==================== design 1
[config.mk]
export PLATFORM = sky130hd
export DESIGN_NAME = regfile_writeback_flat
export DESIGN_NICKNAME = d
export VERILOG_FILES = /design/src/rtl/regfile_writeback_if.sv /design/src/rtl/regfile_writeback.sv /design/src/flat_wrapper.sv
export SDC_FILE = /design/constraint.sdc
export NUM_CORES = 1
export LEC_CHECK = 0
export CAP_MARGIN = 0
export CORE_MARGIN = 5
export CORE_UTILIZATION = 46
export CTS_CLUSTER_SIZE = 8
export DETAILED_ROUTE_END_ITERATION = 6
export MAX_ROUTING_LAYER = met4
export PLACE_DENSITY = 0.76
export SYNTH_ARGS = -nofsm -noshare
export SYNTH_HDL_FRONTEND = slang
export SYNTH_SLANG_ARGS = --single-unit
[constraint.sdc]
create_clock -name clk -period 5.2 [get_ports clk]
set_clock_uncertainty 0.2 [all_clocks]
set_input_delay 0.52 -clock clk [delete_from_list [all_inputs] [get_ports clk]]
set_output_delay 0.52 -clock clk [all_outputs]
set_load 0.01 [all_outputs]
[src/rtl/regfile_writeback_if.sv]
// Bundle of the primary, secondary and register-file write-port signals of regfile_writeback.
// The slave modport is the arbiter's view and the master modport is the surrounding pipeline's view.
interface regfile_writeback_if #(
    parameter int ADDR_SIZE  = 5,
    parameter int WORD_SIZE  = 32,
    parameter int FIFO_DEPTH = 4
);
    localparam int CNT_W = $clog2(FIFO_DEPTH) + 1;

    logic                 a_we;
    logic [ADDR_SIZE-1:0] a_addr;
    logic [WORD_SIZE-1:0] a_data;

    logic                 b_valid;
    logic                 b_ready;
    logic [ADDR_SIZE-1:0] b_addr;
    logic [WORD_SIZE-1:0] b_data;

    logic                 d_we;
    logic [ADDR_SIZE-1:0] d_addr;
    logic [WORD_SIZE-1:0] d_data;

    logic                 stall;
    logic [CNT_W-1:0]     count;

    modport slave (
        input  a_we, a_addr, a_data,
        input  b_valid, b_addr, b_data,
        output b_ready,
        output d_we, d_addr, d_data,
        output stall, count
    );

    modport master (
        output a_we, a_addr, a_data,
        output b_valid, b_addr, b_data,
        input  b_ready,
        input  d_we, d_addr, d_data,
        input  stall, count
    );
endinterface

[src/rtl/regfile_writeback.sv]
// Arbitrates the register file's single write port between the un-stallable ALU writeback and a
// queued secondary source; a starvation counter forces a one-cycle stall so the queue always drains.
module regfile_writeback #(
    parameter int ADDR_SIZE    = 5,
    parameter int WORD_SIZE    = 32,
    parameter int FIFO_DEPTH   = 4,
    parameter int STARVE_LIMIT = 4
) (
    input  logic                clk,
    input  logic                rst,
    regfile_writeback_if.slave  bus
);
    localparam int PTR_W = (FIFO_DEPTH > 1) ? $clog2(FIFO_DEPTH) : 1;
    localparam int CNT_W = $clog2(FIFO_DEPTH) + 1;
    localparam int STV_W = (STARVE_LIMIT > 1) ? $clog2(STARVE_LIMIT + 1) : 1;

    typedef struct packed {
        logic [ADDR_SIZE-1:0] addr;
        logic [WORD_SIZE-1:0] data;
    } entry_t;

    // NOTE: the queue storage has no reset; only pointers and count define which entries are live.
    entry_t mem_q [FIFO_DEPTH];

    logic [PTR_W-1:0]     wr_ptr_q, wr_ptr_d;
    logic [PTR_W-1:0]     rd_ptr_q, rd_ptr_d;
    logic [CNT_W-1:0]     count_q,  count_d;
    logic [STV_W-1:0]     starve_q, starve_d;
    logic                 stall_q,  stall_d;
    logic                 d_we_q,   d_we_d;
    logic [ADDR_SIZE-1:0] d_addr_q, d_addr_d;
    logic [WORD_SIZE-1:0] d_data_q, d_data_d;

    logic   b_ready;
    logic   push;
    logic   pop;
    logic   non_empty;
    logic   a_req;
    entry_t head;

    // Ready depends only on registered occupancy, never on a same-cycle pop.
    assign b_ready   = !rst && (count_q != CNT_W'(FIFO_DEPTH));
    assign push      = bus.b_valid && b_ready && (bus.b_addr != '0);
    assign non_empty = (count_q != '0);
    assign a_req     = bus.a_we && (bus.a_addr != '0);
    assign pop       = non_empty && (stall_q || !a_req);
    assign head      = mem_q[rd_ptr_q];

    // NOTE: every always_comb output gets a default first so no path infers a latch.
    always_comb begin
        wr_ptr_d = wr_ptr_q;
        rd_ptr_d = rd_ptr_q;
        count_d  = count_q;
        if (push) wr_ptr_d = wr_ptr_q + PTR_W'(1);
        if (pop)  rd_ptr_d = rd_ptr_q + PTR_W'(1);
        case ({push, pop})
            2'b10:   count_d = count_q + CNT_W'(1);
            2'b01:   count_d = count_q - CNT_W'(1);
            default: count_d = count_q;
        endcase
    end

    // Write-port selection; an idle cycle keeps the previous address and data.
    always_comb begin
        d_we_d   = 1'b0;
        d_addr_d = d_addr_q;
        d_data_d = d_data_q;
        if (pop) begin
            d_we_d   = 1'b1;
            d_addr_d = head.addr;
            d_data_d = head.data;
        end else if (a_req) begin
            d_we_d   = 1'b1;
            d_addr_d = bus.a_addr;
            d_data_d = bus.a_data;
        end
    end

    // Without a pop and with a non-empty queue, the primary path is the winner this cycle.
    always_comb begin
        starve_d = starve_q;
        stall_d  = 1'b0;
        if (pop || !non_empty) begin
            starve_d = '0;
        end else if (starve_q == STV_W'(STARVE_LIMIT - 1)) begin
            starve_d = '0;
            stall_d  = 1'b1;
        end else begin
            starve_d = starve_q + STV_W'(1);
        end
    end

    // NOTE: sequential state uses non-blocking assignments so every flop samples pre-edge values.
    always_ff @(posedge clk) begin
        if (rst) begin
            wr_ptr_q <= '0;
            rd_ptr_q <= '0;
            count_q  <= '0;
            starve_q <= '0;
            stall_q  <= 1'b0;
            d_we_q   <= 1'b0;
            d_addr_q <= '0;
            d_data_q <= '0;
        end else begin
            wr_ptr_q <= wr_ptr_d;
            rd_ptr_q <= rd_ptr_d;
            count_q  <= count_d;
            starve_q <= starve_d;
            stall_q  <= stall_d;
            d_we_q   <= d_we_d;
            d_addr_q <= d_addr_d;
            d_data_q <= d_data_d;
        end
    end

    always_ff @(posedge clk) begin
        if (push) mem_q[wr_ptr_q] <= '{addr: bus.b_addr, data: bus.b_data};
    end

    assign bus.b_ready = b_ready;
    assign bus.d_we    = d_we_q;
    assign bus.d_addr  = d_addr_q;
    assign bus.d_data  = d_data_q;
    assign bus.stall   = stall_q;
    assign bus.count   = count_q;
endmodule
[src/flat_wrapper.sv]
// flat-port wrapper written by rule: the top's interface ports become plain ports
module regfile_writeback_flat 
#(
    parameter int ADDR_SIZE    = 5,
    parameter int WORD_SIZE    = 32,
    parameter int FIFO_DEPTH   = 4,
    parameter int STARVE_LIMIT = 4
)
  (clk, rst, bus_a_we, bus_a_addr, bus_a_data, bus_b_valid, bus_b_addr, bus_b_data, bus_b_ready, bus_d_we, bus_d_addr, bus_d_data, bus_stall, bus_count);
  regfile_writeback_if #(.ADDR_SIZE(ADDR_SIZE), .WORD_SIZE(WORD_SIZE), .FIFO_DEPTH(FIFO_DEPTH)) bus_i ();
  input  logic clk;
  input  logic rst;
  input wire logic [$bits(bus_i.a_we)-1:0] bus_a_we;
  input wire logic [$bits(bus_i.a_addr)-1:0] bus_a_addr;
  input wire logic [$bits(bus_i.a_data)-1:0] bus_a_data;
  input wire logic [$bits(bus_i.b_valid)-1:0] bus_b_valid;
  input wire logic [$bits(bus_i.b_addr)-1:0] bus_b_addr;
  input wire logic [$bits(bus_i.b_data)-1:0] bus_b_data;
  output wire logic [$bits(bus_i.b_ready)-1:0] bus_b_ready;
  output wire logic [$bits(bus_i.d_we)-1:0] bus_d_we;
  output wire logic [$bits(bus_i.d_addr)-1:0] bus_d_addr;
  output wire logic [$bits(bus_i.d_data)-1:0] bus_d_data;
  output wire logic [$bits(bus_i.stall)-1:0] bus_stall;
  output wire logic [$bits(bus_i.count)-1:0] bus_count;
  assign bus_i.a_we = bus_a_we;
  assign bus_i.a_addr = bus_a_addr;
  assign bus_i.a_data = bus_a_data;
  assign bus_i.b_valid = bus_b_valid;
  assign bus_i.b_addr = bus_b_addr;
  assign bus_i.b_data = bus_b_data;
  assign bus_b_ready = bus_i.b_ready;
  assign bus_d_we = bus_i.d_we;
  assign bus_d_addr = bus_i.d_addr;
  assign bus_d_data = bus_i.d_data;
  assign bus_stall = bus_i.stall;
  assign bus_count = bus_i.count;
  regfile_writeback #(.ADDR_SIZE(ADDR_SIZE), .WORD_SIZE(WORD_SIZE), .FIFO_DEPTH(FIFO_DEPTH), .STARVE_LIMIT(STARVE_LIMIT)) u_core (.clk(clk), .rst(rst), .bus(bus_i));
endmodule
==================== design 2
## config.mk

```make
export PLATFORM = sky130hd
export DESIGN_NAME = host_mem_arbiter
export DESIGN_NICKNAME = d
export VERILOG_FILES = /design/src/rtl/host_mem_arb_pkg.sv /design/src/rtl/host_mem_arb_id_fifo.sv /design/src/rtl/host_mem_arbiter.sv
export SDC_FILE = /design/constraint.sdc
export NUM_CORES = 1
export LEC_CHECK = 0
export ABC_AREA = 1
export CORE_AREA = 8 8 103 105
export CTS_CLUSTER_SIZE = 12
export DETAILED_ROUTE_END_ITERATION = 16
export DIE_AREA = 0 0 111 113
export GPL_ROUTABILITY_DRIVEN = 0
export PLACE_DENSITY = 0.81
export SLEW_MARGIN = 20
export SYNTH_ARGS = -nofsm -noshare
export SYNTH_HDL_FRONTEND = slang
export SYNTH_SLANG_ARGS = --single-unit
```

## constraint.sdc

```tcl
create_clock -name clk_i -period 4.2 [get_ports clk_i]
set_input_delay 0.63 -clock clk_i [delete_from_list [all_inputs] [get_ports clk_i]]
set_output_delay 0.63 -clock clk_i [all_outputs]
set_load 0.05 [all_outputs]
```

## src/rtl/host_mem_arb_pkg.sv

```systemverilog
// -----------------------------------------------------------------------------
// host_mem_arb_pkg
// Shared constants and types for the host memory OBI arbiter.
//   OBI_AW / OBI_DW / OBI_BEW : OBI address, data and byte-enable widths
//   arb_state_t               : request-path state (free to arbitrate, or
//                               locked onto a master awaiting grant)
//   id_width()                : width of a master index; at least 1 bit so
//                               degenerate configurations stay legal
// The master-ID type itself depends on N_MASTERS, so each module declares
// it locally as logic [id_width(N_MASTERS)-1:0].
// -----------------------------------------------------------------------------
package host_mem_arb_pkg;

  localparam int OBI_AW  = 32;
  localparam int OBI_DW  = 32;
  localparam int OBI_BEW = 4;

  typedef enum logic [0:0] {
    ARB_FREE   = 1'b0,
    ARB_LOCKED = 1'b1
  } arb_state_t;

  function automatic int id_width(input int n_masters);
    return (n_masters > 1) ? $clog2(n_masters) : 1;
  endfunction

endpackage : host_mem_arb_pkg

```

## src/rtl/host_mem_arb_id_fifo.sv

```systemverilog
// -----------------------------------------------------------------------------
// host_mem_arb_id_fifo
// Synchronous FIFO holding the master index of every granted-but-unanswered
// OBI transaction, in grant order. The head is combinational so a response
// can be routed in the same cycle it arrives.
// Ports:
//   clk_i, rst_i   clock, synchronous active-high reset (empties the FIFO)
//   push_i         enqueue push_id_i (ignored while full)
//   push_id_i      master index to enqueue
//   pop_i          dequeue the head (ignored while empty)
//   head_o         oldest stored index (undefined while empty)
//   full_o         DEPTH entries stored
//   empty_o        no entries stored
// Push and pop in the same cycle are both performed; occupancy is unchanged.
// -----------------------------------------------------------------------------
module host_mem_arb_id_fifo #(
  parameter int ID_W  = 1,
  parameter int DEPTH = 2
) (
  input  logic            clk_i,
  input  logic            rst_i,
  input  logic            push_i,
  input  logic [ID_W-1:0] push_id_i,
  input  logic            pop_i,
  output logic [ID_W-1:0] head_o,
  output logic            full_o,
  output logic            empty_o
);

  localparam int PTR_W = (DEPTH > 1) ? $clog2(DEPTH) : 1;
  localparam int CNT_W = $clog2(DEPTH + 1);

  logic [ID_W-1:0]  mem_q [DEPTH];
  logic [PTR_W-1:0] wr_ptr_q, wr_ptr_d;
  logic [PTR_W-1:0] rd_ptr_q, rd_ptr_d;
  logic [CNT_W-1:0] cnt_q, cnt_d;
  logic             do_push_s;
  logic             do_pop_s;

  // Pointers wrap explicitly so any DEPTH works, not only powers of two.
  function automatic logic [PTR_W-1:0] ptr_inc(input logic [PTR_W-1:0] p);
    return (int'(p) == DEPTH - 1) ? {PTR_W{1'b0}} : (p + PTR_W'(32'd1));
  endfunction

  assign full_o    = (cnt_q == CNT_W'(DEPTH));
  assign empty_o   = (cnt_q == {CNT_W{1'b0}});
  assign do_push_s = push_i & ~full_o;
  assign do_pop_s  = pop_i & ~empty_o;
  assign head_o    = mem_q[rd_ptr_q];

  // Next pointer and occupancy values.
  always_comb begin
    wr_ptr_d = do_push_s ? ptr_inc(wr_ptr_q) : wr_ptr_q;
    rd_ptr_d = do_pop_s  ? ptr_inc(rd_ptr_q) : rd_ptr_q;
    case ({do_push_s, do_pop_s})
      2'b10:   cnt_d = cnt_q + CNT_W'(32'd1);
      2'b01:   cnt_d = cnt_q - CNT_W'(32'd1);
      default: cnt_d = cnt_q;
    endcase
  end

  // Pointer and occupancy registers.
  always_ff @(posedge clk_i) begin
    if (rst_i) begin
      wr_ptr_q <= {PTR_W{1'b0}};
      rd_ptr_q <= {PTR_W{1'b0}};
      cnt_q    <= {CNT_W{1'b0}};
    end else begin
      wr_ptr_q <= wr_ptr_d;
      rd_ptr_q <= rd_ptr_d;
      cnt_q    <= cnt_d;
    end
  end

  // Entry storage; contents are only meaningful between push and pop, so no reset.
  always_ff @(posedge clk_i) begin
    if (do_push_s) begin
      mem_q[wr_ptr_q] <= push_id_i;
    end
  end

endmodule : host_mem_arb_id_fifo

```

## src/rtl/host_mem_arbiter.sv

```systemverilog
// -----------------------------------------------------------------------------
// host_mem_arbiter
// N-to-1 OBI arbiter in front of the single host memory slave port. Requests
// from N masters are serialised onto one OBI request channel with zero added
// latency; each response is routed back to the master that issued it using an
// in-order FIFO of outstanding master indices.
//
// Parameters:
//   N_MASTERS    number of upstream OBI masters (>= 2)
//   OUTST_DEPTH  maximum granted-but-unanswered transactions (>= 1)
//
// Ports:
//   clk_i, rst_i              clock, synchronous active-high reset
//   m_req_i/m_we_i            per-master request / write enable (N bits)
//   m_be_i                    per-master byte enables, master i at [4*i +: 4]
//   m_addr_i/m_wdata_i        per-master address / write data, master i at [32*i +: 32]
//   m_gnt_o                   per-master grant, one-hot or zero
//   m_rvalid_o                per-master response valid, one-hot or zero
//   m_rdata_o                 response data, broadcast to all masters
//   s_req_o/s_we_o/s_be_o/s_addr_o/s_wdata_o  request towards host memory
//   s_gnt_i/s_rvalid_i/s_rdata_i              grant and response from host memory
//   err_o                     sticky: a response arrived with nothing outstanding
//
// Build option:
//   HOST_MEM_ARB_FIXED_PRIO_EN  defined   -> fixed priority, lowest index wins
//                               undefined -> round-robin from a rotating pointer
// In both builds a request left waiting for s_gnt_i locks the selection so
// the OBI payload stays stable until it is granted.
// -----------------------------------------------------------------------------
module host_mem_arbiter
  import host_mem_arb_pkg::*;
#(
  parameter int N_MASTERS   = 2,
  parameter int OUTST_DEPTH = 2
) (
  input  logic                          clk_i,
  input  logic                          rst_i,
  input  logic [N_MASTERS-1:0]          m_req_i,
  input  logic [N_MASTERS-1:0]          m_we_i,
  input  logic [N_MASTERS*OBI_BEW-1:0]  m_be_i,
  input  logic [N_MASTERS*OBI_AW-1:0]   m_addr_i,
  input  logic [N_MASTERS*OBI_DW-1:0]   m_wdata_i,
  output logic [N_MASTERS-1:0]          m_gnt_o,
  output logic [N_MASTERS-1:0]          m_rvalid_o,
  output logic [OBI_DW-1:0]             m_rdata_o,
  output logic                          s_req_o,
  output logic                          s_we_o,
  output logic [OBI_BEW-1:0]            s_be_o,
  output logic [OBI_AW-1:0]             s_addr_o,
  output logic [OBI_DW-1:0]             s_wdata_o,
  input  logic                          s_gnt_i,
  input  logic                          s_rvalid_i,
  input  logic [OBI_DW-1:0]             s_rdata_i,
  output logic                          err_o
);

  localparam int ID_W = id_width(N_MASTERS);

  arb_state_t      state_q, state_d;
  logic [ID_W-1:0] sel_q, sel_d;
  logic [ID_W-1:0] arb_pick_s;
  logic [ID_W-1:0] sel_s;
  logic            any_req_s;
  logic            hs_s;
  logic            rsp_ok_s;
  logic            err_q, err_d;
  logic            fifo_full_s;
  logic            fifo_empty_s;
  logic [ID_W-1:0] fifo_head_s;

  assign any_req_s = |m_req_i;

`ifdef HOST_MEM_ARB_FIXED_PRIO_EN
  // Fixed priority: scan from the top so the lowest requesting index is kept last.
  always_comb begin
    arb_pick_s = {ID_W{1'b0}};
    for (int i = N_MASTERS - 1; i >= 0; i--) begin
      arb_pick_s = m_req_i[i] ? ID_W'(i) : arb_pick_s;
    end
  end
`else
  logic [ID_W-1:0] rr_q, rr_d;
  logic            rr_found_s;

  // Round-robin: first requester found walking upward from the pointer, wrapping.
  always_comb begin
    arb_pick_s = {ID_W{1'b0}};
    rr_found_s = 1'b0;
    for (int i = 0; i < N_MASTERS; i++) begin
      arb_pick_s = (!rr_found_s && m_req_i[(int'(rr_q) + i) % N_MASTERS])
                   ? ID_W'((int'(rr_q) + i) % N_MASTERS) : arb_pick_s;
      rr_found_s = rr_found_s | m_req_i[(int'(rr_q) + i) % N_MASTERS];
    end
  end

  // Pointer moves just past the master that completed a handshake.
  always_comb begin
    rr_d = hs_s ? ID_W'((int'(sel_s) + 1) % N_MASTERS) : rr_q;
  end

  // Round-robin pointer register.
  always_ff @(posedge clk_i) begin
    if (rst_i) begin
      rr_q <= {ID_W{1'b0}};
    end else begin
      rr_q <= rr_d;
    end
  end
`endif

  // While locked the earlier choice is held so req/payload stay stable until grant.
  assign sel_s = (state_q == ARB_LOCKED) ? sel_q : arb_pick_s;

  // Full is a registered flag: a same-cycle pop does not reopen the request path.
  assign s_req_o = any_req_s & ~fifo_full_s;
  assign hs_s    = s_req_o & s_gnt_i;

  // Payload mux; forced to zero when nobody is requesting.
  always_comb begin
    s_we_o    = any_req_s ? m_we_i[sel_s] : 1'b0;
    s_be_o    = any_req_s ? m_be_i[int'(sel_s)*OBI_BEW +: OBI_BEW] : {OBI_BEW{1'b0}};
    s_addr_o  = any_req_s ? m_addr_i[int'(sel_s)*OBI_AW +: OBI_AW] : {OBI_AW{1'b0}};
    s_wdata_o = any_req_s ? m_wdata_i[int'(sel_s)*OBI_DW +: OBI_DW] : {OBI_DW{1'b0}};
  end

  // A response is only routable if some transaction is outstanding.
  assign rsp_ok_s  = s_rvalid_i & ~fifo_empty_s;
  assign m_rdata_o = rsp_ok_s ? s_rdata_i : {OBI_DW{1'b0}};

  // One-hot grant and response-valid decode.
  always_comb begin
    m_gnt_o    = {N_MASTERS{1'b0}};
    m_rvalid_o = {N_MASTERS{1'b0}};
    for (int i = 0; i < N_MASTERS; i++) begin
      m_gnt_o[i]    = hs_s & (sel_s == ID_W'(i));
      m_rvalid_o[i] = rsp_ok_s & (fifo_head_s == ID_W'(i));
    end
  end

  // Lock state: enter on an ungranted request, leave on grant; idle cycles hold it.
  always_comb begin
    state_d = state_q;
    sel_d   = sel_q;
    case (state_q)
      ARB_FREE: begin
        if (s_req_o && !s_gnt_i) begin
          state_d = ARB_LOCKED;
          sel_d   = arb_pick_s;
        end else begin
          state_d = ARB_FREE;
        end
      end
      ARB_LOCKED: begin
        if (hs_s) begin
          state_d = ARB_FREE;
        end else begin
          state_d = ARB_LOCKED;
        end
      end
      default: begin
        state_d = ARB_FREE;
      end
    endcase
  end

  // Orphan responses set the error flag, which only reset clears.
  always_comb begin
    err_d = err_q | (s_rvalid_i & fifo_empty_s);
  end

  assign err_o = err_q;

  // Lock state, locked selection and error flag registers.
  always_ff @(posedge clk_i) begin
    if (rst_i) begin
      state_q <= ARB_FREE;
      sel_q   <= {ID_W{1'b0}};
      err_q   <= 1'b0;
    end else begin
      state_q <= state_d;
      sel_q   <= sel_d;
      err_q   <= err_d;
    end
  end

  host_mem_arb_id_fifo #(
    .ID_W  (ID_W),
    .DEPTH (OUTST_DEPTH)
  ) u_id_fifo (
    .clk_i     (clk_i),
    .rst_i     (rst_i),
    .push_i    (hs_s),
    .push_id_i (sel_s),
    .pop_i     (s_rvalid_i),
    .head_o    (fifo_head_s),
    .full_o    (fifo_full_s),
    .empty_o   (fifo_empty_s)
  );

endmodule : host_mem_arbiter

```

Figure 1. M3 wires (design 2).
Drawn at 4 px/micron. Cells faint in the background.
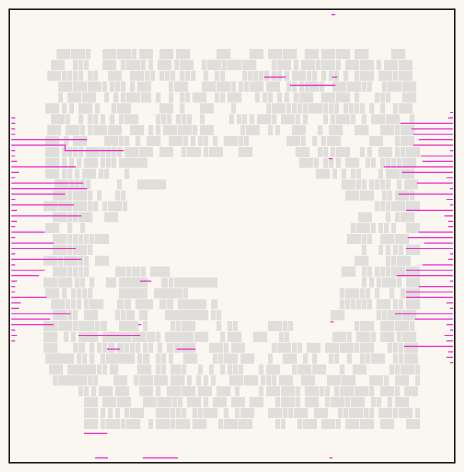
- share of all routed wire: 5.3%
- main direction: horizontal
- wire length on this layer: 623 microns
- longest straight run: 18.6 microns
- nets with wire on the layer: 98
wirelength, routed: 11.7 mm
overall via count from detail_route: 3570
met3 layer usage reported by global route: 3.60%

==> job_summary.md, design 2 <==
## Synthesis and layout report

| Metric | Value |
|---|---|
| Worst-case setup slack after placement | `0.651 ns` |
| Minimum setup slack in the final design | `0.629 ns` |
| Total die size | `12500 sq um` |
| # fillers | `864` |
| Placeable core region | `8980 sq um` |
| Final Critical Period | `3.57 ns` |
| Via-to-Cell Ratio | `4.05` |
| Area of all sequential standard cells | `240 sq um` |
| Clock-pin slew reported for the worst setup and hold paths after clock tree synthesis | `0.05 ns` |
| Die extent in x | `111 microns` |
| Finished Cell Area | `5120 sq um` |
| Comb power | `0.00126 W` |
| Final cycle utilization of the critical path | `85.0%` |
| Routed len/inst | `13.3 microns` |
| Largest incremental delay on the critical path | `0.84 ns` |
| Fmax | `280 MHz` |
| Max-cap violation count | `0` |
| Top Ports | `283` |
| Longest Clk Path Bufs | `2` |
| Startpoint type of the worst setup path | `primary input` |
| Switching share of power | `56.2%` |
| Via count of the first global-routing pass | `3435` |
| Crit path max fanout | `56` |
| Required arrival time at the worst endpoint | `3.57 ns` |
| Cell at the root of the clock tree | `sky130_fd_sc_hd__clkbuf_8` |
| Max power group | `combinational cells` |
| Adder-Cell Fraction of Synth Area | `0.559%` |
| Net load switching power | `0.000846 W` |
| Quantity of hold-fixing buffers added after cts | `0` |
| Library cell with the largest summed area after synthesis | `sky130_fd_sc_hd__nor2_1` |
| Residual DRC | `0` |
| Total stage count of the critical path | `7` |
| CTS buffer count | `3` |
| Ranking of synthesized cells by area | `sky130_fd_sc_hd__nor2_1 30%, sky130_fd_sc_hd__nand2_1 25%, sky130_fd_sc_hd__inv_1 19%` |
| Launching element of the worst setup path | `m_req_i[1]` |
| Capture point of the worst path | `s_addr_o[2]` |
| Number of antenna repair diodes | `0` |
| Area-dominant cell class after layout | `non-clock buffers` |
| Number of standard cells in the layout, taps in and fillers out | `881` |
| Number of flops mapped to enable cells by yosys | `2` |
| Routed met3 length | `623 microns` |
| Post-layout net count | `948` |
| Cells after synthesis | `505` |
| Top comb family, area | `simple AND/OR/NAND/NOR gates` |
| Aggregate global routing overflow | `0` |
| Post-synthesis mux area share | `0%` |
| Distinct lib cells | `21` |
| Design internal power | `0.000658 W` |
| Clock buffers | `4` |
| Worst-case register-to-register setup slack | `2.58 ns` |
| Post-Syn Area | `2240 sq um` |
| Clk pwr | `0.000104 W` |
| Global-route wire length before repair | `17.8 mm` |
| Worst IR drop on VDD | `290 uV` |
| Non-clock buffer total of the final layout | `286` |
| Startpoint of the worst-slack reg-to-reg timing path | `u_id_fifo.cnt_q[0]` |
| Area leader share | `30.2%` |
| Most crowded layer after global routing | `met2` |
| Tool Warnings | `26` |
| Total power density per cell area | `294 nW/um^2` |
| Number of endpoints with negative hold slack in the final report | `0` |
| Arrival time of data at the critical path endpoint | `2.94 ns` |
| Unrepaired setup endpoints after global routing | `no` |
| Number of tapcells | `111` |
| Depth of the worst register-to-register path | `7` |
| Yosys stat area | `2240 sq um` |
| Result of the run | `finished, final reports clean` |
Figure 2. Clock network drawn from the DEF (design 1).
Drawn at 3 px/micron.
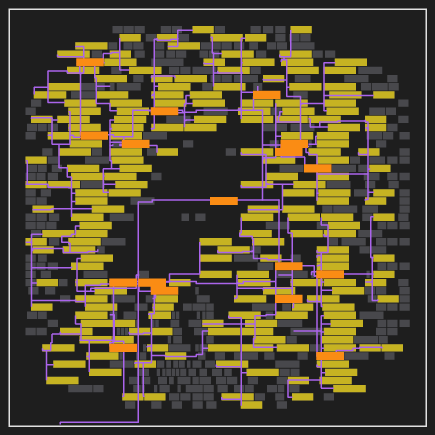
- purple: clock wires (length 2050 microns)
- orange: clock-net drivers (count 17)
- yellow: flip-flops (count 199)
- flops lie: all over the die
- routed clock nets: 18
clk pwr: 0.00135 W
Clk Latency, worst-skew pair: 0.42 ns
Clock power frac: 30.5%

Figure 3. M3 wires (design 1).
Drawn at 3 px/micron. Cells faint in the background.
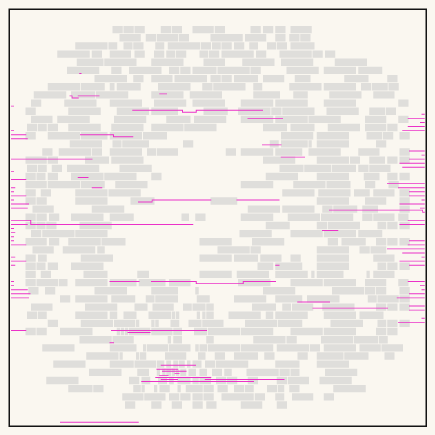
- share of all routed wire: 5.6%
- nets with wire on the layer: 85
- main direction: horizontal
wirelength, routed: 14.5 mm
overall via count from detail_route: 3925
met3 layer usage reported by global route: 4.39%

==> job_summary.md, design 1 <==
## Synthesis and layout report

| Metric | Value |
|---|---|
| Result of the run | `finished, final reports clean` |
| Most crowded layer after global routing | `met2` |
| Via-to-Cell Ratio | `5.26` |
| Cells after synthesis | `391` |
| Tightest Hold Check Type | `reg2reg` |
| Aggregate global routing overflow | `0` |
| Async set-reset flop share out of synthesis | `0%` |
| Final Critical Period | `3.03 ns` |
| Max power group | `sequential cells` |
| Area after detailed placement | `8970 sq um` |
| Part of the Yosys area used for sequential elements | `72.0%` |
| Pre-placement core utilization | `46.3%` |
| Crit path buffers/inverters | `3` |
| Startpoint of the worst-slack reg-to-reg timing path | `u_core.bus.count[0]` |
| Startpoint type of the worst setup path | `primary input` |
| Minimum setup slack in the final design | `2.17 ns` |
| Capture point of the worst path | `u_core.bus.count[2]` |
| Setup Fix Bufs, Post-CTS | `0` |
| Core Rows | `47` |
| Family of cells with the greatest summed delay on the critical path | `simple AND/OR/NAND/NOR gates` |

==================== design 3
Figure 4. Clock network drawn from the DEF (design 3).
Drawn at 1.5 px/micron.
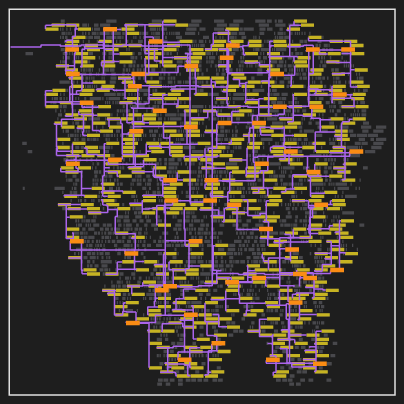

**config.mk**
```make
export PLATFORM = sky130hd
export DESIGN_NAME = perf_counter_unit
export DESIGN_NICKNAME = d
export VERILOG_FILES = /design/src/rtl/perf_counter_unit.sv
export SDC_FILE = /design/constraint.sdc
export NUM_CORES = 1
export LEC_CHECK = 0
export CORE_MARGIN = 5
export CORE_UTILIZATION = 40
export CTS_CLUSTER_SIZE = 14
export DETAILED_ROUTE_END_ITERATION = 16
export GPL_ROUTABILITY_DRIVEN = 0
export GPL_TIMING_DRIVEN = 1
export PLACE_DENSITY = 0.65
export SLEW_MARGIN = 20
export SYNTH_ARGS = -nofsm -noshare
export SYNTH_HDL_FRONTEND = slang
export SYNTH_SLANG_ARGS = --single-unit
```
**constraint.sdc**
```tcl
create_clock -name clk -period 5.6 [get_ports clk]
set_clock_uncertainty 0.15 [all_clocks]
set_input_delay 1.68 -clock clk [delete_from_list [all_inputs] [get_ports clk]]
set_output_delay 1.68 -clock clk [all_outputs]
set_load 0.05 [all_outputs]
```
**src/rtl/perf_counter_unit.sv**
```systemverilog
// Performance monitor: cycle, retired-instruction and event counters, snapshot, fixed-point CPI.
// Latency: counters update every enabled edge; CPI result arrives CNT_W+FRAC+1 cycles after an accepted snap.
// Backpressure: none on counting; a snap arriving while the divider is busy is dropped.
//
// Ports:
//   clk, rst (async, active-low)       clock and reset
//   en, clear                          count enable; synchronous clear of live counters and ovf
//   retire_cnt, evt                    per-cycle increments (instructions, event strobes)
//   snap                               freeze live counters and start the CPI division
//   rd_sel / rd_data                   combinational snapshot read (0=cycles, 1=instrs, 2+k=event k)
//   ovf                                sticky overflow flags, same index map as rd_sel
//   cpi, cpi_busy, cpi_valid, div0     CPI result (FRAC fractional bits) and status
module perf_counter_unit #(
  parameter int CNT_W   = 32,
  parameter int NUM_EVT = 4,
  parameter int RET_W   = 2,
  parameter int FRAC    = 8,
  parameter int SAT     = 0,
  localparam int NCNT   = NUM_EVT + 2,
  localparam int SEL_W  = $clog2(NUM_EVT + 2)
) (
  input  logic               clk,
  input  logic               rst,
  input  logic               en,
  input  logic               clear,
  input  logic [RET_W-1:0]   retire_cnt,
  input  logic [NUM_EVT-1:0] evt,
  input  logic               snap,
  input  logic [SEL_W-1:0]   rd_sel,
  output logic [CNT_W-1:0]   rd_data,
  output logic [NCNT-1:0]    ovf,
  output logic [CNT_W-1:0]   cpi,
  output logic               cpi_busy,
  output logic               cpi_valid,
  output logic               div0
);

  localparam int QW     = CNT_W + FRAC;
  localparam int STEP_W = $clog2(QW + 1);

  typedef enum logic [1:0] {
    S_IDLE,
    S_DIV,
    S_DONE
  } state_t;

  state_t state_q, state_d;

  logic [CNT_W-1:0]  cnt_q  [NCNT];
  logic [CNT_W-1:0]  snap_q [NCNT];
  logic [NCNT-1:0]   ovf_q;
  logic [CNT_W:0]    inc    [NCNT];
  logic [CNT_W:0]    sum    [NCNT];
  logic [CNT_W-1:0]  nxt    [NCNT];

  logic [CNT_W-1:0]  rem_q;
  logic [QW-1:0]     quo_q;
  logic [STEP_W-1:0] step_q;
  logic [CNT_W-1:0]  cpi_q;
  logic              cpi_valid_q;
  logic              div0_q;

  logic              load;
  logic              step_en;
  logic              finish;
  logic              snap_acc;

  logic [CNT_W:0]    trial;
  logic              trial_ge;
  logic [CNT_W-1:0]  rem_nxt;
  logic              over;
  logic [CNT_W-1:0]  quo_clip;

  // ---------------------------------------------------------------------------
  // Live counters. Each sum carries one extra bit so the carry-out doubles as
  // the overflow detector for both wrap and saturate modes.
  // ---------------------------------------------------------------------------
  always_comb begin
    for (int i = 0; i < NCNT; i++) inc[i] = '0;
    inc[0] = (CNT_W+1)'(1);
    inc[1] = (CNT_W+1)'(retire_cnt);
    for (int k = 0; k < NUM_EVT; k++) inc[k+2] = (CNT_W+1)'(evt[k]);
  end

  always_comb begin
    for (int i = 0; i < NCNT; i++) begin
      sum[i] = {1'b0, cnt_q[i]} + inc[i];
      if (sum[i][CNT_W] && (SAT != 0)) nxt[i] = '1;
      else                             nxt[i] = sum[i][CNT_W-1:0];
    end
  end

  always_ff @(posedge clk or negedge rst) begin
    if (!rst) begin
      for (int i = 0; i < NCNT; i++) cnt_q[i] <= '0;
      ovf_q <= '0;
    end else if (clear) begin
      // clear wins over any increment on the same edge
      for (int i = 0; i < NCNT; i++) cnt_q[i] <= '0;
      ovf_q <= '0;
    end else if (en) begin
      for (int i = 0; i < NCNT; i++) begin
        cnt_q[i] <= nxt[i];
        if (sum[i][CNT_W]) ovf_q[i] <= 1'b1;
      end
    end
  end

  // ---------------------------------------------------------------------------
  // Snapshot: captures pre-edge live values, so a same-edge clear or increment
  // is not seen by the snapshot.
  // ---------------------------------------------------------------------------
  assign snap_acc = snap && (state_q == S_IDLE);

  always_ff @(posedge clk or negedge rst) begin
    if (!rst) begin
      for (int i = 0; i < NCNT; i++) snap_q[i] <= '0;
    end else if (snap_acc) begin
      for (int i = 0; i < NCNT; i++) snap_q[i] <= cnt_q[i];
    end
  end

  always_comb begin
    rd_data = '0;
    if ({1'b0, rd_sel} < (SEL_W+1)'(NCNT)) rd_data = snap_q[rd_sel];
  end

  // ---------------------------------------------------------------------------
  // CPI control FSM
  // ---------------------------------------------------------------------------
  always_ff @(posedge clk or negedge rst) begin
    if (!rst) state_q <= S_IDLE;
    else      state_q <= state_d;
  end

  always_comb begin
    state_d = state_q;
    load    = 1'b0;
    step_en = 1'b0;
    finish  = 1'b0;
    case (state_q)
      S_IDLE: begin
        if (snap) begin
          load    = 1'b1;
          state_d = S_DIV;
        end
      end
      S_DIV: begin
        step_en = 1'b1;
        if (step_q == STEP_W'(QW - 1)) state_d = S_DONE;
      end
      S_DONE: begin
        finish  = 1'b1;
        state_d = S_IDLE;
      end
      default: state_d = S_IDLE;
    endcase
  end

  // ---------------------------------------------------------------------------
  // Restoring divider. quo_q starts as the dividend and shifts left; quotient
  // bits enter at the bottom. The remainder stays below the divisor, so
  // CNT_W bits hold it and the subtraction can be done modulo 2^CNT_W.
  // A zero divisor makes every trial succeed; the result is forced anyway.
  // ---------------------------------------------------------------------------
  assign trial    = {rem_q, quo_q[QW-1]};
  assign trial_ge = trial >= {1'b0, snap_q[1]};
  assign rem_nxt  = trial_ge ? (trial[CNT_W-1:0] - snap_q[1]) : trial[CNT_W-1:0];
  assign over     = (quo_q >> CNT_W) != '0;
  assign quo_clip = over ? '1 : quo_q[CNT_W-1:0];

  always_ff @(posedge clk or negedge rst) begin
    if (!rst) begin
      rem_q       <= '0;
      quo_q       <= '0;
      step_q      <= '0;
      cpi_q       <= '0;
      cpi_valid_q <= 1'b0;
      div0_q      <= 1'b0;
    end else begin
      cpi_valid_q <= 1'b0;
      if (load) begin
        rem_q  <= '0;
        quo_q  <= QW'(cnt_q[0]) << FRAC;
        step_q <= '0;
      end
      if (step_en) begin
        rem_q  <= rem_nxt;
        quo_q  <= {quo_q[QW-2:0], trial_ge};
        step_q <= step_q + STEP_W'(1);
      end
      if (finish) begin
        cpi_valid_q <= 1'b1;
        if (snap_q[1] == '0) begin
          cpi_q  <= '1;
          div0_q <= 1'b1;
        end else begin
          cpi_q  <= quo_clip;
          div0_q <= 1'b0;
        end
      end
    end
  end

  assign ovf       = ovf_q;
  assign cpi       = cpi_q;
  assign cpi_busy  = (state_q != S_IDLE);
  assign cpi_valid = cpi_valid_q;
  assign div0      = div0_q;

endmodule

```
==================== design 4
==> config.mk <==
export PLATFORM = sky130hd
export DESIGN_NAME = io_dma
export DESIGN_NICKNAME = d
export VERILOG_FILES = /design/src/rtl/io_dma_pkg.sv /design/src/rtl/io_dma.sv
export SDC_FILE = /design/constraint.sdc
export NUM_CORES = 1
export LEC_CHECK = 0
export ABC_AREA = 0
export ABC_CLOCK_PERIOD_IN_PS = 4100
export CAP_MARGIN = 40
export CORE_AREA = 2 2 104 106
export CTS_BUF_LIST = sky130_fd_sc_hd__clkbuf_4
export DETAILED_ROUTE_END_ITERATION = 7
export DIE_AREA = 0 0 106 108
export GPL_ROUTABILITY_DRIVEN = 1
export PLACE_DENSITY = 0.71
export RECOVER_POWER = 100
export SLEW_MARGIN = 20
export SYNTH_ARGS = -nofsm -noshare
export SYNTH_HDL_FRONTEND = slang
export SYNTH_SLANG_ARGS = --single-unit
==> constraint.sdc <==
create_clock -name clk -period 4.1 [get_ports clk]
set_clock_uncertainty 0.1 [all_clocks]
set_input_delay 0.82 -clock clk [delete_from_list [all_inputs] [get_ports clk]]
set_output_delay 0.82 -clock clk [all_outputs]
set_load 0.02 [all_outputs]
==> src/rtl/io_dma_pkg.sv <==
// Shared FSM state type and the segmented-memory address map for io_dma and the mem decode.
package io_dma_pkg;

    typedef enum logic [1:0] {
        LOAD = 2'd0,
        RUN  = 2'd1,
        DUMP = 2'd2
    } state_t;

    localparam int IOBASE    = 1056;
    localparam int IOSIZE    = 512;
    localparam int STARTADDR = 1568;
    localparam int DONEADDR  = 1569;

endpackage

==> src/rtl/io_dma.sv <==
// Streams a buffer into the I/O segment, lends the mem port to the CPU, then streams it back out.
// Latency: one word per cycle in LOAD/DUMP; RUN entered the edge after the last load beat, DUMP the edge after the done write.
// Backpressure: in_ready only in LOAD; out_data held while out_ready is low because widx only moves on a handshake.
module io_dma #(
    parameter int WIDTH    = 32,
    parameter int IOBASE   = io_dma_pkg::IOBASE,
    parameter int IOWORDS  = io_dma_pkg::IOSIZE,
    parameter int DONEADDR = io_dma_pkg::DONEADDR
) (
    input  logic             clk,
    input  logic             reset,
    input  logic             cpu_we,
    input  logic [WIDTH-1:0] cpu_a,
    input  logic [WIDTH-1:0] cpu_wd,
    output logic [WIDTH-1:0] cpu_rd,
    output logic             busy,
    output logic             mem_we,
    output logic [WIDTH-1:0] mem_a,
    output logic [WIDTH-1:0] mem_wd,
    input  logic [WIDTH-1:0] mem_rd,
    output logic             startIO,
    input  logic             in_valid,
    input  logic [WIDTH-1:0] in_data,
    input  logic             in_last,
    output logic             in_ready,
    output logic             out_valid,
    output logic [WIDTH-1:0] out_data,
    output logic             out_last,
    input  logic             out_ready
);
    import io_dma_pkg::*;

    localparam int IW = $clog2(IOWORDS);
    localparam int CW = IW + 1;
    localparam logic [IW-1:0] LASTIDX = IW'(IOWORDS - 1);

    state_t          state;
    logic [IW-1:0]   widx;
    logic [CW-1:0]   cnt;

    logic             load_hs;
    logic             load_end;
    logic             dump_hs;
    logic             dump_end;
    logic             done_wr;
    logic [WIDTH-1:0] io_addr;

    assign io_addr  = WIDTH'(IOBASE) + WIDTH'(widx);
    assign load_hs  = (state == LOAD) && in_valid;
    assign load_end = load_hs && (in_last || (widx == LASTIDX));
    assign dump_end = (state == DUMP) && ({1'b0, widx} == (cnt - CW'(1)));
    assign dump_hs  = (state == DUMP) && out_ready;
    assign done_wr  = (state == RUN) && cpu_we && (cpu_a == WIDTH'(DONEADDR));

    always_ff @(posedge clk) begin
        if (reset) begin
            state <= LOAD;
            widx  <= '0;
            cnt   <= '0;
        end else begin
            case (state)
                LOAD: begin
                    if (load_hs) begin
                        cnt <= {1'b0, widx} + CW'(1);
                        if (load_end) begin
                            state <= RUN;
                            widx  <= '0;
                        end else begin
                            widx  <= widx + IW'(1);
                        end
                    end
                end
                RUN: begin
                    if (done_wr) state <= DUMP;
                end
                DUMP: begin
                    if (dump_hs) begin
                        if (dump_end) begin
                            state <= LOAD;
                            widx  <= '0;
                        end else begin
                            widx  <= widx + IW'(1);
                        end
                    end
                end
                default: begin
                    state <= LOAD;
                    widx  <= '0;
                end
            endcase
        end
    end

    always_comb begin
        cpu_rd    = '0;
        busy      = 1'b1;
        mem_we    = 1'b0;
        mem_a     = '0;
        mem_wd    = '0;
        startIO   = 1'b0;
        in_ready  = 1'b0;
        out_valid = 1'b0;
        out_data  = '0;
        out_last  = 1'b0;
        case (state)
            LOAD: begin
                in_ready = 1'b1;
                mem_we   = load_hs && !reset;
                mem_a    = io_addr;
                mem_wd   = in_data;
            end
            RUN: begin
                busy    = 1'b0;
                startIO = 1'b1;
                mem_we  = cpu_we;
                mem_a   = cpu_a;
                mem_wd  = cpu_wd;
                cpu_rd  = mem_rd;
            end
            DUMP: begin
                // The program's result flag stays visible until the last word leaves.
                startIO   = 1'b1;
                mem_a     = io_addr;
                out_valid = 1'b1;
                out_data  = mem_rd;
                out_last  = dump_end;
            end
            default: begin
            end
        endcase
    end

endmodule

==================== design 5
<file path="src/rtl/in_order_retire_pkg.sv">
// -----------------------------------------------------------------------------
// in_order_retire_pkg
//   Types and defaults shared by the in-order retire block.
//   - state_e           : retire controller state (RUN / DRAIN)
//   - DEF_ENTRY_WIDTH   : default queue entry width
//   - DEF_DONE_BIT      : default "completed" bit position
//   - DEF_EXC_BIT       : default "raised exception" bit position
//   - default_done_bit / default_exc_bit : derive positions for any width
// -----------------------------------------------------------------------------
package in_order_retire_pkg;

  typedef enum logic {
    RUN   = 1'b0,
    DRAIN = 1'b1
  } state_e;

  localparam int DEF_ENTRY_WIDTH = 32;
  localparam int DEF_DONE_BIT    = DEF_ENTRY_WIDTH - 1;
  localparam int DEF_EXC_BIT     = DEF_ENTRY_WIDTH - 2;

  // Status flags live in the two MSBs of an entry regardless of its width.
  function automatic int default_done_bit(input int entry_width);
    return entry_width - 1;
  endfunction

  function automatic int default_exc_bit(input int entry_width);
    return entry_width - 2;
  endfunction

endpackage

</file>
<file path="src/rtl/in_order_retire_out_stage.sv">
// -----------------------------------------------------------------------------
// retire_out_stage
//   Single-entry registered output of the retire block (valid/ready slice).
//   Ports:
//     clk_i       : clock, rising edge
//     rst_ni      : asynchronous active-low reset
//     load_i      : head popped for delivery; capture it this edge
//     load_data_i : entry to capture
//     load_exc_i  : exception flag of the entry to capture
//     clear_i     : discard any held entry (flush)
//     ready_i     : downstream accepts the held entry
//     valid_o     : held entry valid
//     data_o      : held entry
//     exc_o       : held entry carries an exception
// -----------------------------------------------------------------------------
module retire_out_stage #(
  parameter int ENTRY_WIDTH = 32
) (
  input  logic                   clk_i,
  input  logic                   rst_ni,
  input  logic                   load_i,
  input  logic [ENTRY_WIDTH-1:0] load_data_i,
  input  logic                   load_exc_i,
  input  logic                   clear_i,
  input  logic                   ready_i,
  output logic                   valid_o,
  output logic [ENTRY_WIDTH-1:0] data_o,
  output logic                   exc_o
);

  logic                   valid_q, valid_d;
  logic [ENTRY_WIDTH-1:0] data_q,  data_d;
  logic                   exc_q,   exc_d;

  // Clear wins over load; the controller never asserts both, but a flush must
  // never let a stale entry survive.
  always_comb begin
    valid_d = valid_q;
    data_d  = data_q;
    exc_d   = exc_q;
    if (clear_i) begin
      valid_d = 1'b0;
    end else if (load_i) begin
      valid_d = 1'b1;
      data_d  = load_data_i;
      exc_d   = load_exc_i;
    end else if (valid_q && ready_i) begin
      valid_d = 1'b0;
    end
  end

  always_ff @(posedge clk_i or negedge rst_ni) begin
    if (!rst_ni) begin
      valid_q <= 1'b0;
      data_q  <= '0;
      exc_q   <= 1'b0;
    end else begin
      valid_q <= valid_d;
      data_q  <= data_d;
      exc_q   <= exc_d;
    end
  end

  assign valid_o = valid_q;
  assign data_o  = data_q;
  assign exc_o   = exc_q;

endmodule

</file>
<file path="src/rtl/register.sv">
// -----------------------------------------------------------------------------
// register
//   Plain D register with asynchronous active-low reset to RST_VAL.
//   Ports:
//     clk_i  : clock, rising edge
//     rst_ni : asynchronous active-low reset
//     d_i    : next value
//     q_o    : registered value
// -----------------------------------------------------------------------------
module register #(
  parameter int           W       = 1,
  parameter logic [W-1:0] RST_VAL = '0
) (
  input  logic         clk_i,
  input  logic         rst_ni,
  input  logic [W-1:0] d_i,
  output logic [W-1:0] q_o
);

  always_ff @(posedge clk_i or negedge rst_ni) begin
    if (!rst_ni) q_o <= RST_VAL;
    else         q_o <= d_i;
  end

endmodule

</file>
<file path="src/rtl/up_counter.sv">
// -----------------------------------------------------------------------------
// up_counter
//   Free-running wrapping up-counter with enable, async active-low reset to 0.
//   Ports:
//     clk_i   : clock, rising edge
//     rst_ni  : asynchronous active-low reset
//     en_i    : increment by one on this edge
//     count_o : current count, wraps from 2^W-1 to 0
// -----------------------------------------------------------------------------
module up_counter #(
  parameter int W = 16
) (
  input  logic         clk_i,
  input  logic         rst_ni,
  input  logic         en_i,
  output logic [W-1:0] count_o
);

  logic [W-1:0] count_q, count_d;

  always_comb begin
    count_d = count_q;
    if (en_i) count_d = count_q + W'(1);
  end

  always_ff @(posedge clk_i or negedge rst_ni) begin
    if (!rst_ni) count_q <= '0;
    else         count_q <= count_d;
  end

  assign count_o = count_q;

endmodule

</file>
<file path="src/rtl/in_order_retire.sv">
// -----------------------------------------------------------------------------
// in_order_retire
//   Retires completed entries from the head of an in-order queue, one per
//   cycle, into a registered output. An excepting entry or an external flush
//   switches to DRAIN, where remaining heads are popped and discarded.
//
//   state | meaning
//   ------+-----------------------------------------------------------------
//   RUN   | pop done heads into the output register, stall on not-done head
//   DRAIN | pop and discard every head; back to RUN once queue and output empty
//
//   Ports:
//     clk          : clock, rising edge
//     rst_aL       : asynchronous active-low reset
//     head_valid   : queue head present
//     head_data    : queue head entry
//     head_ready   : pop the head this cycle
//     ret_valid    : retired entry valid (registered)
//     ret_data     : retired entry (registered)
//     ret_exc      : retired entry carries an exception
//     ret_ready    : downstream accepts ret_data
//     flush        : external flush pulse
//     draining     : state is DRAIN
//     retire_count : entries handed downstream (wrapping)
//     drain_count  : entries discarded by drains (wrapping)
// -----------------------------------------------------------------------------
module in_order_retire
  import in_order_retire_pkg::*;
#(
  parameter int ENTRY_WIDTH = DEF_ENTRY_WIDTH,
  parameter int DONE_BIT    = default_done_bit(ENTRY_WIDTH),
  parameter int EXC_BIT     = default_exc_bit(ENTRY_WIDTH),
  parameter int CNT_WIDTH   = 16
) (
  input  logic                   clk,
  input  logic                   rst_aL,
  input  logic                   head_valid,
  input  logic [ENTRY_WIDTH-1:0] head_data,
  output logic                   head_ready,
  output logic                   ret_valid,
  output logic [ENTRY_WIDTH-1:0] ret_data,
  output logic                   ret_exc,
  input  logic                   ret_ready,
  input  logic                   flush,
  output logic                   draining,
  output logic [CNT_WIDTH-1:0]   retire_count,
  output logic [CNT_WIDTH-1:0]   drain_count
);

  state_e state_q, state_d;
  logic   state_raw;
  logic   in_run;
  logic   out_free;
  logic   pop_run;
  logic   pop_drain;
  logic   flush_run;

  register #(.W(1), .RST_VAL(1'b0)) u_state_reg (
    .clk_i  (clk),
    .rst_ni (rst_aL),
    .d_i    (state_d),
    .q_o    (state_raw)
  );

  assign state_q = state_e'(state_raw);
  assign in_run  = (state_q == RUN);

  // Output slot can take a new entry when empty or being emptied this cycle.
  assign out_free  = !ret_valid || ret_ready;
  assign head_ready = in_run ? (head_valid && head_data[DONE_BIT] && out_free && !flush)
                             : head_valid;
  assign pop_run   = in_run && head_ready;
  assign pop_drain = !in_run && head_valid;
  assign flush_run = in_run && flush;

  always_comb begin
    state_d = state_q;
    case (state_q)
      RUN:     if (flush_run || (pop_run && head_data[EXC_BIT])) state_d = DRAIN;
      DRAIN:   if (!head_valid && !ret_valid)                    state_d = RUN;
      default: state_d = RUN;
    endcase
  end

  retire_out_stage #(.ENTRY_WIDTH(ENTRY_WIDTH)) u_out_stage (
    .clk_i       (clk),
    .rst_ni      (rst_aL),
    .load_i      (pop_run),
    .load_data_i (head_data),
    .load_exc_i  (head_data[EXC_BIT]),
    .clear_i     (flush_run),
    .ready_i     (ret_ready),
    .valid_o     (ret_valid),
    .data_o      (ret_data),
    .exc_o       (ret_exc)
  );

  // A flush that lands on a handshake cycle still counts that entry: it was
  // accepted downstream before being discarded.
  up_counter #(.W(CNT_WIDTH)) u_retire_cnt (
    .clk_i   (clk),
    .rst_ni  (rst_aL),
    .en_i    (ret_valid && ret_ready),
    .count_o (retire_count)
  );

  up_counter #(.W(CNT_WIDTH)) u_drain_cnt (
    .clk_i   (clk),
    .rst_ni  (rst_aL),
    .en_i    (pop_drain),
    .count_o (drain_count)
  );

  assign draining = (state_q == DRAIN);

endmodule
</file>
<file path="config.mk">
export PLATFORM = sky130hd
export DESIGN_NAME = in_order_retire
export DESIGN_NICKNAME = d
export VERILOG_FILES = /design/src/rtl/in_order_retire_pkg.sv /design/src/rtl/in_order_retire_out_stage.sv /design/src/rtl/register.sv /design/src/rtl/up_counter.sv /design/src/rtl/in_order_retire.sv
export SDC_FILE = /design/constraint.sdc
export NUM_CORES = 1
export LEC_CHECK = 0
export CAP_MARGIN = 0
export CELL_PAD_IN_SITES_DETAIL_PLACEMENT = 0
export CELL_PAD_IN_SITES_GLOBAL_PLACEMENT = 1
export CORE_ASPECT_RATIO = 1.1
export CORE_MARGIN = 3
export CORE_UTILIZATION = 30
export CTS_BUF_LIST = sky130_fd_sc_hd__clkbuf_4 sky130_fd_sc_hd__clkbuf_8
export CTS_CLUSTER_DIAMETER = 100
export DETAILED_ROUTE_END_ITERATION = 10
export PLACE_DENSITY_LB_ADDON = 0.1
export SYNTH_ARGS = -nofsm -noshare
export SYNTH_HDL_FRONTEND = slang
export SYNTH_SLANG_ARGS = --single-unit
export TNS_END_PERCENT = 20
</file>
<file path="constraint.sdc">
create_clock -name clk -period 2.4 [get_ports clk]
set_input_delay 0.48 -clock clk [delete_from_list [all_inputs] [get_ports clk]]
set_output_delay 0.48 -clock clk [all_outputs]
set_load 0.02 [all_outputs]
</file>

==> screenshots <==
Placement density heat map.
Plate I
Drawn at 3 px/micron. 11 x 11 tiles, from white (low) to dark blue (high), 0 to 100% covered.
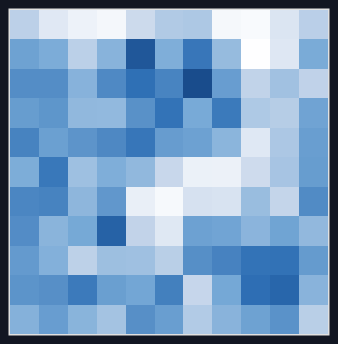
Plate II
Drawn at 1.5 px/micron. 26 x 26 tiles, from white (low) to dark blue (high), 0 to 100% covered.
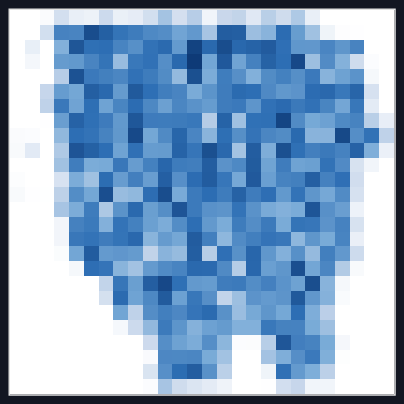
Plate III
Drawn at 3 px/micron. 10 x 11 tiles, from white (low) to dark blue (high), 0 to 100% covered.
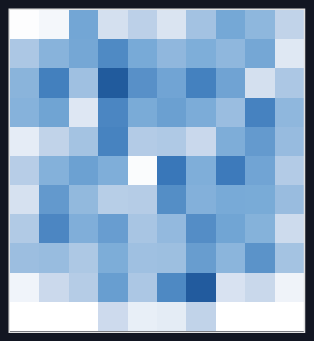
For design 3, see Plate II.
For design 4, see Plate I.
For design 5, see Plate III.
The one with the largest die is Plate II.

Key to Plate I:
- nearly empty tiles: 0.80%
- emptiest ninth of the die: top right
- tiles over 75% full: 3.3%
- mean over tiles: 45%
- fullest tile: 89%

Figure 5. Met1 routing (design 3).
Drawn at 1 px/micron. Supply wires on this layer in gray.
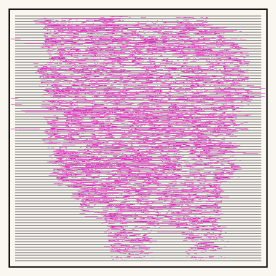
- longest straight run: 55.2 microns
- share of all routed wire: 44%
- main direction: horizontal
- wire length on this layer: 27.4 mm
- nets with wire on the layer: 2488
overall via count from detail_route: 18600
met1 demand-to-capacity share in global routing: 25.4%
wirelength, routed: 63.0 mm

About Figure 4:
- purple: clock wires (length 6470 microns)
- orange: clock-net drivers (count 52)
- yellow: flip-flops (count 504)
- routed clock nets: 53
Clk Latency, worst-skew pair: 0.61 ns
Clock power frac: 34.0%
clk pwr: 0.00342 W

==> job_summary.md, design 3 <==
## Synthesis and layout report

| Metric | Value |
|---|---|
| Area leader share | `52.0%` |
| Accumulated negative setup slack | `0 ns` |
| Final Max-Slew Violation Tally | `0` |
| Fraction of standard cell area that is sequential | `44.7%` |
| Combinational group share of total power | `25.0%` |
| Dominant logic cell type in the layout | `sky130_fd_sc_hd__nand2_1` |
| Worst path cell trace | `buf_4 > buf_12 > mux4_2 > inv_1 > o22ai_2 > buf_12` |
| Arrival time of data at the critical path endpoint | `3.19 ns` |
| Ranking of synthesized cells by area | `sky130_fd_sc_hd__dfrtp_1 52%, sky130_fd_sc_hd__nand2_1 11%, sky130_fd_sc_hd__xor2_1 4.9%` |
| Worst-case setup slack after placement | `0.506 ns` |
| Detailed-routing wirelength on met1 | `27.4 mm` |
| Family of cells with the greatest summed delay on the critical path | `buffers and inverters` |
| Total number of H-tree levels | `2` |
| Critical path endpoint category | `output port` |
| Result of the run | `finished, final reports clean` |
| Number of standard cells in the layout, taps in and fillers out | `3448` |
| Most crowded layer after global routing | `met2` |
| Comb power | `0.00252 W` |
| Global-route wire length before repair | `102 mm` |
| Area share of and-or/or-and cells after synthesis | `8.98%` |
| Area of all sequential standard cells | `12600 sq um` |
| Finished Cell Area | `28200 sq um` |
| Primary flip-flop cell chosen by synthesis mapping | `sky130_fd_sc_hd__dfrtp_1` |
| Cell occurring most often along the worst timing path | `sky130_fd_sc_hd__buf_12` |
| Most frequent cell after synthesis | `sky130_fd_sc_hd__nand2_1` |
| Via-to-Cell Ratio | `5.40` |
| Yosys warnings | `0` |
| Tool Warnings | `30` |
| Die extent in x | `256 microns` |
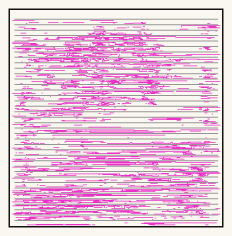
Figure 6: design 4, met1 routing.
Drawn at 2 px/micron. Supply wires on this layer in gray.
- nets with wire on the layer: 629
- share of all routed wire: 43%
met1 demand-to-capacity share in global routing: 31.0%
overall via count from detail_route: 3719
wirelength, routed: 14.5 mm

==> job_summary.md, design 4 <==
## Synthesis and layout report

| Metric | Value |
|---|---|
| Sinks on Clock Net | `21` |
| Clock power frac | `5.6%` |
| Clk Latency, worst-skew pair | `0.31 ns` |
| Routed len/inst | `19.4 microns` |
| XOR Share, Synth | `4.69%` |
| Number of tapcells | `136` |
| Power of the sequential group | `0.000276 W` |
| Critical path endpoint category | `output port` |
| Post-synthesis mux area share | `0.766%` |
| Quantity of hold-fixing buffers added after cts | `0` |
| Residual DRC | `0` |
| Ranking of synthesized cells by area | `sky130_fd_sc_hd__and2_1 21%, sky130_fd_sc_hd__dfxtp_1 16%, sky130_fd_sc_hd__a22o_1 11%` |
| Capturing point of the worst reg2reg path | `state[0]` |
| Total stage count of the critical path | `8` |
| Area after detailed placement | `5370 sq um` |
| Final GP Congestion | `0.999` |
| Number of flops mapped to enable cells by yosys | `0` |
| Tightest Hold Check Type | `reg2reg` |
| Result of the run | `finished, final reports clean` |
| Capture point of the worst path | `out_last` |
| Worst-case register-to-register setup slack | `0.96 ns` |
| Core Rows | `37` |
| Area of all sequential standard cells | `420 sq um` |
| Clock-pin slew reported for the worst setup and hold paths after clock tree synthesis | `0.11 ns` |
| Number of DRC violations after detailed-routing iteration 0 | `221` |
| Total die size | `11400 sq um` |
| Number of antenna repair diodes | `0` |
| Number of cells in the yosys synthesis report | `365` |
| Post-Syn Nets | `507` |
| Non-clock inverter instance count of the final layout | `9` |
| Highest Signal Layer | `met4` |
| Clk pwr | `0.000110 W` |
| Most crowded layer after global routing | `met2` |
| Area leader share | `20.6%` |
| Post-synth top cells | `86 x sky130_fd_sc_hd__and2_1, 32 x sky130_fd_sc_hd__a22o_1, 30 x sky130_fd_sc_hd__nand2_1` |
| Combinational group share of total power | `80.2%` |
| Pre-placement core utilization | `25.5%` |
| Transition time at the pin with the least slew margin | `1.27 ns` |
| Comb power | `0.00157 W` |
| Startpoint of the worst-slack reg-to-reg timing path | `state[0]` |
| Number of standard cells in the layout, taps in and fillers out | `747` |
| # setup viols final | `0` |
| Routed met3 length | `1.50 mm` |
| Yosys warnings | `0` |
| Yosys stat area | `2610 sq um` |
| Non-clock buffer total of the final layout | `273` |
| Avg Cell Area, Syn | `7.16 sq um` |
| Cell depth of the worst min-delay path | `2` |
| Total power density per cell area | `364 nW/um^2` |
| Unrepaired setup endpoints after global routing | `no` |
| Area-dominant cell class after layout | `non-clock buffers` |
| Via count of the first global-routing pass | `3731` |
| Clock tree from TritonCTS | `built` |
| Amount of wire on met2 after detailed routing | `6.45 mm` |
| Arrival time of data at the critical path endpoint | `2.75 ns` |
| Maximum number of pins on one net before global-route repair | `37` |
| Met3 layer usage reported by global route | `7.11%` |
| Top Ports | `268` |
| Worst path cell trace | `inv_1 > ha_1 > nor2b_1 > or3_1 > a31oi_1 > nand4_1 > nor2_1 > dlygate4sd3_1` |
| Area share of and-or/or-and cells after synthesis | `22.9%` |
| Depth of the worst register-to-register path | `8` |
Figure 7. Clock network drawn from the DEF (design 5).
Drawn at 3 px/micron.
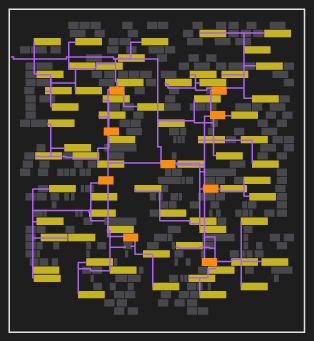
- orange: clock-net drivers (count 9)
- purple: clock wires (length 923 microns)
- yellow: flip-flops (count 66)
- routed clock nets: 10
- flops lie: all over the die
clk pwr: 0.00123 W
Clock power frac: 27.8%
Clk Latency, worst-skew pair: 0.34 ns
final clock skew: 0.00593 ns

==> job_summary.md, design 5 <==
## Synthesis and layout report

| Metric | Value |
|---|---|
| Post-Synth Simple-Gate Area | `11.8%` |
| Post-synthesis mux area share | `16.4%` |
| Switching share of power | `30.3%` |
| Number of tapcells | `114` |
| Fraction of area in clock buffers and inverters | `6.27%` |
| Setup Fix Bufs, Post-CTS | `0` |
| Max-cap violation count | `0` |
| Result of the run | `finished, final reports clean` |
| Total stage count of the critical path | `5` |
| Most crowded layer after global routing | `met2` |
| Top cells excl fill/tap | `102 x sky130_fd_sc_hd__clkdlybuf4s50_1, 66 x sky130_fd_sc_hd__dfrtp_1, 26 x sky130_fd_sc_hd__mux2_4` |
| Amount of wire on met2 after detailed routing | `2.98 mm` |
| Number of DRC violations after detailed-routing iteration 0 | `60` |
| Routed met3 length | `313 microns` |
| Capture point of the worst path | `head_ready` |
| Fraction of layout instances using a drive strength above 1 | `19.0%` |
| # fillers | `817` |
| Depth of the worst register-to-register path | `4` |
| Adder-Cell Fraction of Synth Area | `0.897%` |
| Area-dominant cell class after layout | `flip-flops and latches` |
| Area of all sequential standard cells | `1650 sq um` |
| Clock buffers | `9` |
| Flop pwr share | `36.8%` |
| Crit path max fanout | `4` |
| Tool Warnings | `26` |
| Via count of the first global-routing pass | `2040` |
| Non-clock buffer total of the final layout | `108` |
| Total number of H-tree levels | `3` |
| Primary flip-flop cell chosen by synthesis mapping | `sky130_fd_sc_hd__dfrtp_1` |
| Residual DRC | `0` |
| Final cycle utilization of the critical path | `91.8%` |
| Flip-flop count of the largest register, all copies and words added | `32` |
| Maximum number of pins on one net before global-route repair | `67` |
| Global routing usage summed across all routing layers | `12.8%` |
| Combinational group share of total power | `35.4%` |
| Crit path buffers/inverters | `2` |
| Design internal power | `0.00308 W` |
| Initial antenna violation count | `0` |
| Startpoint type of the worst setup path | `primary input` |
| Critical path endpoint category | `output port` |
| Wirelength, routed | `6.35 mm` |

==================== design 6
Figure 8. Clock nets (design 6).
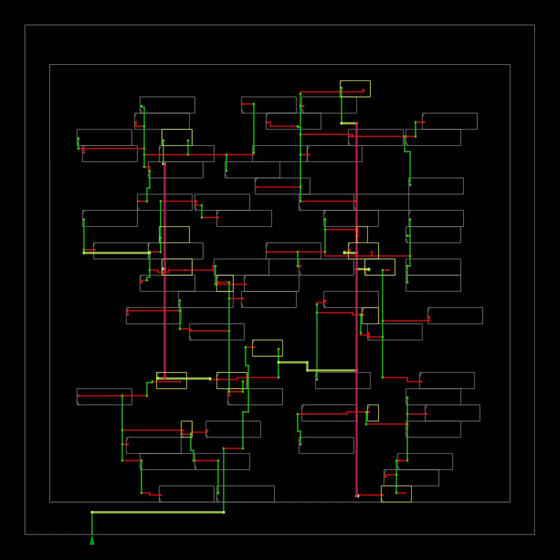

`config.mk`:
```
export PLATFORM = sky130hd
export DESIGN_NAME = sm83_alu_seq
export DESIGN_NICKNAME = d
export VERILOG_FILES = /design/src/rtl/sm83_alu_seq.sv
export SDC_FILE = /design/constraint.sdc
export NUM_CORES = 1
export LEC_CHECK = 0
export ABC_AREA = 0
export CAP_MARGIN = 20
export CORE_MARGIN = 4
export CORE_UTILIZATION = 42
export DETAILED_ROUTE_END_ITERATION = 12
export GPL_TIMING_DRIVEN = 0
export PLACE_DENSITY = 0.72
export SYNTH_ARGS = -nofsm -noshare
export SYNTH_HDL_FRONTEND = slang
export SYNTH_SLANG_ARGS = --single-unit
export TNS_END_PERCENT = 1
```
`constraint.sdc`:
```
create_clock -name clk -period 2.8 [get_ports clk]
set_input_delay 0.56 -clock clk [delete_from_list [all_inputs] [get_ports clk]]
set_output_delay 0.56 -clock clk [all_outputs]
set_load 0.01 [all_outputs]
```
`src/rtl/sm83_alu_seq.sv`:
```
// sm83_alu_seq
// Micro-sequencer that runs one 8-bit operation per request on the 4-bit sm83
// ALU datapath. It loads the operands, runs the low-nibble and high-nibble
// passes (or a single shifter pass), computes Z/N/H/C, and returns the result
// with a one-cycle res_valid pulse. It owns every ALU control strobe. The
// unused ALU strobes (load_a_low, load_a_zero, load_b_lq, load_b_zero,
// op_a_oe, op_b_oe, bs_oe) are tied low by the parent.
//
// Ports
//   clk, nreset            clock (posedge), asynchronous active-low reset
//   req_valid/req_ready    request handshake; ready is high only in IDLE
//   req_op/a/b/cf/nf/hf    operation, operands and incoming flags (latched on accept)
//   res_valid              one-cycle result pulse
//   res_data, res_z/n/h/c  result and flags, held until the next res_valid
//   alu_din                value driven into the ALU shifter/bus
//   alu_dout, alu_carry, alu_zero, alu_dbh, alu_dbl   ALU status inputs
//   alu_load_a ... alu_op_b_mux                       registered ALU strobes
//
// Build option: define SM83_ALU_SEQ_DAA_EN to make op 15 execute DAA. This
// also adds the alu_daa_l_gt_9 / alu_daa_h_gt_9 / alu_daa_h_eq_9 inputs.
// Without it, op 15 returns A unchanged (OR with B forced to 0).
//
// Only ALU_WIDTH = 4 (8-bit word) is supported.
//
// state | meaning
// IDLE  | waiting for a request, req_ready high
// LDA   | A driven through the shifter into ALU operand A
// LDB   | B (or the DAA correction) driven into ALU operand B
// LO    | low-nibble pass, half carry captured at the closing edge
// HI    | high-nibble pass, result and flags captured at the closing edge
// SHF   | single shifter pass for rotates/shifts, result captured at the closing edge
// DONE  | res_valid pulse

module sm83_alu_seq #(
   parameter int ALU_WIDTH = 4
) (
   input  logic                   clk,
   input  logic                   nreset,
   input  logic                   req_valid,
   output logic                   req_ready,
   input  logic [3:0]             req_op,
   input  logic [2*ALU_WIDTH-1:0] req_a,
   input  logic [2*ALU_WIDTH-1:0] req_b,
   input  logic                   req_cf,
   input  logic                   req_nf,
   input  logic                   req_hf,
   output logic                   res_valid,
   output logic [2*ALU_WIDTH-1:0] res_data,
   output logic                   res_z,
   output logic                   res_n,
   output logic                   res_h,
   output logic                   res_c,
   output logic [2*ALU_WIDTH-1:0] alu_din,
   input  logic [2*ALU_WIDTH-1:0] alu_dout,
   input  logic                   alu_carry,
   input  logic                   alu_zero,
   input  logic                   alu_dbh,
   input  logic                   alu_dbl,
`ifdef SM83_ALU_SEQ_DAA_EN
   input  logic                   alu_daa_l_gt_9,
   input  logic                   alu_daa_h_gt_9,
   input  logic                   alu_daa_h_eq_9,
`endif
   output logic                   alu_load_a,
   output logic                   alu_load_b,
   output logic                   alu_shift_l,
   output logic                   alu_shift_r,
   output logic                   alu_shift_in,
   output logic                   alu_carry_in,
   output logic                   alu_result_oe,
   output logic                   alu_shift_oe,
   output logic                   alu_r,
   output logic                   alu_s,
   output logic                   alu_v,
   output logic                   alu_negate,
   output logic                   alu_mux,
   output logic                   alu_op_b_mux
);

   localparam int WORD = 2*ALU_WIDTH;

   localparam logic [3:0] OP_ADD = 4'd0;
   localparam logic [3:0] OP_ADC = 4'd1;
   localparam logic [3:0] OP_SUB = 4'd2;
   localparam logic [3:0] OP_SBC = 4'd3;
   localparam logic [3:0] OP_AND = 4'd4;
   localparam logic [3:0] OP_XOR = 4'd5;
   localparam logic [3:0] OP_OR  = 4'd6;
   localparam logic [3:0] OP_CP  = 4'd7;
   localparam logic [3:0] OP_RLC = 4'd8;
   localparam logic [3:0] OP_RRC = 4'd9;
   localparam logic [3:0] OP_RL  = 4'd10;
   localparam logic [3:0] OP_RR  = 4'd11;
   localparam logic [3:0] OP_SLA = 4'd12;
   localparam logic [3:0] OP_SRA = 4'd13;
   localparam logic [3:0] OP_DAA = 4'd15;

   typedef enum logic [2:0] {
      S_IDLE, S_LDA, S_LDB, S_LO, S_HI, S_SHF, S_DONE
   } state_t;

   state_t state, state_nx;

   logic [3:0]      op_q, op_e;
   logic [WORD-1:0] a_q, b_q, a_e, b_load;
   logic            cf_q, cf_e, hc_q;
   logic            accept;

   logic ctl_r, ctl_s, ctl_v, ctl_neg, cin_lo, is_add, is_sub;
   logic sh_left, sh_in;

   logic [WORD-1:0] din_nx;
   logic load_a_nx, load_b_nx, shift_l_nx, shift_r_nx, shift_in_nx, carry_in_nx;
   logic result_oe_nx, shift_oe_nx, r_nx, s_nx, v_nx, negate_nx, mux_nx, op_b_mux_nx;
   logic ready_nx, valid_nx;

`ifdef SM83_ALU_SEQ_DAA_EN
   logic nf_q, hf_q, daa_lo, daa_hi, daa_hi_q;

   // A > 0x99 is decided from the nibble compares of the loaded ALU operand A;
   // they are valid once A loads on the negedge inside LDA.
   assign daa_lo = hf_q || (!nf_q && alu_daa_l_gt_9);
   assign daa_hi = cf_q || (!nf_q && (alu_daa_h_gt_9 || (alu_daa_h_eq_9 && alu_daa_l_gt_9)));
`else
   logic unused_req_flags;
   assign unused_req_flags = req_nf ^ req_hf;
`endif

   function automatic logic is_shift(input logic [3:0] op);
      return op[3] && (op != OP_DAA);
   endfunction

   // Next state; op/A/cf are taken straight from the request in the accept
   // cycle so the first state's registered strobes are correct on entry.
   always_comb begin
      state_nx = state;
      accept   = 1'b0;
      op_e     = op_q;
      a_e      = a_q;
      cf_e     = cf_q;
      case (state)
         S_IDLE: begin
            if (req_valid) begin
               accept   = 1'b1;
               op_e     = req_op;
               a_e      = req_a;
               cf_e     = req_cf;
               state_nx = is_shift(req_op) ? S_SHF : S_LDA;
            end
         end
         S_LDA:   state_nx = S_LDB;
         S_LDB:   state_nx = S_LO;
         S_LO:    state_nx = S_HI;
         S_HI:    state_nx = S_DONE;
         S_SHF:   state_nx = S_DONE;
         S_DONE:  state_nx = S_IDLE;
         default: state_nx = S_IDLE;
      endcase
   end

   // Nibble-pass controls; only used in LO/HI where op_q is already latched.
   always_comb begin
      ctl_r   = 1'b0;
      ctl_s   = 1'b0;
      ctl_v   = 1'b0;
      ctl_neg = 1'b0;
      cin_lo  = 1'b0;
      is_add  = 1'b0;
      is_sub  = 1'b0;
      case (op_q)
         OP_ADD: is_add = 1'b1;
         OP_ADC: begin is_add = 1'b1; cin_lo = cf_q; end
         OP_SUB, OP_CP: begin is_sub = 1'b1; ctl_neg = 1'b1; cin_lo = 1'b1; end
         OP_SBC: begin is_sub = 1'b1; ctl_neg = 1'b1; cin_lo = !cf_q; end
         OP_AND: begin ctl_s = 1'b1; cin_lo = 1'b1; end
         OP_XOR: ctl_r = 1'b1;
         OP_OR:  begin ctl_r = 1'b1; ctl_v = 1'b1; end
`ifdef SM83_ALU_SEQ_DAA_EN
         OP_DAA: begin
            if (nf_q) begin is_sub = 1'b1; ctl_neg = 1'b1; cin_lo = 1'b1; end
            else      is_add = 1'b1;
         end
`else
         OP_DAA: begin ctl_r = 1'b1; ctl_v = 1'b1; end
`endif
         default: ;
      endcase
   end

   always_comb begin
      sh_left = (op_e == OP_RLC) || (op_e == OP_RL) || (op_e == OP_SLA);
      case (op_e)
         OP_RLC, OP_SRA: sh_in = a_e[WORD-1];
         OP_RRC:         sh_in = a_e[0];
         OP_RL, OP_RR:   sh_in = cf_e;
         default:        sh_in = 1'b0;
      endcase
   end

`ifdef SM83_ALU_SEQ_DAA_EN
   assign b_load = (op_q == OP_DAA) ? {1'b0, daa_hi, daa_hi, 2'b00, daa_lo, daa_lo, 1'b0} : b_q;
`else
   assign b_load = (op_q == OP_DAA) ? '0 : b_q;
`endif

   // Strobe values for the state being entered; registered below so every
   // alu_* output is a clean Moore output of the state.
   always_comb begin
      din_nx       = '0;
      load_a_nx    = 1'b0;
      load_b_nx    = 1'b0;
      shift_l_nx   = 1'b0;
      shift_r_nx   = 1'b0;
      shift_in_nx  = 1'b0;
      carry_in_nx  = 1'b0;
      result_oe_nx = 1'b0;
      shift_oe_nx  = 1'b0;
      r_nx         = 1'b0;
      s_nx         = 1'b0;
      v_nx         = 1'b0;
      negate_nx    = 1'b0;
      mux_nx       = 1'b0;
      op_b_mux_nx  = 1'b0;
      ready_nx     = 1'b0;
      valid_nx     = 1'b0;
      case (state_nx)
         S_IDLE: ready_nx = 1'b1;
         S_LDA: begin
            din_nx      = a_e;
            shift_oe_nx = 1'b1;
            load_a_nx   = 1'b1;
         end
         S_LDB: begin
            din_nx      = b_load;
            shift_oe_nx = 1'b1;
            load_b_nx   = 1'b1;
         end
         S_LO: begin
            r_nx        = ctl_r;
            s_nx        = ctl_s;
            v_nx        = ctl_v;
            negate_nx   = ctl_neg;
            carry_in_nx = cin_lo;
         end
         S_HI: begin
            r_nx         = ctl_r;
            s_nx         = ctl_s;
            v_nx         = ctl_v;
            negate_nx    = ctl_neg;
            // HI is only entered from LO, so the live carry is the half carry.
            carry_in_nx  = alu_carry;
            mux_nx       = 1'b1;
            op_b_mux_nx  = 1'b1;
            result_oe_nx = 1'b1;
         end
         S_SHF: begin
            din_nx      = a_e;
            shift_oe_nx = 1'b1;
            shift_l_nx  = sh_left;
            shift_r_nx  = !sh_left;
            shift_in_nx = sh_in;
         end
         S_DONE: valid_nx = 1'b1;
         default: ;
      endcase
   end

   always_ff @(posedge clk or negedge nreset) begin
      if (!nreset) begin
         state         <= S_IDLE;
         req_ready     <= 1'b1;
         res_valid     <= 1'b0;
         alu_din       <= '0;
         alu_load_a    <= 1'b0;
         alu_load_b    <= 1'b0;
         alu_shift_l   <= 1'b0;
         alu_shift_r   <= 1'b0;
         alu_shift_in  <= 1'b0;
         alu_carry_in  <= 1'b0;
         alu_result_oe <= 1'b0;
         alu_shift_oe  <= 1'b0;
         alu_r         <= 1'b0;
         alu_s         <= 1'b0;
         alu_v         <= 1'b0;
         alu_negate    <= 1'b0;
         alu_mux       <= 1'b0;
         alu_op_b_mux  <= 1'b0;
      end else begin
         state         <= state_nx;
         req_ready     <= ready_nx;
         res_valid     <= valid_nx;
         alu_din       <= din_nx;
         alu_load_a    <= load_a_nx;
         alu_load_b    <= load_b_nx;
         alu_shift_l   <= shift_l_nx;
         alu_shift_r   <= shift_r_nx;
         alu_shift_in  <= shift_in_nx;
         alu_carry_in  <= carry_in_nx;
         alu_result_oe <= result_oe_nx;
         alu_shift_oe  <= shift_oe_nx;
         alu_r         <= r_nx;
         alu_s         <= s_nx;
         alu_v         <= v_nx;
         alu_negate    <= negate_nx;
         alu_mux       <= mux_nx;
         alu_op_b_mux  <= op_b_mux_nx;
      end
   end

   // Result registers change on the edge into DONE, i.e. together with res_valid.
   always_ff @(posedge clk or negedge nreset) begin
      if (!nreset) begin
         op_q     <= '0;
         a_q      <= '0;
         b_q      <= '0;
         cf_q     <= 1'b0;
         hc_q     <= 1'b0;
         res_data <= '0;
         res_z    <= 1'b0;
         res_n    <= 1'b0;
         res_h    <= 1'b0;
         res_c    <= 1'b0;
`ifdef SM83_ALU_SEQ_DAA_EN
         nf_q     <= 1'b0;
         hf_q     <= 1'b0;
         daa_hi_q <= 1'b0;
`endif
      end else begin
         if (accept) begin
            op_q <= req_op;
            a_q  <= req_a;
            b_q  <= req_b;
            cf_q <= req_cf;
`ifdef SM83_ALU_SEQ_DAA_EN
            nf_q <= req_nf;
            hf_q <= req_hf;
`endif
         end
         if (state == S_LO) hc_q <= alu_carry;
`ifdef SM83_ALU_SEQ_DAA_EN
         if (state == S_LDA) daa_hi_q <= daa_hi;
`endif
         if (state == S_HI) begin
            res_data <= (op_q == OP_CP) ? a_q : alu_dout;
            res_z    <= alu_zero;
            res_n    <= is_sub;
            res_h    <= is_add ? hc_q : (is_sub ? !hc_q : (op_q == OP_AND));
            res_c    <= is_add ? alu_carry : (is_sub ? !alu_carry : 1'b0);
`ifdef SM83_ALU_SEQ_DAA_EN
            if (op_q == OP_DAA) begin
               res_h <= 1'b0;
               res_c <= cf_q | daa_hi_q;
            end
`endif
         end
         if (state == S_SHF) begin
            res_data <= alu_dout;
            res_z    <= alu_zero;
            res_n    <= 1'b0;
            res_h    <= 1'b0;
            res_c    <= alu_shift_l ? alu_dbh : alu_dbl;
         end
      end
   end

endmodule

```
==================== design 7
<file path="config.mk">
export PLATFORM = sky130hd
export DESIGN_NAME = bus_arbiter_flat
export DESIGN_NICKNAME = d
export VERILOG_FILES = /design/src/rtl/bus_arbiter_if.sv /design/src/rtl/bus_arbiter.sv /design/src/flat_wrapper.sv
export SDC_FILE = /design/constraint.sdc
export NUM_CORES = 1
export LEC_CHECK = 0
export ABC_AREA = 1
export CORE_MARGIN = 3
export CORE_UTILIZATION = 42
export CTS_BUF_LIST = sky130_fd_sc_hd__clkbuf_16
export DETAILED_ROUTE_END_ITERATION = 8
export PLACE_DENSITY = 0.72
export SYNTH_ARGS = -nofsm -noshare
export SYNTH_HDL_FRONTEND = slang
export SYNTH_SLANG_ARGS = --single-unit
</file>
<file path="constraint.sdc">
create_clock -name clk -period 1.2 [get_ports clk]
set_input_delay 0.3 -clock clk [delete_from_list [all_inputs] [get_ports clk]]
set_output_delay 0.3 -clock clk [all_outputs]
set_load 0.02 [all_outputs]
</file>
<file path="src/rtl/bus_arbiter_if.sv">
// Coherence-bus request/grant bundle between two CPUs and the bus arbiter.
// master = requester side (CPUs / bus controller), slave = arbiter side.
interface bus_arbiter_if;
  logic       req_0;
  logic       req_1;
  logic [2:0] op_0;
  logic [2:0] op_1;
  logic       done;
  logic       grant_0;
  logic       grant_1;
  logic [2:0] bus_op;
  logic       bus_owner;
  logic       bus_busy;
  logic       timeout_err;

  modport master (
    output req_0, req_1, op_0, op_1, done,
    input  grant_0, grant_1, bus_op, bus_owner, bus_busy, timeout_err
  );

  modport slave (
    input  req_0, req_1, op_0, op_1, done,
    output grant_0, grant_1, bus_op, bus_owner, bus_busy, timeout_err
  );
endinterface

</file>
<file path="src/rtl/bus_arbiter.sv">
// Two-CPU round-robin coherence-bus arbiter with registered outputs.
// Optional forced release after HOLD_MAX owner cycles when ARB_TIMEOUT_EN is defined.
//
//   state   | meaning
//   --------+------------------------------------------------------------
//   IDLE    | bus free; sample requests, pick a winner
//   OWN     | one CPU holds the bus; op/owner frozen, hold counter runs
//   RELEASE | one-cycle gap with grants low; last_owner updated
module bus_arbiter #(
  parameter int unsigned HOLD_MAX = 15
) (
  input  logic          clk,
  input  logic          rst,
  bus_arbiter_if.slave  bus
);

  if (HOLD_MAX < 2 || HOLD_MAX > 15) begin : g_hold_max_check
    $error("bus_arbiter: HOLD_MAX must be in 2..15");
  end

  typedef enum logic [1:0] {
    IDLE    = 2'd0,
    OWN     = 2'd1,
    RELEASE = 2'd2
  } state_t;

  localparam logic [2:0] OP_NOOP = 3'b000;

  state_t     state_q, state_d;
  logic       grant0_q, grant0_d;
  logic       grant1_q, grant1_d;
  logic [2:0] op_q, op_d;
  logic       owner_q, owner_d;
  logic       busy_q, busy_d;
  logic [3:0] hold_q, hold_d;
  logic       last_q, last_d;
  logic       win;
  logic       release_now;

`ifdef ARB_TIMEOUT_EN
  localparam logic [3:0] HOLD_LIM = 4'(HOLD_MAX);
  logic       tmo_q, tmo_d;
`endif

  always_comb begin
    state_d     = state_q;
    grant0_d    = grant0_q;
    grant1_d    = grant1_q;
    op_d        = op_q;
    owner_d     = owner_q;
    busy_d      = busy_q;
    hold_d      = hold_q;
    last_d      = last_q;
    win         = 1'b0;
    release_now = 1'b0;
`ifdef ARB_TIMEOUT_EN
    tmo_d       = 1'b0;
`endif

    case (state_q)
      IDLE: begin
        grant0_d = 1'b0;
        grant1_d = 1'b0;
        op_d     = OP_NOOP;
        busy_d   = 1'b0;
        hold_d   = 4'd0;
        if (bus.req_0 || bus.req_1) begin
          // On contention the CPU that did not own the bus last time wins.
          win      = (bus.req_0 && bus.req_1) ? ~last_q : bus.req_1;
          state_d  = OWN;
          grant0_d = ~win;
          grant1_d = win;
          op_d     = win ? bus.op_1 : bus.op_0;
          owner_d  = win;
          busy_d   = 1'b1;
          hold_d   = 4'd1;
        end
      end

      OWN: begin
        if (hold_q != 4'd15) hold_d = hold_q + 4'd1;
        if (bus.done && hold_q >= 4'd2) begin
          release_now = 1'b1;
        end
`ifdef ARB_TIMEOUT_EN
        else if (hold_q >= HOLD_LIM) begin
          release_now = 1'b1;
          tmo_d       = 1'b1;
        end
`endif
        if (release_now) begin
          state_d  = RELEASE;
          grant0_d = 1'b0;
          grant1_d = 1'b0;
          op_d     = OP_NOOP;
          busy_d   = 1'b0;
          hold_d   = 4'd0;
        end
      end

      RELEASE: begin
        last_d  = owner_q;
        state_d = IDLE;
      end

      default: begin
        state_d  = IDLE;
        grant0_d = 1'b0;
        grant1_d = 1'b0;
        op_d     = OP_NOOP;
        busy_d   = 1'b0;
        hold_d   = 4'd0;
      end
    endcase
  end

  always_ff @(posedge clk or posedge rst) begin
    if (rst) begin
      state_q  <= IDLE;
      grant0_q <= 1'b0;
      grant1_q <= 1'b0;
      op_q     <= OP_NOOP;
      owner_q  <= 1'b0;
      busy_q   <= 1'b0;
      hold_q   <= 4'd0;
      last_q   <= 1'b1;
`ifdef ARB_TIMEOUT_EN
      tmo_q    <= 1'b0;
`endif
    end else begin
      state_q  <= state_d;
      grant0_q <= grant0_d;
      grant1_q <= grant1_d;
      op_q     <= op_d;
      owner_q  <= owner_d;
      busy_q   <= busy_d;
      hold_q   <= hold_d;
      last_q   <= last_d;
`ifdef ARB_TIMEOUT_EN
      tmo_q    <= tmo_d;
`endif
    end
  end

  assign bus.grant_0   = grant0_q;
  assign bus.grant_1   = grant1_q;
  assign bus.bus_op    = op_q;
  assign bus.bus_owner = owner_q;
  assign bus.bus_busy  = busy_q;
`ifdef ARB_TIMEOUT_EN
  assign bus.timeout_err = tmo_q;
`else
  assign bus.timeout_err = 1'b0;
`endif

endmodule

</file>
<file path="src/flat_wrapper.sv">
// flat-port wrapper written by rule: the top's interface ports become plain ports
module bus_arbiter_flat 
#(
  parameter int unsigned HOLD_MAX = 15
)
  (clk, rst, bus_req_0, bus_req_1, bus_op_0, bus_op_1, bus_done, bus_grant_0, bus_grant_1, bus_bus_op, bus_bus_owner, bus_bus_busy, bus_timeout_err);
  bus_arbiter_if bus_i ();
  input  logic clk;
  input  logic rst;
  input wire logic [$bits(bus_i.req_0)-1:0] bus_req_0;
  input wire logic [$bits(bus_i.req_1)-1:0] bus_req_1;
  input wire logic [$bits(bus_i.op_0)-1:0] bus_op_0;
  input wire logic [$bits(bus_i.op_1)-1:0] bus_op_1;
  input wire logic [$bits(bus_i.done)-1:0] bus_done;
  output wire logic [$bits(bus_i.grant_0)-1:0] bus_grant_0;
  output wire logic [$bits(bus_i.grant_1)-1:0] bus_grant_1;
  output wire logic [$bits(bus_i.bus_op)-1:0] bus_bus_op;
  output wire logic [$bits(bus_i.bus_owner)-1:0] bus_bus_owner;
  output wire logic [$bits(bus_i.bus_busy)-1:0] bus_bus_busy;
  output wire logic [$bits(bus_i.timeout_err)-1:0] bus_timeout_err;
  assign bus_i.req_0 = bus_req_0;
  assign bus_i.req_1 = bus_req_1;
  assign bus_i.op_0 = bus_op_0;
  assign bus_i.op_1 = bus_op_1;
  assign bus_i.done = bus_done;
  assign bus_grant_0 = bus_i.grant_0;
  assign bus_grant_1 = bus_i.grant_1;
  assign bus_bus_op = bus_i.bus_op;
  assign bus_bus_owner = bus_i.bus_owner;
  assign bus_bus_busy = bus_i.bus_busy;
  assign bus_timeout_err = bus_i.timeout_err;
  bus_arbiter #(.HOLD_MAX(HOLD_MAX)) u_core (.clk(clk), .rst(rst), .bus(bus_i));
endmodule
</file>
==================== design 8
$ cat config.mk
export PLATFORM = sky130hd
export DESIGN_NAME = uart_rx
export DESIGN_NICKNAME = d
export VERILOG_FILES = /design/src/rtl/uart_rx.sv
export SDC_FILE = /design/constraint.sdc
export NUM_CORES = 1
export LEC_CHECK = 0
export CORE_ASPECT_RATIO = 0.6
export CORE_MARGIN = 2
export CORE_UTILIZATION = 62
export CTS_CLUSTER_DIAMETER = 200
export DETAILED_ROUTE_END_ITERATION = 12
export HOLD_SLACK_MARGIN = 0.15
export PLACE_DENSITY = 0.82
export SLEW_MARGIN = 20
export SYNTH_ARGS = -nofsm -noshare
export SYNTH_HDL_FRONTEND = slang
export SYNTH_SLANG_ARGS = --single-unit
$ cat constraint.sdc
create_clock -name CLK -period 3.2 [get_ports CLK]
set_input_delay 0.64 -clock CLK [delete_from_list [all_inputs] [get_ports CLK]]
set_output_delay 0.64 -clock CLK [all_outputs]
set_load 0.05 [all_outputs]
$ cat src/rtl/uart_rx.sv
// uart_rx: 8N1 serial receiver with 16x oversampling, a single-entry
// valid/ready holding register, and framing-error / overrun pulses.
module uart_rx #(
  parameter int DIV = 54  // CLK cycles per oversample tick (1/16 bit)
) (
  input  logic       CLK,
  input  logic       RST,
  input  logic       sin_in,
  output logic [7:0] rx_data,
  output logic       rx_valid,
  input  logic       rx_ready,
  output logic       frame_err,
  output logic       overrun,
  output logic       busy
);

  typedef enum logic [2:0] {
    S_IDLE,
    S_START,
    S_DATA,
    S_STOP,
    S_WAIT_HIGH
  } state_t;

  localparam logic [15:0] DIV_LAST = 16'(DIV - 1);

  state_t      r_state;
  state_t      w_next;
  logic        r_sync1;
  logic        r_rxs;
  logic [15:0] r_div_cnt;
  logic [3:0]  r_smp;
  logic [2:0]  r_bitcnt;
  logic [7:0]  r_shift;

  logic        w_tick;
  logic        w_mid;
  logic        w_wrap;
  logic        w_shift_en;
  logic        w_stop_good;
  logic        w_stop_bad;
  logic        w_xfer;

  // Two-flop synchroniser on the asynchronous line; idles high.
  always_ff @(posedge CLK) begin
    // NOTE: sequential state uses non-blocking assignments so every flop
    // samples pre-edge values regardless of statement order.
    if (RST) begin
      r_sync1 <= 1'b1;
      r_rxs   <= 1'b1;
    end else begin
      r_sync1 <= sin_in;
      r_rxs   <= r_sync1;
    end
  end

  // Oversample tick only runs while a frame is being tracked.
  assign w_tick = (r_state != S_IDLE) && (r_div_cnt == DIV_LAST);
  assign w_mid  = w_tick && (r_smp == 4'd7);
  assign w_wrap = w_tick && (r_smp == 4'd15);
  assign w_xfer = rx_valid && rx_ready;
  assign busy   = (r_state != S_IDLE);

  // Next-state decode and per-cycle strobes for the datapath.
  always_comb begin
    // NOTE: every output of this block gets a default first, so no path
    // can leave one unassigned and infer a latch.
    w_next      = r_state;
    w_shift_en  = 1'b0;
    w_stop_good = 1'b0;
    w_stop_bad  = 1'b0;
    case (r_state)
      S_IDLE: begin
        if (!r_rxs) w_next = S_START;
      end
      S_START: begin
        // Mid start bit: a high line here was only a glitch.
        if (w_mid) w_next = r_rxs ? S_IDLE : S_DATA;
      end
      S_DATA: begin
        if (w_wrap) begin
          w_shift_en = 1'b1;
          if (r_bitcnt == 3'd7) w_next = S_STOP;
        end
      end
      S_STOP: begin
        // Leave half a bit early so a back-to-back start edge is not missed.
        if (w_wrap) begin
          w_stop_good = r_rxs;
          w_stop_bad  = !r_rxs;
          w_next      = r_rxs ? S_IDLE : S_WAIT_HIGH;
        end
      end
      S_WAIT_HIGH: begin
        // A held-low line (break) must release before a new frame can start.
        if (r_rxs) w_next = S_IDLE;
      end
      default: w_next = S_IDLE;
    endcase
  end

  // State register.
  always_ff @(posedge CLK) begin
    if (RST) r_state <= S_IDLE;
    else     r_state <= w_next;
  end

  // Tick divider, tick counter and bit counter.
  always_ff @(posedge CLK) begin
    if (RST) begin
      r_div_cnt <= '0;
      r_smp     <= '0;
      r_bitcnt  <= '0;
    end else begin
      // Held at zero in IDLE, so leaving IDLE always starts a fresh divide.
      if (r_state == S_IDLE || w_tick) r_div_cnt <= '0;
      else                             r_div_cnt <= r_div_cnt + 16'd1;

      if (w_next != r_state) begin
        r_smp    <= '0;
        r_bitcnt <= '0;
      end else begin
        if (w_tick)     r_smp    <= r_smp + 4'd1;
        if (w_shift_en) r_bitcnt <= r_bitcnt + 3'd1;
      end
    end
  end

  // Shift register, holding register and status pulses.
  always_ff @(posedge CLK) begin
    if (RST) begin
      r_shift   <= '0;
      rx_data   <= '0;
      rx_valid  <= 1'b0;
      frame_err <= 1'b0;
      overrun   <= 1'b0;
    end else begin
      frame_err <= w_stop_bad;
      overrun   <= 1'b0;
      if (w_shift_en) r_shift <= {r_rxs, r_shift[7:1]};  // LSB first
      if (w_stop_good) begin
        // A consumer taking the old byte this cycle frees the slot.
        if (!rx_valid || w_xfer) begin
          rx_data  <= r_shift;
          rx_valid <= 1'b1;
        end else begin
          overrun  <= 1'b1;
        end
      end else if (w_xfer) begin
        rx_valid <= 1'b0;
      end
    end
  end

endmodule

==================== design 9
===== config.mk =====
export PLATFORM = sky130hd
export DESIGN_NAME = pipe_stage_reg
export DESIGN_NICKNAME = d
export VERILOG_FILES = /design/src/rtl/pipe_stage_reg.sv
export SDC_FILE = /design/constraint.sdc
export NUM_CORES = 1
export LEC_CHECK = 0
export CORE_MARGIN = 2
export CORE_UTILIZATION = 50
export DETAILED_ROUTE_END_ITERATION = 8
export HOLD_SLACK_MARGIN = 0.06
export PLACE_DENSITY = 0.83
export SYNTH_ARGS = -nofsm -noshare
export SYNTH_HDL_FRONTEND = slang
export SYNTH_SLANG_ARGS = --single-unit

===== constraint.sdc =====
create_clock -name clk -period 2.5 [get_ports clk]
set_clock_uncertainty 0.05 [all_clocks]
set_input_delay 0.625 -clock clk [delete_from_list [all_inputs] [get_ports clk]]
set_output_delay 0.625 -clock clk [all_outputs]
set_load 0.03 [all_outputs]

===== src/rtl/pipe_stage_reg.sv =====
// -----------------------------------------------------------------------------
// pipe_stage_reg
//
// Purpose
//   Elastic pipeline register for one processor pipeline stage. It carries a
//   payload (operands / immediate / PC) and a control bundle (WriteBack,
//   MemoryRead, MemoryWrite, aluOP, AluSrc, ...) between two stages using a
//   valid/ready handshake.
//
//   SKID_EN = 1 : two-entry stage (main + skid). in_ready is a register, so
//                 the upstream ready path does not depend combinationally on
//                 out_ready, and throughput stays at one beat per cycle.
//   SKID_EN = 0 : single-entry stage. in_ready = out_ready || !out_valid,
//                 combinational, which allows accept and pop in one cycle.
//
//   A flush (branch/jump redirect) empties the stage at the next edge and
//   discards any beat offered in the flush cycle. When the stage is empty,
//   out_ctrl is forced to zero so that a bubble can never write back or
//   touch memory; out_data keeps the last main-entry value.
//
//   Two saturating performance counters observe the output port:
//   stall_cnt  : cycles with out_valid && !out_ready (downstream backpressure)
//   bubble_cnt : cycles with out_valid == 0 (excluding reset cycles)
//
// Ports
//   clk         in   1       sole clock, rising edge
//   rst         in   1       synchronous active-high reset (beats flush)
//   flush       in   1       kill stage contents (beats accept/pop)
//   in_valid    in   1       upstream beat valid
//   in_ready    out  1       stage can accept a beat
//   in_data     in   DATA_W  upstream payload
//   in_ctrl     in   CTRL_W  upstream control bundle
//   out_valid   out  1       downstream beat valid (occ > 0)
//   out_ready   in   1       downstream accept (inverse of stall)
//   out_data    out  DATA_W  downstream payload (main entry)
//   out_ctrl    out  CTRL_W  downstream control bundle, zero when bubble
//   occ         out  2       number of held beats (0..2)
//   stall_cnt   out  CNT_W   saturating backpressure cycle counter
//   bubble_cnt  out  CNT_W   saturating empty-output cycle counter
// -----------------------------------------------------------------------------
module pipe_stage_reg #(
   parameter int DATA_W  = 32,
   parameter int CTRL_W  = 12,
   parameter int SKID_EN = 1,
   parameter int CNT_W   = 16
) (
   input  logic              clk,
   input  logic              rst,
   input  logic              flush,
   input  logic              in_valid,
   output logic              in_ready,
   input  logic [DATA_W-1:0] in_data,
   input  logic [CTRL_W-1:0] in_ctrl,
   output logic              out_valid,
   input  logic              out_ready,
   output logic [DATA_W-1:0] out_data,
   output logic [CTRL_W-1:0] out_ctrl,
   output logic [1:0]        occ,
   output logic [CNT_W-1:0]  stall_cnt,
   output logic [CNT_W-1:0]  bubble_cnt
);

   // EMPTY: nothing held. FULL: main entry holds the output beat.
   // SKID : main entry is the output beat, skid entry holds the next one.
   typedef enum logic [1:0] {
      EMPTY = 2'd0,
      FULL  = 2'd1,
      SKID  = 2'd2
   } state_e;

   state_e              state_q,      state_d;
   logic [DATA_W-1:0]   main_data_q,  main_data_d;
   logic [CTRL_W-1:0]   main_ctrl_q,  main_ctrl_d;
   logic [DATA_W-1:0]   skid_data_q,  skid_data_d;
   logic [CTRL_W-1:0]   skid_ctrl_q,  skid_ctrl_d;
   logic [1:0]          occ_q,        occ_d;
   logic                in_ready_q,   in_ready_d;
   logic [CNT_W-1:0]    stall_cnt_q,  stall_cnt_d;
   logic [CNT_W-1:0]    bubble_cnt_q, bubble_cnt_d;

   logic                accept;
   logic                pop;

   // -------------------------------------------------------------------------
   // Handshake
   // -------------------------------------------------------------------------
   assign out_valid = (state_q != EMPTY);

   // In the two-entry stage in_ready comes straight from a flop. OR-ing in rst
   // keeps it high while reset is applied, before the flop has been cleared;
   // anything accepted then is dropped by the reset anyway.
   assign in_ready  = (SKID_EN != 0) ? (in_ready_q | rst)
                                     : (out_ready | ~out_valid);

   assign accept    = in_valid  & in_ready;
   assign pop       = out_valid & out_ready;

   // -------------------------------------------------------------------------
   // Next-state / datapath
   // -------------------------------------------------------------------------
   // NOTE: every *_d gets a default (hold) first, so no path through the case
   // leaves a signal unassigned and no latch is inferred.
   always_comb begin
      state_d     = state_q;
      main_data_d = main_data_q;
      main_ctrl_d = main_ctrl_q;
      skid_data_d = skid_data_q;
      skid_ctrl_d = skid_ctrl_q;

      if (flush) begin
         // Redirect: drop everything held and whatever is offered this cycle.
         // A pop in this cycle has already been consumed downstream.
         state_d = EMPTY;
      end else begin
         case (state_q)
            EMPTY: begin
               if (accept) begin
                  state_d     = FULL;
                  main_data_d = in_data;
                  main_ctrl_d = in_ctrl;
               end
            end

            FULL: begin
               if (accept && pop) begin
                  // Streaming: the outgoing beat is replaced in place.
                  main_data_d = in_data;
                  main_ctrl_d = in_ctrl;
               end else if (pop) begin
                  state_d = EMPTY;
               end else if (accept && (SKID_EN != 0)) begin
                  // Downstream stalled but in_ready was still high (it is a
                  // flop): park the beat behind the main entry.
                  state_d     = SKID;
                  skid_data_d = in_data;
                  skid_ctrl_d = in_ctrl;
               end
            end

            SKID: begin
               // in_ready is low here, so only a pop can happen.
               if (pop) begin
                  state_d     = FULL;
                  main_data_d = skid_data_q;
                  main_ctrl_d = skid_ctrl_q;
               end
            end

            default: begin
               state_d = EMPTY;
            end
         endcase
      end

      // Occupancy and registered ready follow the next state, so they change
      // on the same edge as the state itself.
      case (state_d)
         FULL:    occ_d = 2'd1;
         SKID:    occ_d = 2'd2;
         default: occ_d = 2'd0;
      endcase
      in_ready_d = (state_d != SKID);

      // Performance counters look only at the output port, so flush does not
      // affect them; they saturate instead of wrapping.
      stall_cnt_d = stall_cnt_q;
      if (out_valid && !out_ready && (stall_cnt_q != {CNT_W{1'b1}})) begin
         stall_cnt_d = stall_cnt_q + CNT_W'(1);
      end

      bubble_cnt_d = bubble_cnt_q;
      if (!out_valid && (bubble_cnt_q != {CNT_W{1'b1}})) begin
         bubble_cnt_d = bubble_cnt_q + CNT_W'(1);
      end
   end

   // -------------------------------------------------------------------------
   // State registers
   // -------------------------------------------------------------------------
   // NOTE: non-blocking assignments here so every flop samples the values from
   // before the edge, independent of statement order.
   always_ff @(posedge clk) begin
      if (rst) begin
         // NOTE: the payload registers are reset too (not just the valid
         // state) because out_data is visible while empty and must read zero
         // after reset.
         state_q      <= EMPTY;
         main_data_q  <= '0;
         main_ctrl_q  <= '0;
         skid_data_q  <= '0;
         skid_ctrl_q  <= '0;
         occ_q        <= 2'd0;
         in_ready_q   <= 1'b1;
         stall_cnt_q  <= '0;
         bubble_cnt_q <= '0;
      end else begin
         state_q      <= state_d;
         main_data_q  <= main_data_d;
         main_ctrl_q  <= main_ctrl_d;
         skid_data_q  <= skid_data_d;
         skid_ctrl_q  <= skid_ctrl_d;
         occ_q        <= occ_d;
         in_ready_q   <= in_ready_d;
         stall_cnt_q  <= stall_cnt_d;
         bubble_cnt_q <= bubble_cnt_d;
      end
   end

   // -------------------------------------------------------------------------
   // Outputs
   // -------------------------------------------------------------------------
   assign out_data   = main_data_q;
   // A bubble must carry no control so downstream never acts on stale bits.
   assign out_ctrl   = out_valid ? main_ctrl_q : '0;
   assign occ        = occ_q;
   assign stall_cnt  = stall_cnt_q;
   assign bubble_cnt = bubble_cnt_q;

endmodule



==> screenshots <==
Met1 routing.
picture 1
Drawn at 4 px/micron. Supply wires on this layer in gray.
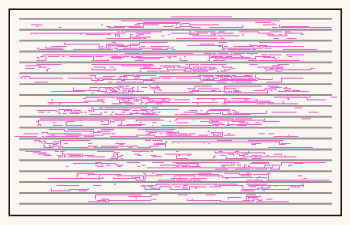
picture 2
Drawn at 3 px/micron. Supply wires on this layer in gray.
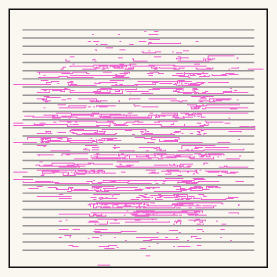
picture 3
Drawn at 2 px/micron. Supply wires on this layer in gray.
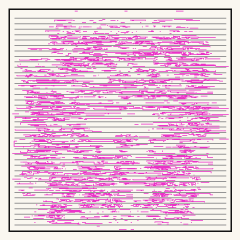
picture 4
Drawn at 6 px/micron. Supply wires on this layer in gray.
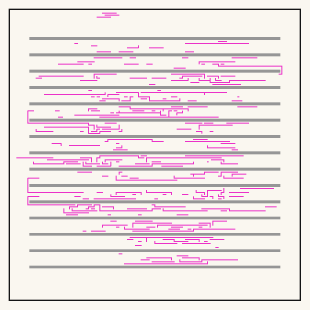
Of these, largest die: picture 3
| from | picture |
|---|---|
| design 7 | picture 4 |
| design 6 | picture 2 |
| design 9 | picture 3 |
| design 8 | picture 1 |

Key to picture 2:
- longest straight run: 30.4 microns
- share of all routed wire: 45%

Figure 9. Clock network drawn from the DEF (design 6).
Drawn at 4 px/micron.
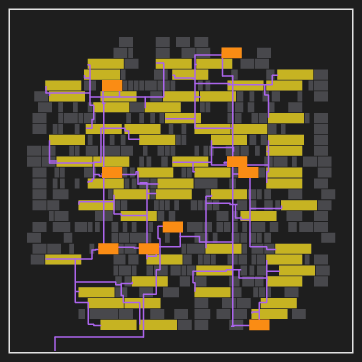
- orange: clock-net drivers (count 9)
- purple: clock wires (length 738 microns)
- yellow: flip-flops (count 59)
- routed clock nets: 10
Clock power frac: 19.1%
clk pwr: 0.000664 W
Clk Latency, worst-skew pair: 0.33 ns

## Picture notes: Figure 8
clock buffers: 10
CTS buffer count: 9

==> job_summary.md, design 6 <==
## Synthesis and layout report

| Metric | Value |
|---|---|
| Result of the run | `finished, final reports clean` |
| Die extent in x | `85.5 microns` |
| Met2 track demand over resource | `25.6%` |
| Depth of the worst register-to-register path | `4` |
| Placeable core region | `5680 sq um` |
| Utilization after layout | `61.8%` |
| Number of placed cells counting well taps | `395` |
| Antenna viol nets, final | `0` |
| Max-cap violation count | `0` |
| Avg Cell Area, Syn | `10.1 sq um` |
| Number of standard cells in the layout, taps in and fillers out | `410` |
| Cell leakage power | `1.61 nW` |
| Area leader share | `57.5%` |
| Yosys stat area | `2520 sq um` |
| Design internal power | `0.00224 W` |
| Detailed placement HPWL | `4.30 mm` |
| Post-Syn Nets | `289` |
| Max_slew headroom | `60.3%` |
| Residual DRC | `0` |
| Dominant logic cell type in the layout | `sky130_fd_sc_hd__nand2_1` |
| Combinational group share of total power | `42.1%` |
| Post-Syn Area | `2520 sq um` |
| Total stage count of the critical path | `1` |
| Arrival time of data at the critical path endpoint | `1.37 ns` |
| Via-to-Cell Ratio | `5.04` |
| Capture point of the worst path | `req_ready` |
| Overall via count from detail_route | `2068` |
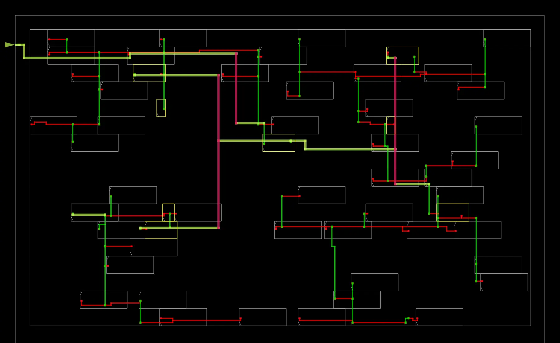
Figure 10: design 8, clock nets.
clock buffers: 7
CTS buffer count: 5

Figure 11. Placement density heat map (design 8).
Drawn at 6 px/micron. 8 x 5 tiles, from white (low) to dark blue (high), 0 to 100% covered.
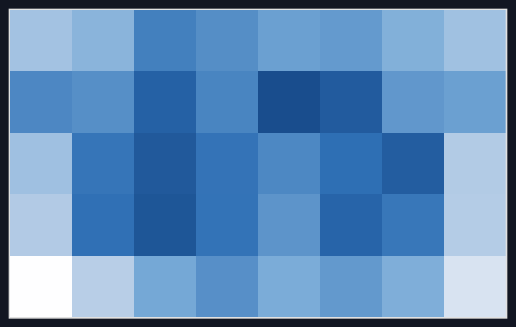
- fullest tile: 88%
- tiles over 75% full: 18%
- emptiest ninth of the die: bottom left
- nearly empty tiles: 2.5%
placeable core region: 3620 sq um
pre-placement core utilization: 63.6%

==> job_summary.md, design 8 <==
## Synthesis and layout report

| Metric | Value |
|---|---|
| Critical path endpoint category | `output port` |
| Non-clock buffer share of cell area | `7.55%` |
| Launching element of the worst setup path | `r_state[0]` |
| Aggregate global routing overflow | `0` |
| Longest Clk Path Bufs | `2` |
| Met2 track demand over resource | `29.7%` |
| Result of the run | `finished, final reports clean` |
| Flip-flop count of the largest register, all copies and words added | `16` |
| Accumulated negative setup slack | `0 ns` |
| Layout sequential cell count | `47` |
| Cell at the root of the clock tree | `sky130_fd_sc_hd__clkbuf_8` |
| Setup Fix Bufs, Post-CTS | `0` |
| Depth of the worst register-to-register path | `5` |
| Capture point of the worst path | `busy` |
| Post-Syn Nets | `266` |
| Routed len/inst | `15.8 microns` |
| Worst-case setup slack after placement | `0.653 ns` |
| Hold path startpoint | `r_sync1` |
| Clock-pin slew reported for the worst setup and hold paths after clock tree synthesis | `0.08 ns` |
| Area-dominant cell class after layout | `logic gates` |
| Largest incremental delay on the critical path | `0.72 ns` |
| Final clock skew | `0.0103 ns` |
| Fmax | `345 MHz` |
| Most crowded layer after global routing | `met1` |
| Avg Cell Area, Syn | `8.95 sq um` |
| Worst-case register-to-register setup slack | `0.60 ns` |
| Area share of and-or/or-and cells after synthesis | `18.0%` |
Figure 12. Clock network drawn from the DEF (design 9).
Drawn at 3 px/micron.
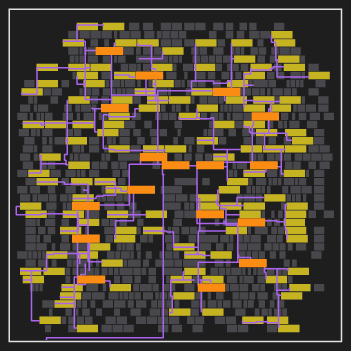
- yellow: flip-flops (count 125)
- purple: clock wires (length 1490 microns)
- orange: clock-net drivers (count 17)
- flops lie: all over the die
- routed clock nets: 18
Clock power frac: 45.5%
Clk Latency, worst-skew pair: 0.41 ns
clk pwr: 0.00233 W

==> job_summary.md, design 9 <==
## Synthesis and layout report

| Metric | Value |
|---|---|
| Result of the run | `finished, final reports clean` |
| XOR Share, Synth | `0.310%` |
| Via-to-Cell Ratio | `6.02` |
| Total power | `0.00511 W` |
| Max-cap violation count | `0` |
| Required arrival time at the worst endpoint | `1.82 ns` |
| Highest Signal Layer | `met4` |
| Arrival time of data at the critical path endpoint | `1.66 ns` |
| Post-synthesis sequential element count | `125` |
| Number of cells in the yosys synthesis report | `636` |
| Clock buffers | `19` |
| Met2 track demand over resource | `44.9%` |
| Most crowded layer after global routing | `met2` |
| Post-layout net count | `808` |
| Crit path buffers/inverters | `1` |
| Area Growth Syn to Fin | `36.4%` |
| Pre-placement core utilization | `51.6%` |
| Adder-Cell Fraction of Synth Area | `0.443%` |
| Worst hold endpoint | `skid_ctrl_q[10]` |
| Largest incremental delay on the critical path | `0.63 ns` |
| Fraction of area in clock buffers and inverters | `7.41%` |
| Cell depth of the worst min-delay path | `2` |
| Max_slew headroom | `52.5%` |
Figure 13. M3 wires (design 7).
Drawn at 10 px/micron. Cells faint in the background.
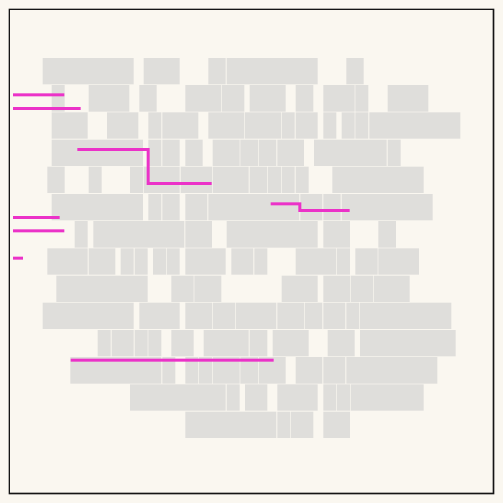
- longest straight run: 20.0 microns
- share of all routed wire: 3.5%
met3 layer usage reported by global route: 7.01%
overall via count from detail_route: 676
wirelength, routed: 1.87 mm

==> job_summary.md, design 7 <==
## Synthesis and layout report

| Metric | Value |
|---|---|
| CTS buffer count | `3` |
| Number of endpoints with negative hold slack in the final report | `0` |
| Distinct lib cells | `22` |
| # setup viols final | `12` |
| Core Rows | `14` |
| Startpoint type of the worst setup path | `flop` |
| Total power | `0.00317 W` |
| Detailed placement HPWL | `1.24 mm` |
| Area share of and-or/or-and cells after synthesis | `4.33%` |
| Fmax | `755 MHz` |
| XOR Share, Synth | `0%` |
| Finished Cell Area | `1190 sq um` |
| Pre-placement core utilization | `47.1%` |
| Maximum number of pins on one net before global-route repair | `15` |
| Flop pwr share | `25.9%` |
| Result of the run | `complete, but fails checks` |
| Fraction of area in clock buffers and inverters | `6.65%` |
| # fillers | `106` |
| Longest Clk Path Bufs | `2` |
| Top comb family, area | `simple AND/OR/NAND/NOR gates` |
| Depth of the worst register-to-register path | `10` |
| Top cells excl fill/tap | `22 x sky130_fd_sc_hd__nand2_1, 14 x sky130_fd_sc_hd__buf_4, 12 x sky130_fd_sc_hd__dfrtp_1` |
| Yosys stat area | `751 sq um` |
| Violated checks | `negative setup slack` |
| Area after detailed placement | `1020 sq um` |
| Ranking of synthesized cells by area | `sky130_fd_sc_hd__dfrtp_1 43%, sky130_fd_sc_hd__nand2_1 13%, sky130_fd_sc_hd__nand3_1 6.7%` |
| Final Max-Slew Violation Tally | `0` |
| Number of placed cells counting well taps | `137` |
| Required arrival time at the worst endpoint | `1.33 ns` |
| Worst path cell trace | `inv_2 > ha_4 > nor2_4 > nand2_2 > nand2_4 > nand2_4 > nand2_8 > nand2_4 > nand2_1 > nand2_1` |
| Routed met3 length | `65 microns` |
| Capture point of the worst path | `u_core.hold_q[0]` |
| Family of cells with the greatest summed delay on the critical path | `simple AND/OR/NAND/NOR gates` |
| Total power density per cell area | `2670 nW/um^2` |
| Cell at the root of the clock tree | `sky130_fd_sc_hd__clkbuf_16` |
| Met2 track demand over resource | `28.6%` |
| Critical path endpoint category | `flop` |
| Placeable core region | `1590 sq um` |
| Area-dominant cell class after layout | `logic gates` |
| Number of DRC violations after detailed-routing iteration 0 | `15` |
| Clk pwr | `0.000622 W` |
| Switching share of power | `39.6%` |
| Minimum setup slack in the final design | `-0.124 ns` |
| Number of standard cells in the layout, taps in and fillers out | `147` |
| Flip-flop count of the largest register, all copies and words added | `4` |
| Post-layout net count | `137` |
| Via-to-Cell Ratio | `4.60` |
| Fraction of standard cell area that is sequential | `29.7%` |
| Cell leakage power | `0.607 nW` |
| Part of the Yosys area used for sequential elements | `46.8%` |
| Detailed-routing wirelength on met1 | `763 microns` |
| Post-synthesis sequential element count | `14` |
| Tool Warnings | `30` |
| Total stage count of the critical path | `10` |
| Arrival time of data at the critical path endpoint | `1.45 ns` |

==================== design 10
Figure 14. Clock nets (design 10).
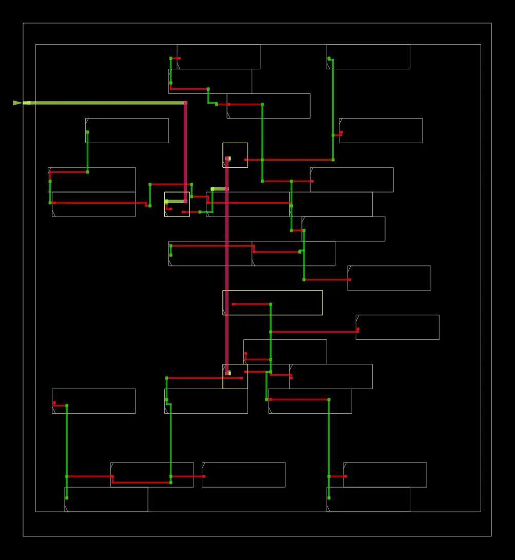
Figure 15. M3 wires (design 10).
Drawn at 8 px/micron. Cells faint in the background.
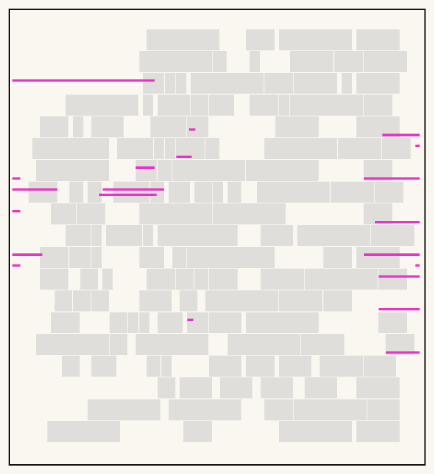
Figure 16. Clock network drawn from the DEF (design 10).
Drawn at 6 px/micron.
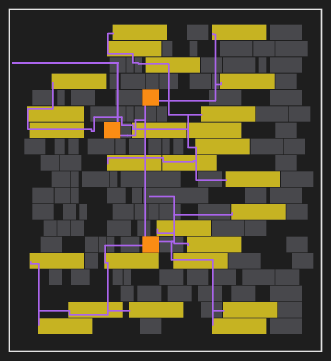
===== src/rtl/dac_spi_pkg.sv =====
// ============================================================================
// Module      : dac_spi_pkg
// Description : Shared types and helpers for the dac_spi_tx serial DAC
//               transmitter (FSM state encoding, frame pad-width helper).
// Revision    : 1.0  initial release
// ============================================================================
`default_nettype none

package dac_spi_pkg;

    // Transmitter FSM states, explicitly encoded.
    typedef enum logic [1:0] {
        IDLE  = 2'd0,
        SHIFT = 2'd1,
        GAP   = 2'd2
    } state_t;

    // Number of trailing zero bits after the power-down bits and data word.
    function automatic int pad_width(input int bits, input int dw);
        return bits - dw - 2;
    endfunction

endpackage

`default_nettype wire


===== src/rtl/dac_spi_tx_hb_tick_gen.sv =====
// ============================================================================
// Module      : hb_tick_gen
// Description : Enabled modulo-HBDIV counter. tick is high on the enabled
//               cycle in which the count sits at its terminal value; the
//               count then wraps to zero. With HBDIV=1 tick simply follows en.
// Revision    : 1.0  initial release
// ============================================================================
`default_nettype none

module hb_tick_gen
    import dac_spi_pkg::*;
#(
    parameter int HBDIV = 1
) (
    input  logic clk,
    input  logic rst,
    input  logic en,
    output logic tick
);

    localparam int             c_W  = (HBDIV > 1) ? $clog2(HBDIV) : 1;
    localparam logic [c_W-1:0] c_TC = c_W'(HBDIV - 1);

    logic [c_W-1:0] r_cnt;
    logic           w_tc;

    assign w_tc = (r_cnt == c_TC);
    assign tick = en & w_tc;

    // Count enabled cycles, wrapping at the terminal value.
    always_ff @(posedge clk or posedge rst) begin
        if (rst) begin
            r_cnt <= '0;
        end else if (en) begin
            r_cnt <= w_tc ? '0 : r_cnt + 1'b1;
        end
    end

endmodule

`default_nettype wire


===== src/rtl/dac_spi_tx.sv =====
// ============================================================================
// Module      : dac_spi_tx
// Description : SPI master transmitter for a 12-bit serial DAC. Accepts one
//               {pd, din} sample per valid/ready handshake, shifts a BITS-long
//               frame MSB first on sck/sync_n/sdi (data changes on sck rise,
//               DAC samples on sck fall), then holds sync_n high for a
//               minimum gap before accepting the next sample.
//               Optional build macro DAC_SPI_TX_LDAC_EN adds an ldac_n load
//               strobe pulsed low for one half-bit at the start of the gap.
// Revision    : 1.0  initial release
// ============================================================================
`default_nettype none

module dac_spi_tx
    import dac_spi_pkg::*;
#(
    parameter int HBDIV  = 1,
    parameter int BITS   = 16,
    parameter int DW     = 12,
    parameter int GAP_HB = 2
) (
    input  logic          clk,
    input  logic          rst,
    input  logic          din_valid,
    output logic          din_ready,
    input  logic [DW-1:0] din,
    input  logic [1:0]    pd,
    output logic          busy,
    output logic          sck,
    output logic          sync_n,
    output logic          sdi
`ifdef DAC_SPI_TX_LDAC_EN
   ,output logic          ldac_n
`endif
);

    localparam int c_PAD = pad_width(BITS, DW);
`ifdef DAC_SPI_TX_LDAC_EN
    // The ldac_n pulse needs one full half-bit of gap to itself.
    localparam int c_GAP_LEN = (GAP_HB < 2) ? 2 : GAP_HB;
`else
    localparam int c_GAP_LEN = GAP_HB;
`endif

    state_t            r_state;
    state_t            w_state_nxt;

    logic              w_div_en;
    logic              w_hb_tick;
    logic              w_shift_en;
    logic              w_frame_end;
    logic              w_gap_en;
    logic              w_gap_end;
    logic              w_hs;

    logic [BITS-1:0]   w_frame;
    logic [BITS-1:0]   r_shreg;
    logic [BITS-1:0]   w_shreg_nxt;

    logic              r_din_ready, w_din_ready_nxt;
    logic              r_busy,      w_busy_nxt;
    logic              r_sck,       w_sck_nxt;
    logic              r_sync_n,    w_sync_n_nxt;
    logic              r_sdi,       w_sdi_nxt;
`ifdef DAC_SPI_TX_LDAC_EN
    logic              r_ldac_n,    w_ldac_n_nxt;
`endif

    assign w_hs       = din_valid & r_din_ready & (r_state == IDLE);
    assign w_frame    = BITS'({pd, din}) << c_PAD;

    assign w_div_en   = (r_state != IDLE);
    assign w_shift_en = w_hb_tick & (r_state == SHIFT);
    assign w_gap_en   = w_hb_tick & (r_state == GAP);

    // Half-bit rate divider, free-running only while a frame or gap is active.
    hb_tick_gen #(.HBDIV(HBDIV)) u_hb_div (
        .clk  (clk),
        .rst  (rst),
        .en   (w_div_en),
        .tick (w_hb_tick)
    );

    // Half-bit index within the frame; tick marks the final half-bit.
    hb_tick_gen #(.HBDIV(2 * BITS)) u_hb_cnt (
        .clk  (clk),
        .rst  (rst),
        .en   (w_shift_en),
        .tick (w_frame_end)
    );

    // Half-bit count of the inter-frame gap.
    hb_tick_gen #(.HBDIV(c_GAP_LEN)) u_gap_cnt (
        .clk  (clk),
        .rst  (rst),
        .en   (w_gap_en),
        .tick (w_gap_end)
    );

    // State register.
    always_ff @(posedge clk or posedge rst) begin
        if (rst) begin
            r_state <= IDLE;
        end else begin
            r_state <= w_state_nxt;
        end
    end

    // Next-state logic.
    always_comb begin
        w_state_nxt = r_state;
        case (r_state)
            IDLE:    if (w_hs)        w_state_nxt = SHIFT;
            SHIFT:   if (w_frame_end) w_state_nxt = GAP;
            GAP:     if (w_gap_end)   w_state_nxt = IDLE;
            default:                  w_state_nxt = IDLE;
        endcase
    end

    // Next values of the registered outputs and the frame shift register.
    always_comb begin
        w_din_ready_nxt = r_din_ready;
        w_busy_nxt      = r_busy;
        w_sck_nxt       = r_sck;
        w_sync_n_nxt    = r_sync_n;
        w_sdi_nxt       = r_sdi;
        w_shreg_nxt     = r_shreg;
`ifdef DAC_SPI_TX_LDAC_EN
        w_ldac_n_nxt    = r_ldac_n;
`endif
        case (r_state)
            IDLE: begin
                w_din_ready_nxt = 1'b1;
                w_busy_nxt      = 1'b0;
                if (w_hs) begin
                    // First half-bit starts right away: MSB out, sck high.
                    w_din_ready_nxt = 1'b0;
                    w_busy_nxt      = 1'b1;
                    w_sync_n_nxt    = 1'b0;
                    w_sck_nxt       = 1'b1;
                    w_sdi_nxt       = w_frame[BITS-1];
                    w_shreg_nxt     = {w_frame[BITS-2:0], 1'b0};
                end
            end
            SHIFT: begin
                if (w_frame_end) begin
                    w_sync_n_nxt = 1'b1;
                    w_sck_nxt    = 1'b0;
                    w_sdi_nxt    = 1'b0;
`ifdef DAC_SPI_TX_LDAC_EN
                    w_ldac_n_nxt = 1'b0;
`endif
                end else if (w_hb_tick) begin
                    w_sck_nxt = ~r_sck;
                    // Data only moves as sck rises, so it is stable at the fall.
                    if (!r_sck) begin
                        w_sdi_nxt   = r_shreg[BITS-1];
                        w_shreg_nxt = {r_shreg[BITS-2:0], 1'b0};
                    end
                end
            end
            GAP: begin
                if (w_hb_tick) begin
`ifdef DAC_SPI_TX_LDAC_EN
                    w_ldac_n_nxt = 1'b1;
`endif
                    if (w_gap_end) begin
                        w_busy_nxt      = 1'b0;
                        w_din_ready_nxt = 1'b1;
                    end
                end
            end
            default: begin
                w_din_ready_nxt = 1'b0;
            end
        endcase
    end

    // Output and shift registers.
    always_ff @(posedge clk or posedge rst) begin
        if (rst) begin
            r_din_ready <= 1'b0;
            r_busy      <= 1'b0;
            r_sck       <= 1'b0;
            r_sync_n    <= 1'b1;
            r_sdi       <= 1'b0;
            r_shreg     <= '0;
        end else begin
            r_din_ready <= w_din_ready_nxt;
            r_busy      <= w_busy_nxt;
            r_sck       <= w_sck_nxt;
            r_sync_n    <= w_sync_n_nxt;
            r_sdi       <= w_sdi_nxt;
            r_shreg     <= w_shreg_nxt;
        end
    end

`ifdef DAC_SPI_TX_LDAC_EN
    // Load strobe register.
    always_ff @(posedge clk or posedge rst) begin
        if (rst) begin
            r_ldac_n <= 1'b1;
        end else begin
            r_ldac_n <= w_ldac_n_nxt;
        end
    end

    assign ldac_n = r_ldac_n;
`endif

    assign din_ready = r_din_ready;
    assign busy      = r_busy;
    assign sck       = r_sck;
    assign sync_n    = r_sync_n;
    assign sdi       = r_sdi;

endmodule

`default_nettype wire


===== config.mk =====
export PLATFORM = sky130hd
export DESIGN_NAME = dac_spi_tx
export DESIGN_NICKNAME = d
export VERILOG_FILES = /design/src/rtl/dac_spi_pkg.sv /design/src/rtl/dac_spi_tx_hb_tick_gen.sv /design/src/rtl/dac_spi_tx.sv
export SDC_FILE = /design/constraint.sdc
export NUM_CORES = 1
export LEC_CHECK = 0
export CORE_ASPECT_RATIO = 1.1
export CORE_UTILIZATION = 53
export DETAILED_ROUTE_END_ITERATION = 10
export GPL_TIMING_DRIVEN = 0
export PLACE_DENSITY = 0.79
export SYNTH_ARGS = -nofsm -noshare
export SYNTH_HDL_FRONTEND = slang
export SYNTH_SLANG_ARGS = --single-unit

===== constraint.sdc =====
create_clock -name clk -period 2.7 [get_ports clk]
set_input_delay 0.405 -clock clk [delete_from_list [all_inputs] [get_ports clk]]
set_output_delay 0.405 -clock clk [all_outputs]
set_load 0.01 [all_outputs]

==> job_summary.md <==
## Synthesis and layout report

| Metric | Value |
|---|---|
| Final cycle utilization of the critical path | `87.0%` |
| Non-clock inverter instance count of the final layout | `8` |
| Required arrival time at the worst endpoint | `2.92 ns` |
| Crit path buffers/inverters | `2` |
| Clock buffers | `3` |
| Maximum number of pins on one net before global-route repair | `27` |
| Launching element of the worst setup path | `u_hb_cnt.r_cnt[0]` |
| Area of all sequential standard cells | `652 sq um` |
| Ranking of synthesized cells by area | `sky130_fd_sc_hd__dfrtp_1 43%, sky130_fd_sc_hd__mux2_4 17%, sky130_fd_sc_hd__mux2_2 8.6%` |
| Post-Synth Simple-Gate Area | `8.31%` |
| Routed met3 length | `83 microns` |
| Amount of wire on met2 after detailed routing | `1.27 mm` |
| Yosys warnings | `0` |
| Area after detailed placement | `1690 sq um` |
| Total die size | `2940 sq um` |
| Final GP Congestion | `0.767` |
| Flip-flop count of the largest register, all copies and words added | `13` |
| Post-Syn Nets | `135` |
| Post-layout net count | `161` |
| Global-route wire length before repair | `4.23 mm` |
| Result of the run | `finished, final reports clean` |
| Routed len/inst | `14.8 microns` |
| Comb_multi_in | `73` |
| Startpoint type of the worst setup path | `flop` |
| Max_slew headroom | `36.3%` |
| Capture point of the worst path | `r_shreg[9]` |
| Met1 demand-to-capacity share in global routing | `23.9%` |
| Final Max-Slew Violation Tally | `0` |
| Primary flip-flop cell chosen by synthesis mapping | `sky130_fd_sc_hd__dfrtp_1` |
| Capturing point of the worst reg2reg path | `r_shreg[9]` |
| Fraction of layout instances using a drive strength above 1 | `28.1%` |
| Worst-case register-to-register setup slack | `0.35 ns` |
| DRT Pass-1 Iters | `4` |
| Global routing usage summed across all routing layers | `19.1%` |
| Area Growth Syn to Fin | `20.9%` |
| Dominant logic cell type in the layout | `sky130_fd_sc_hd__dfrtp_1` |
| Avg Cell Area, Syn | `12.7 sq um` |
| Post-synthesis sequential element count | `26` |
| Cell depth of the worst min-delay path | `1` |
| Max power group | `combinational cells` |
| # fillers | `181` |
| Family of cells with the greatest summed delay on the critical path | `flip-flops` |
| Largest incremental delay on the critical path | `0.45 ns` |
| Final Critical Period | `2.35 ns` |
| Accumulated negative setup slack | `0 ns` |
| Placeable core region | `2540 sq um` |
| Critical path endpoint category | `flop` |
| # setup viols final | `0` |
| Master of the slowest instance on the critical path | `sky130_fd_sc_hd__dfrtp_1` |
Notes on Figure 14 above:
CTS buffer count: 3
layout sequential cell count: 26
Clk Latency, worst-skew pair: 0.33 ns

Notes on Figure 15 above:
- wire length on this layer: 83.7 microns
- share of all routed wire: 3.3%
- longest straight run: 17.5 microns
overall via count from detail_route: 949
met3 layer usage reported by global route: 2.44%
wirelength, routed: 2.52 mm

Notes on Figure 16 above:
- yellow: flip-flops (count 26)
- orange: clock-net drivers (count 3)
- purple: clock wires (length 296 microns)
- routed clock nets: 4
clk pwr: 0.000269 W
final clock skew: 0.00938 ns
Clock power frac: 13.0%



==> gallery <==
Met1 routing.
shot_01.png
Drawn at 4 px/micron. Supply wires on this layer in gray.
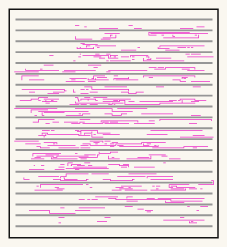
shot_02.png
Drawn at 2 px/micron. Supply wires on this layer in gray.
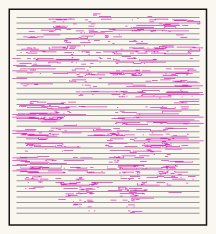
shot_03.png
Drawn at 2 px/micron. Supply wires on this layer in gray.
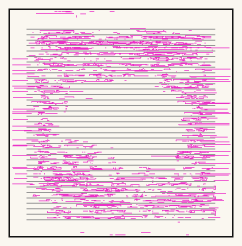
shot_04.png
Drawn at 2 px/micron. Supply wires on this layer in gray.
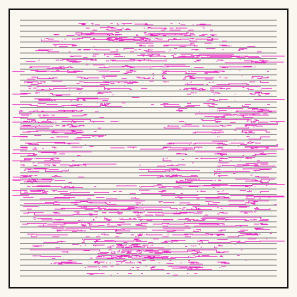
- smallest die: shot_01.png
- largest die: shot_04.png
design 2: shot_03.png
design 10: shot_01.png
design 1: shot_04.png
design 5: shot_02.png

Key to shot_01.png:
- main direction: horizontal
- longest straight run: 14.3 microns
- nets with wire on the layer: 143
- wire length on this layer: 1130 microns
- share of all routed wire: 45%


==> layout pictures side by side <==
Clock nets.
image #1
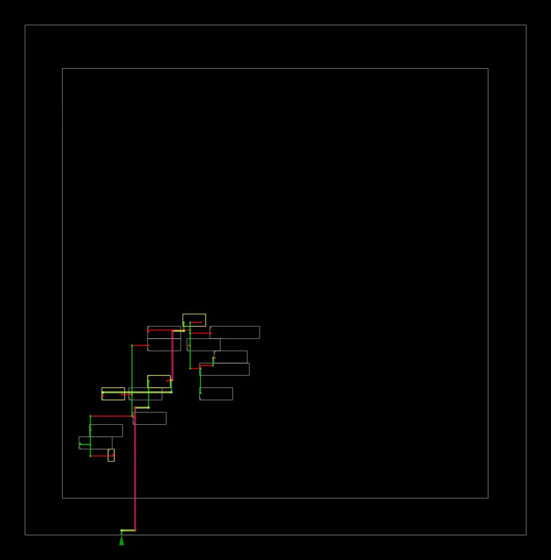
image #2
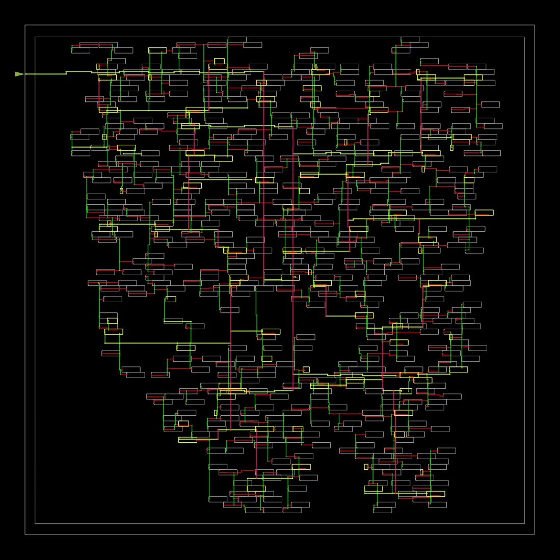
image #3
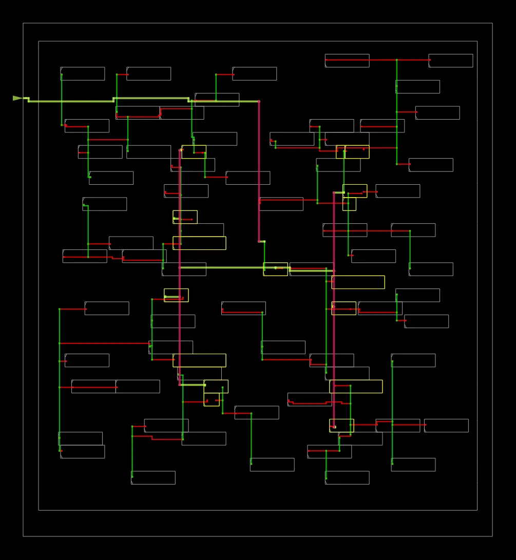
image #4
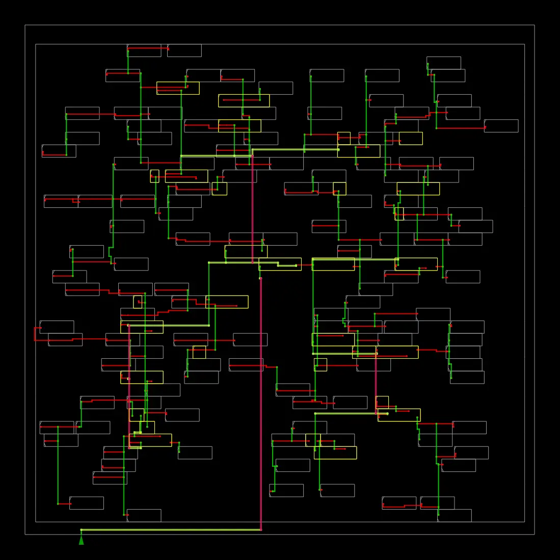
image #5
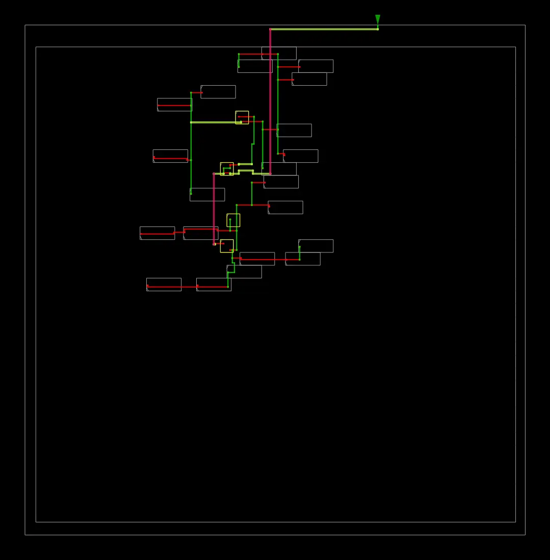
image #6
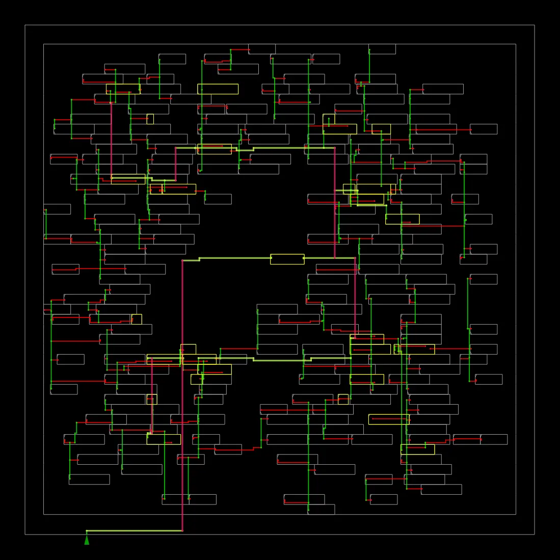
design 5: image #3
design 3: image #2
design 9: image #4
design 4: image #5
design 2: image #1
design 1: image #6
- most clock buffers: image #2
- fewest sequential cells: image #1

No activity file was given, so power comes from the tool's default toggle rates.
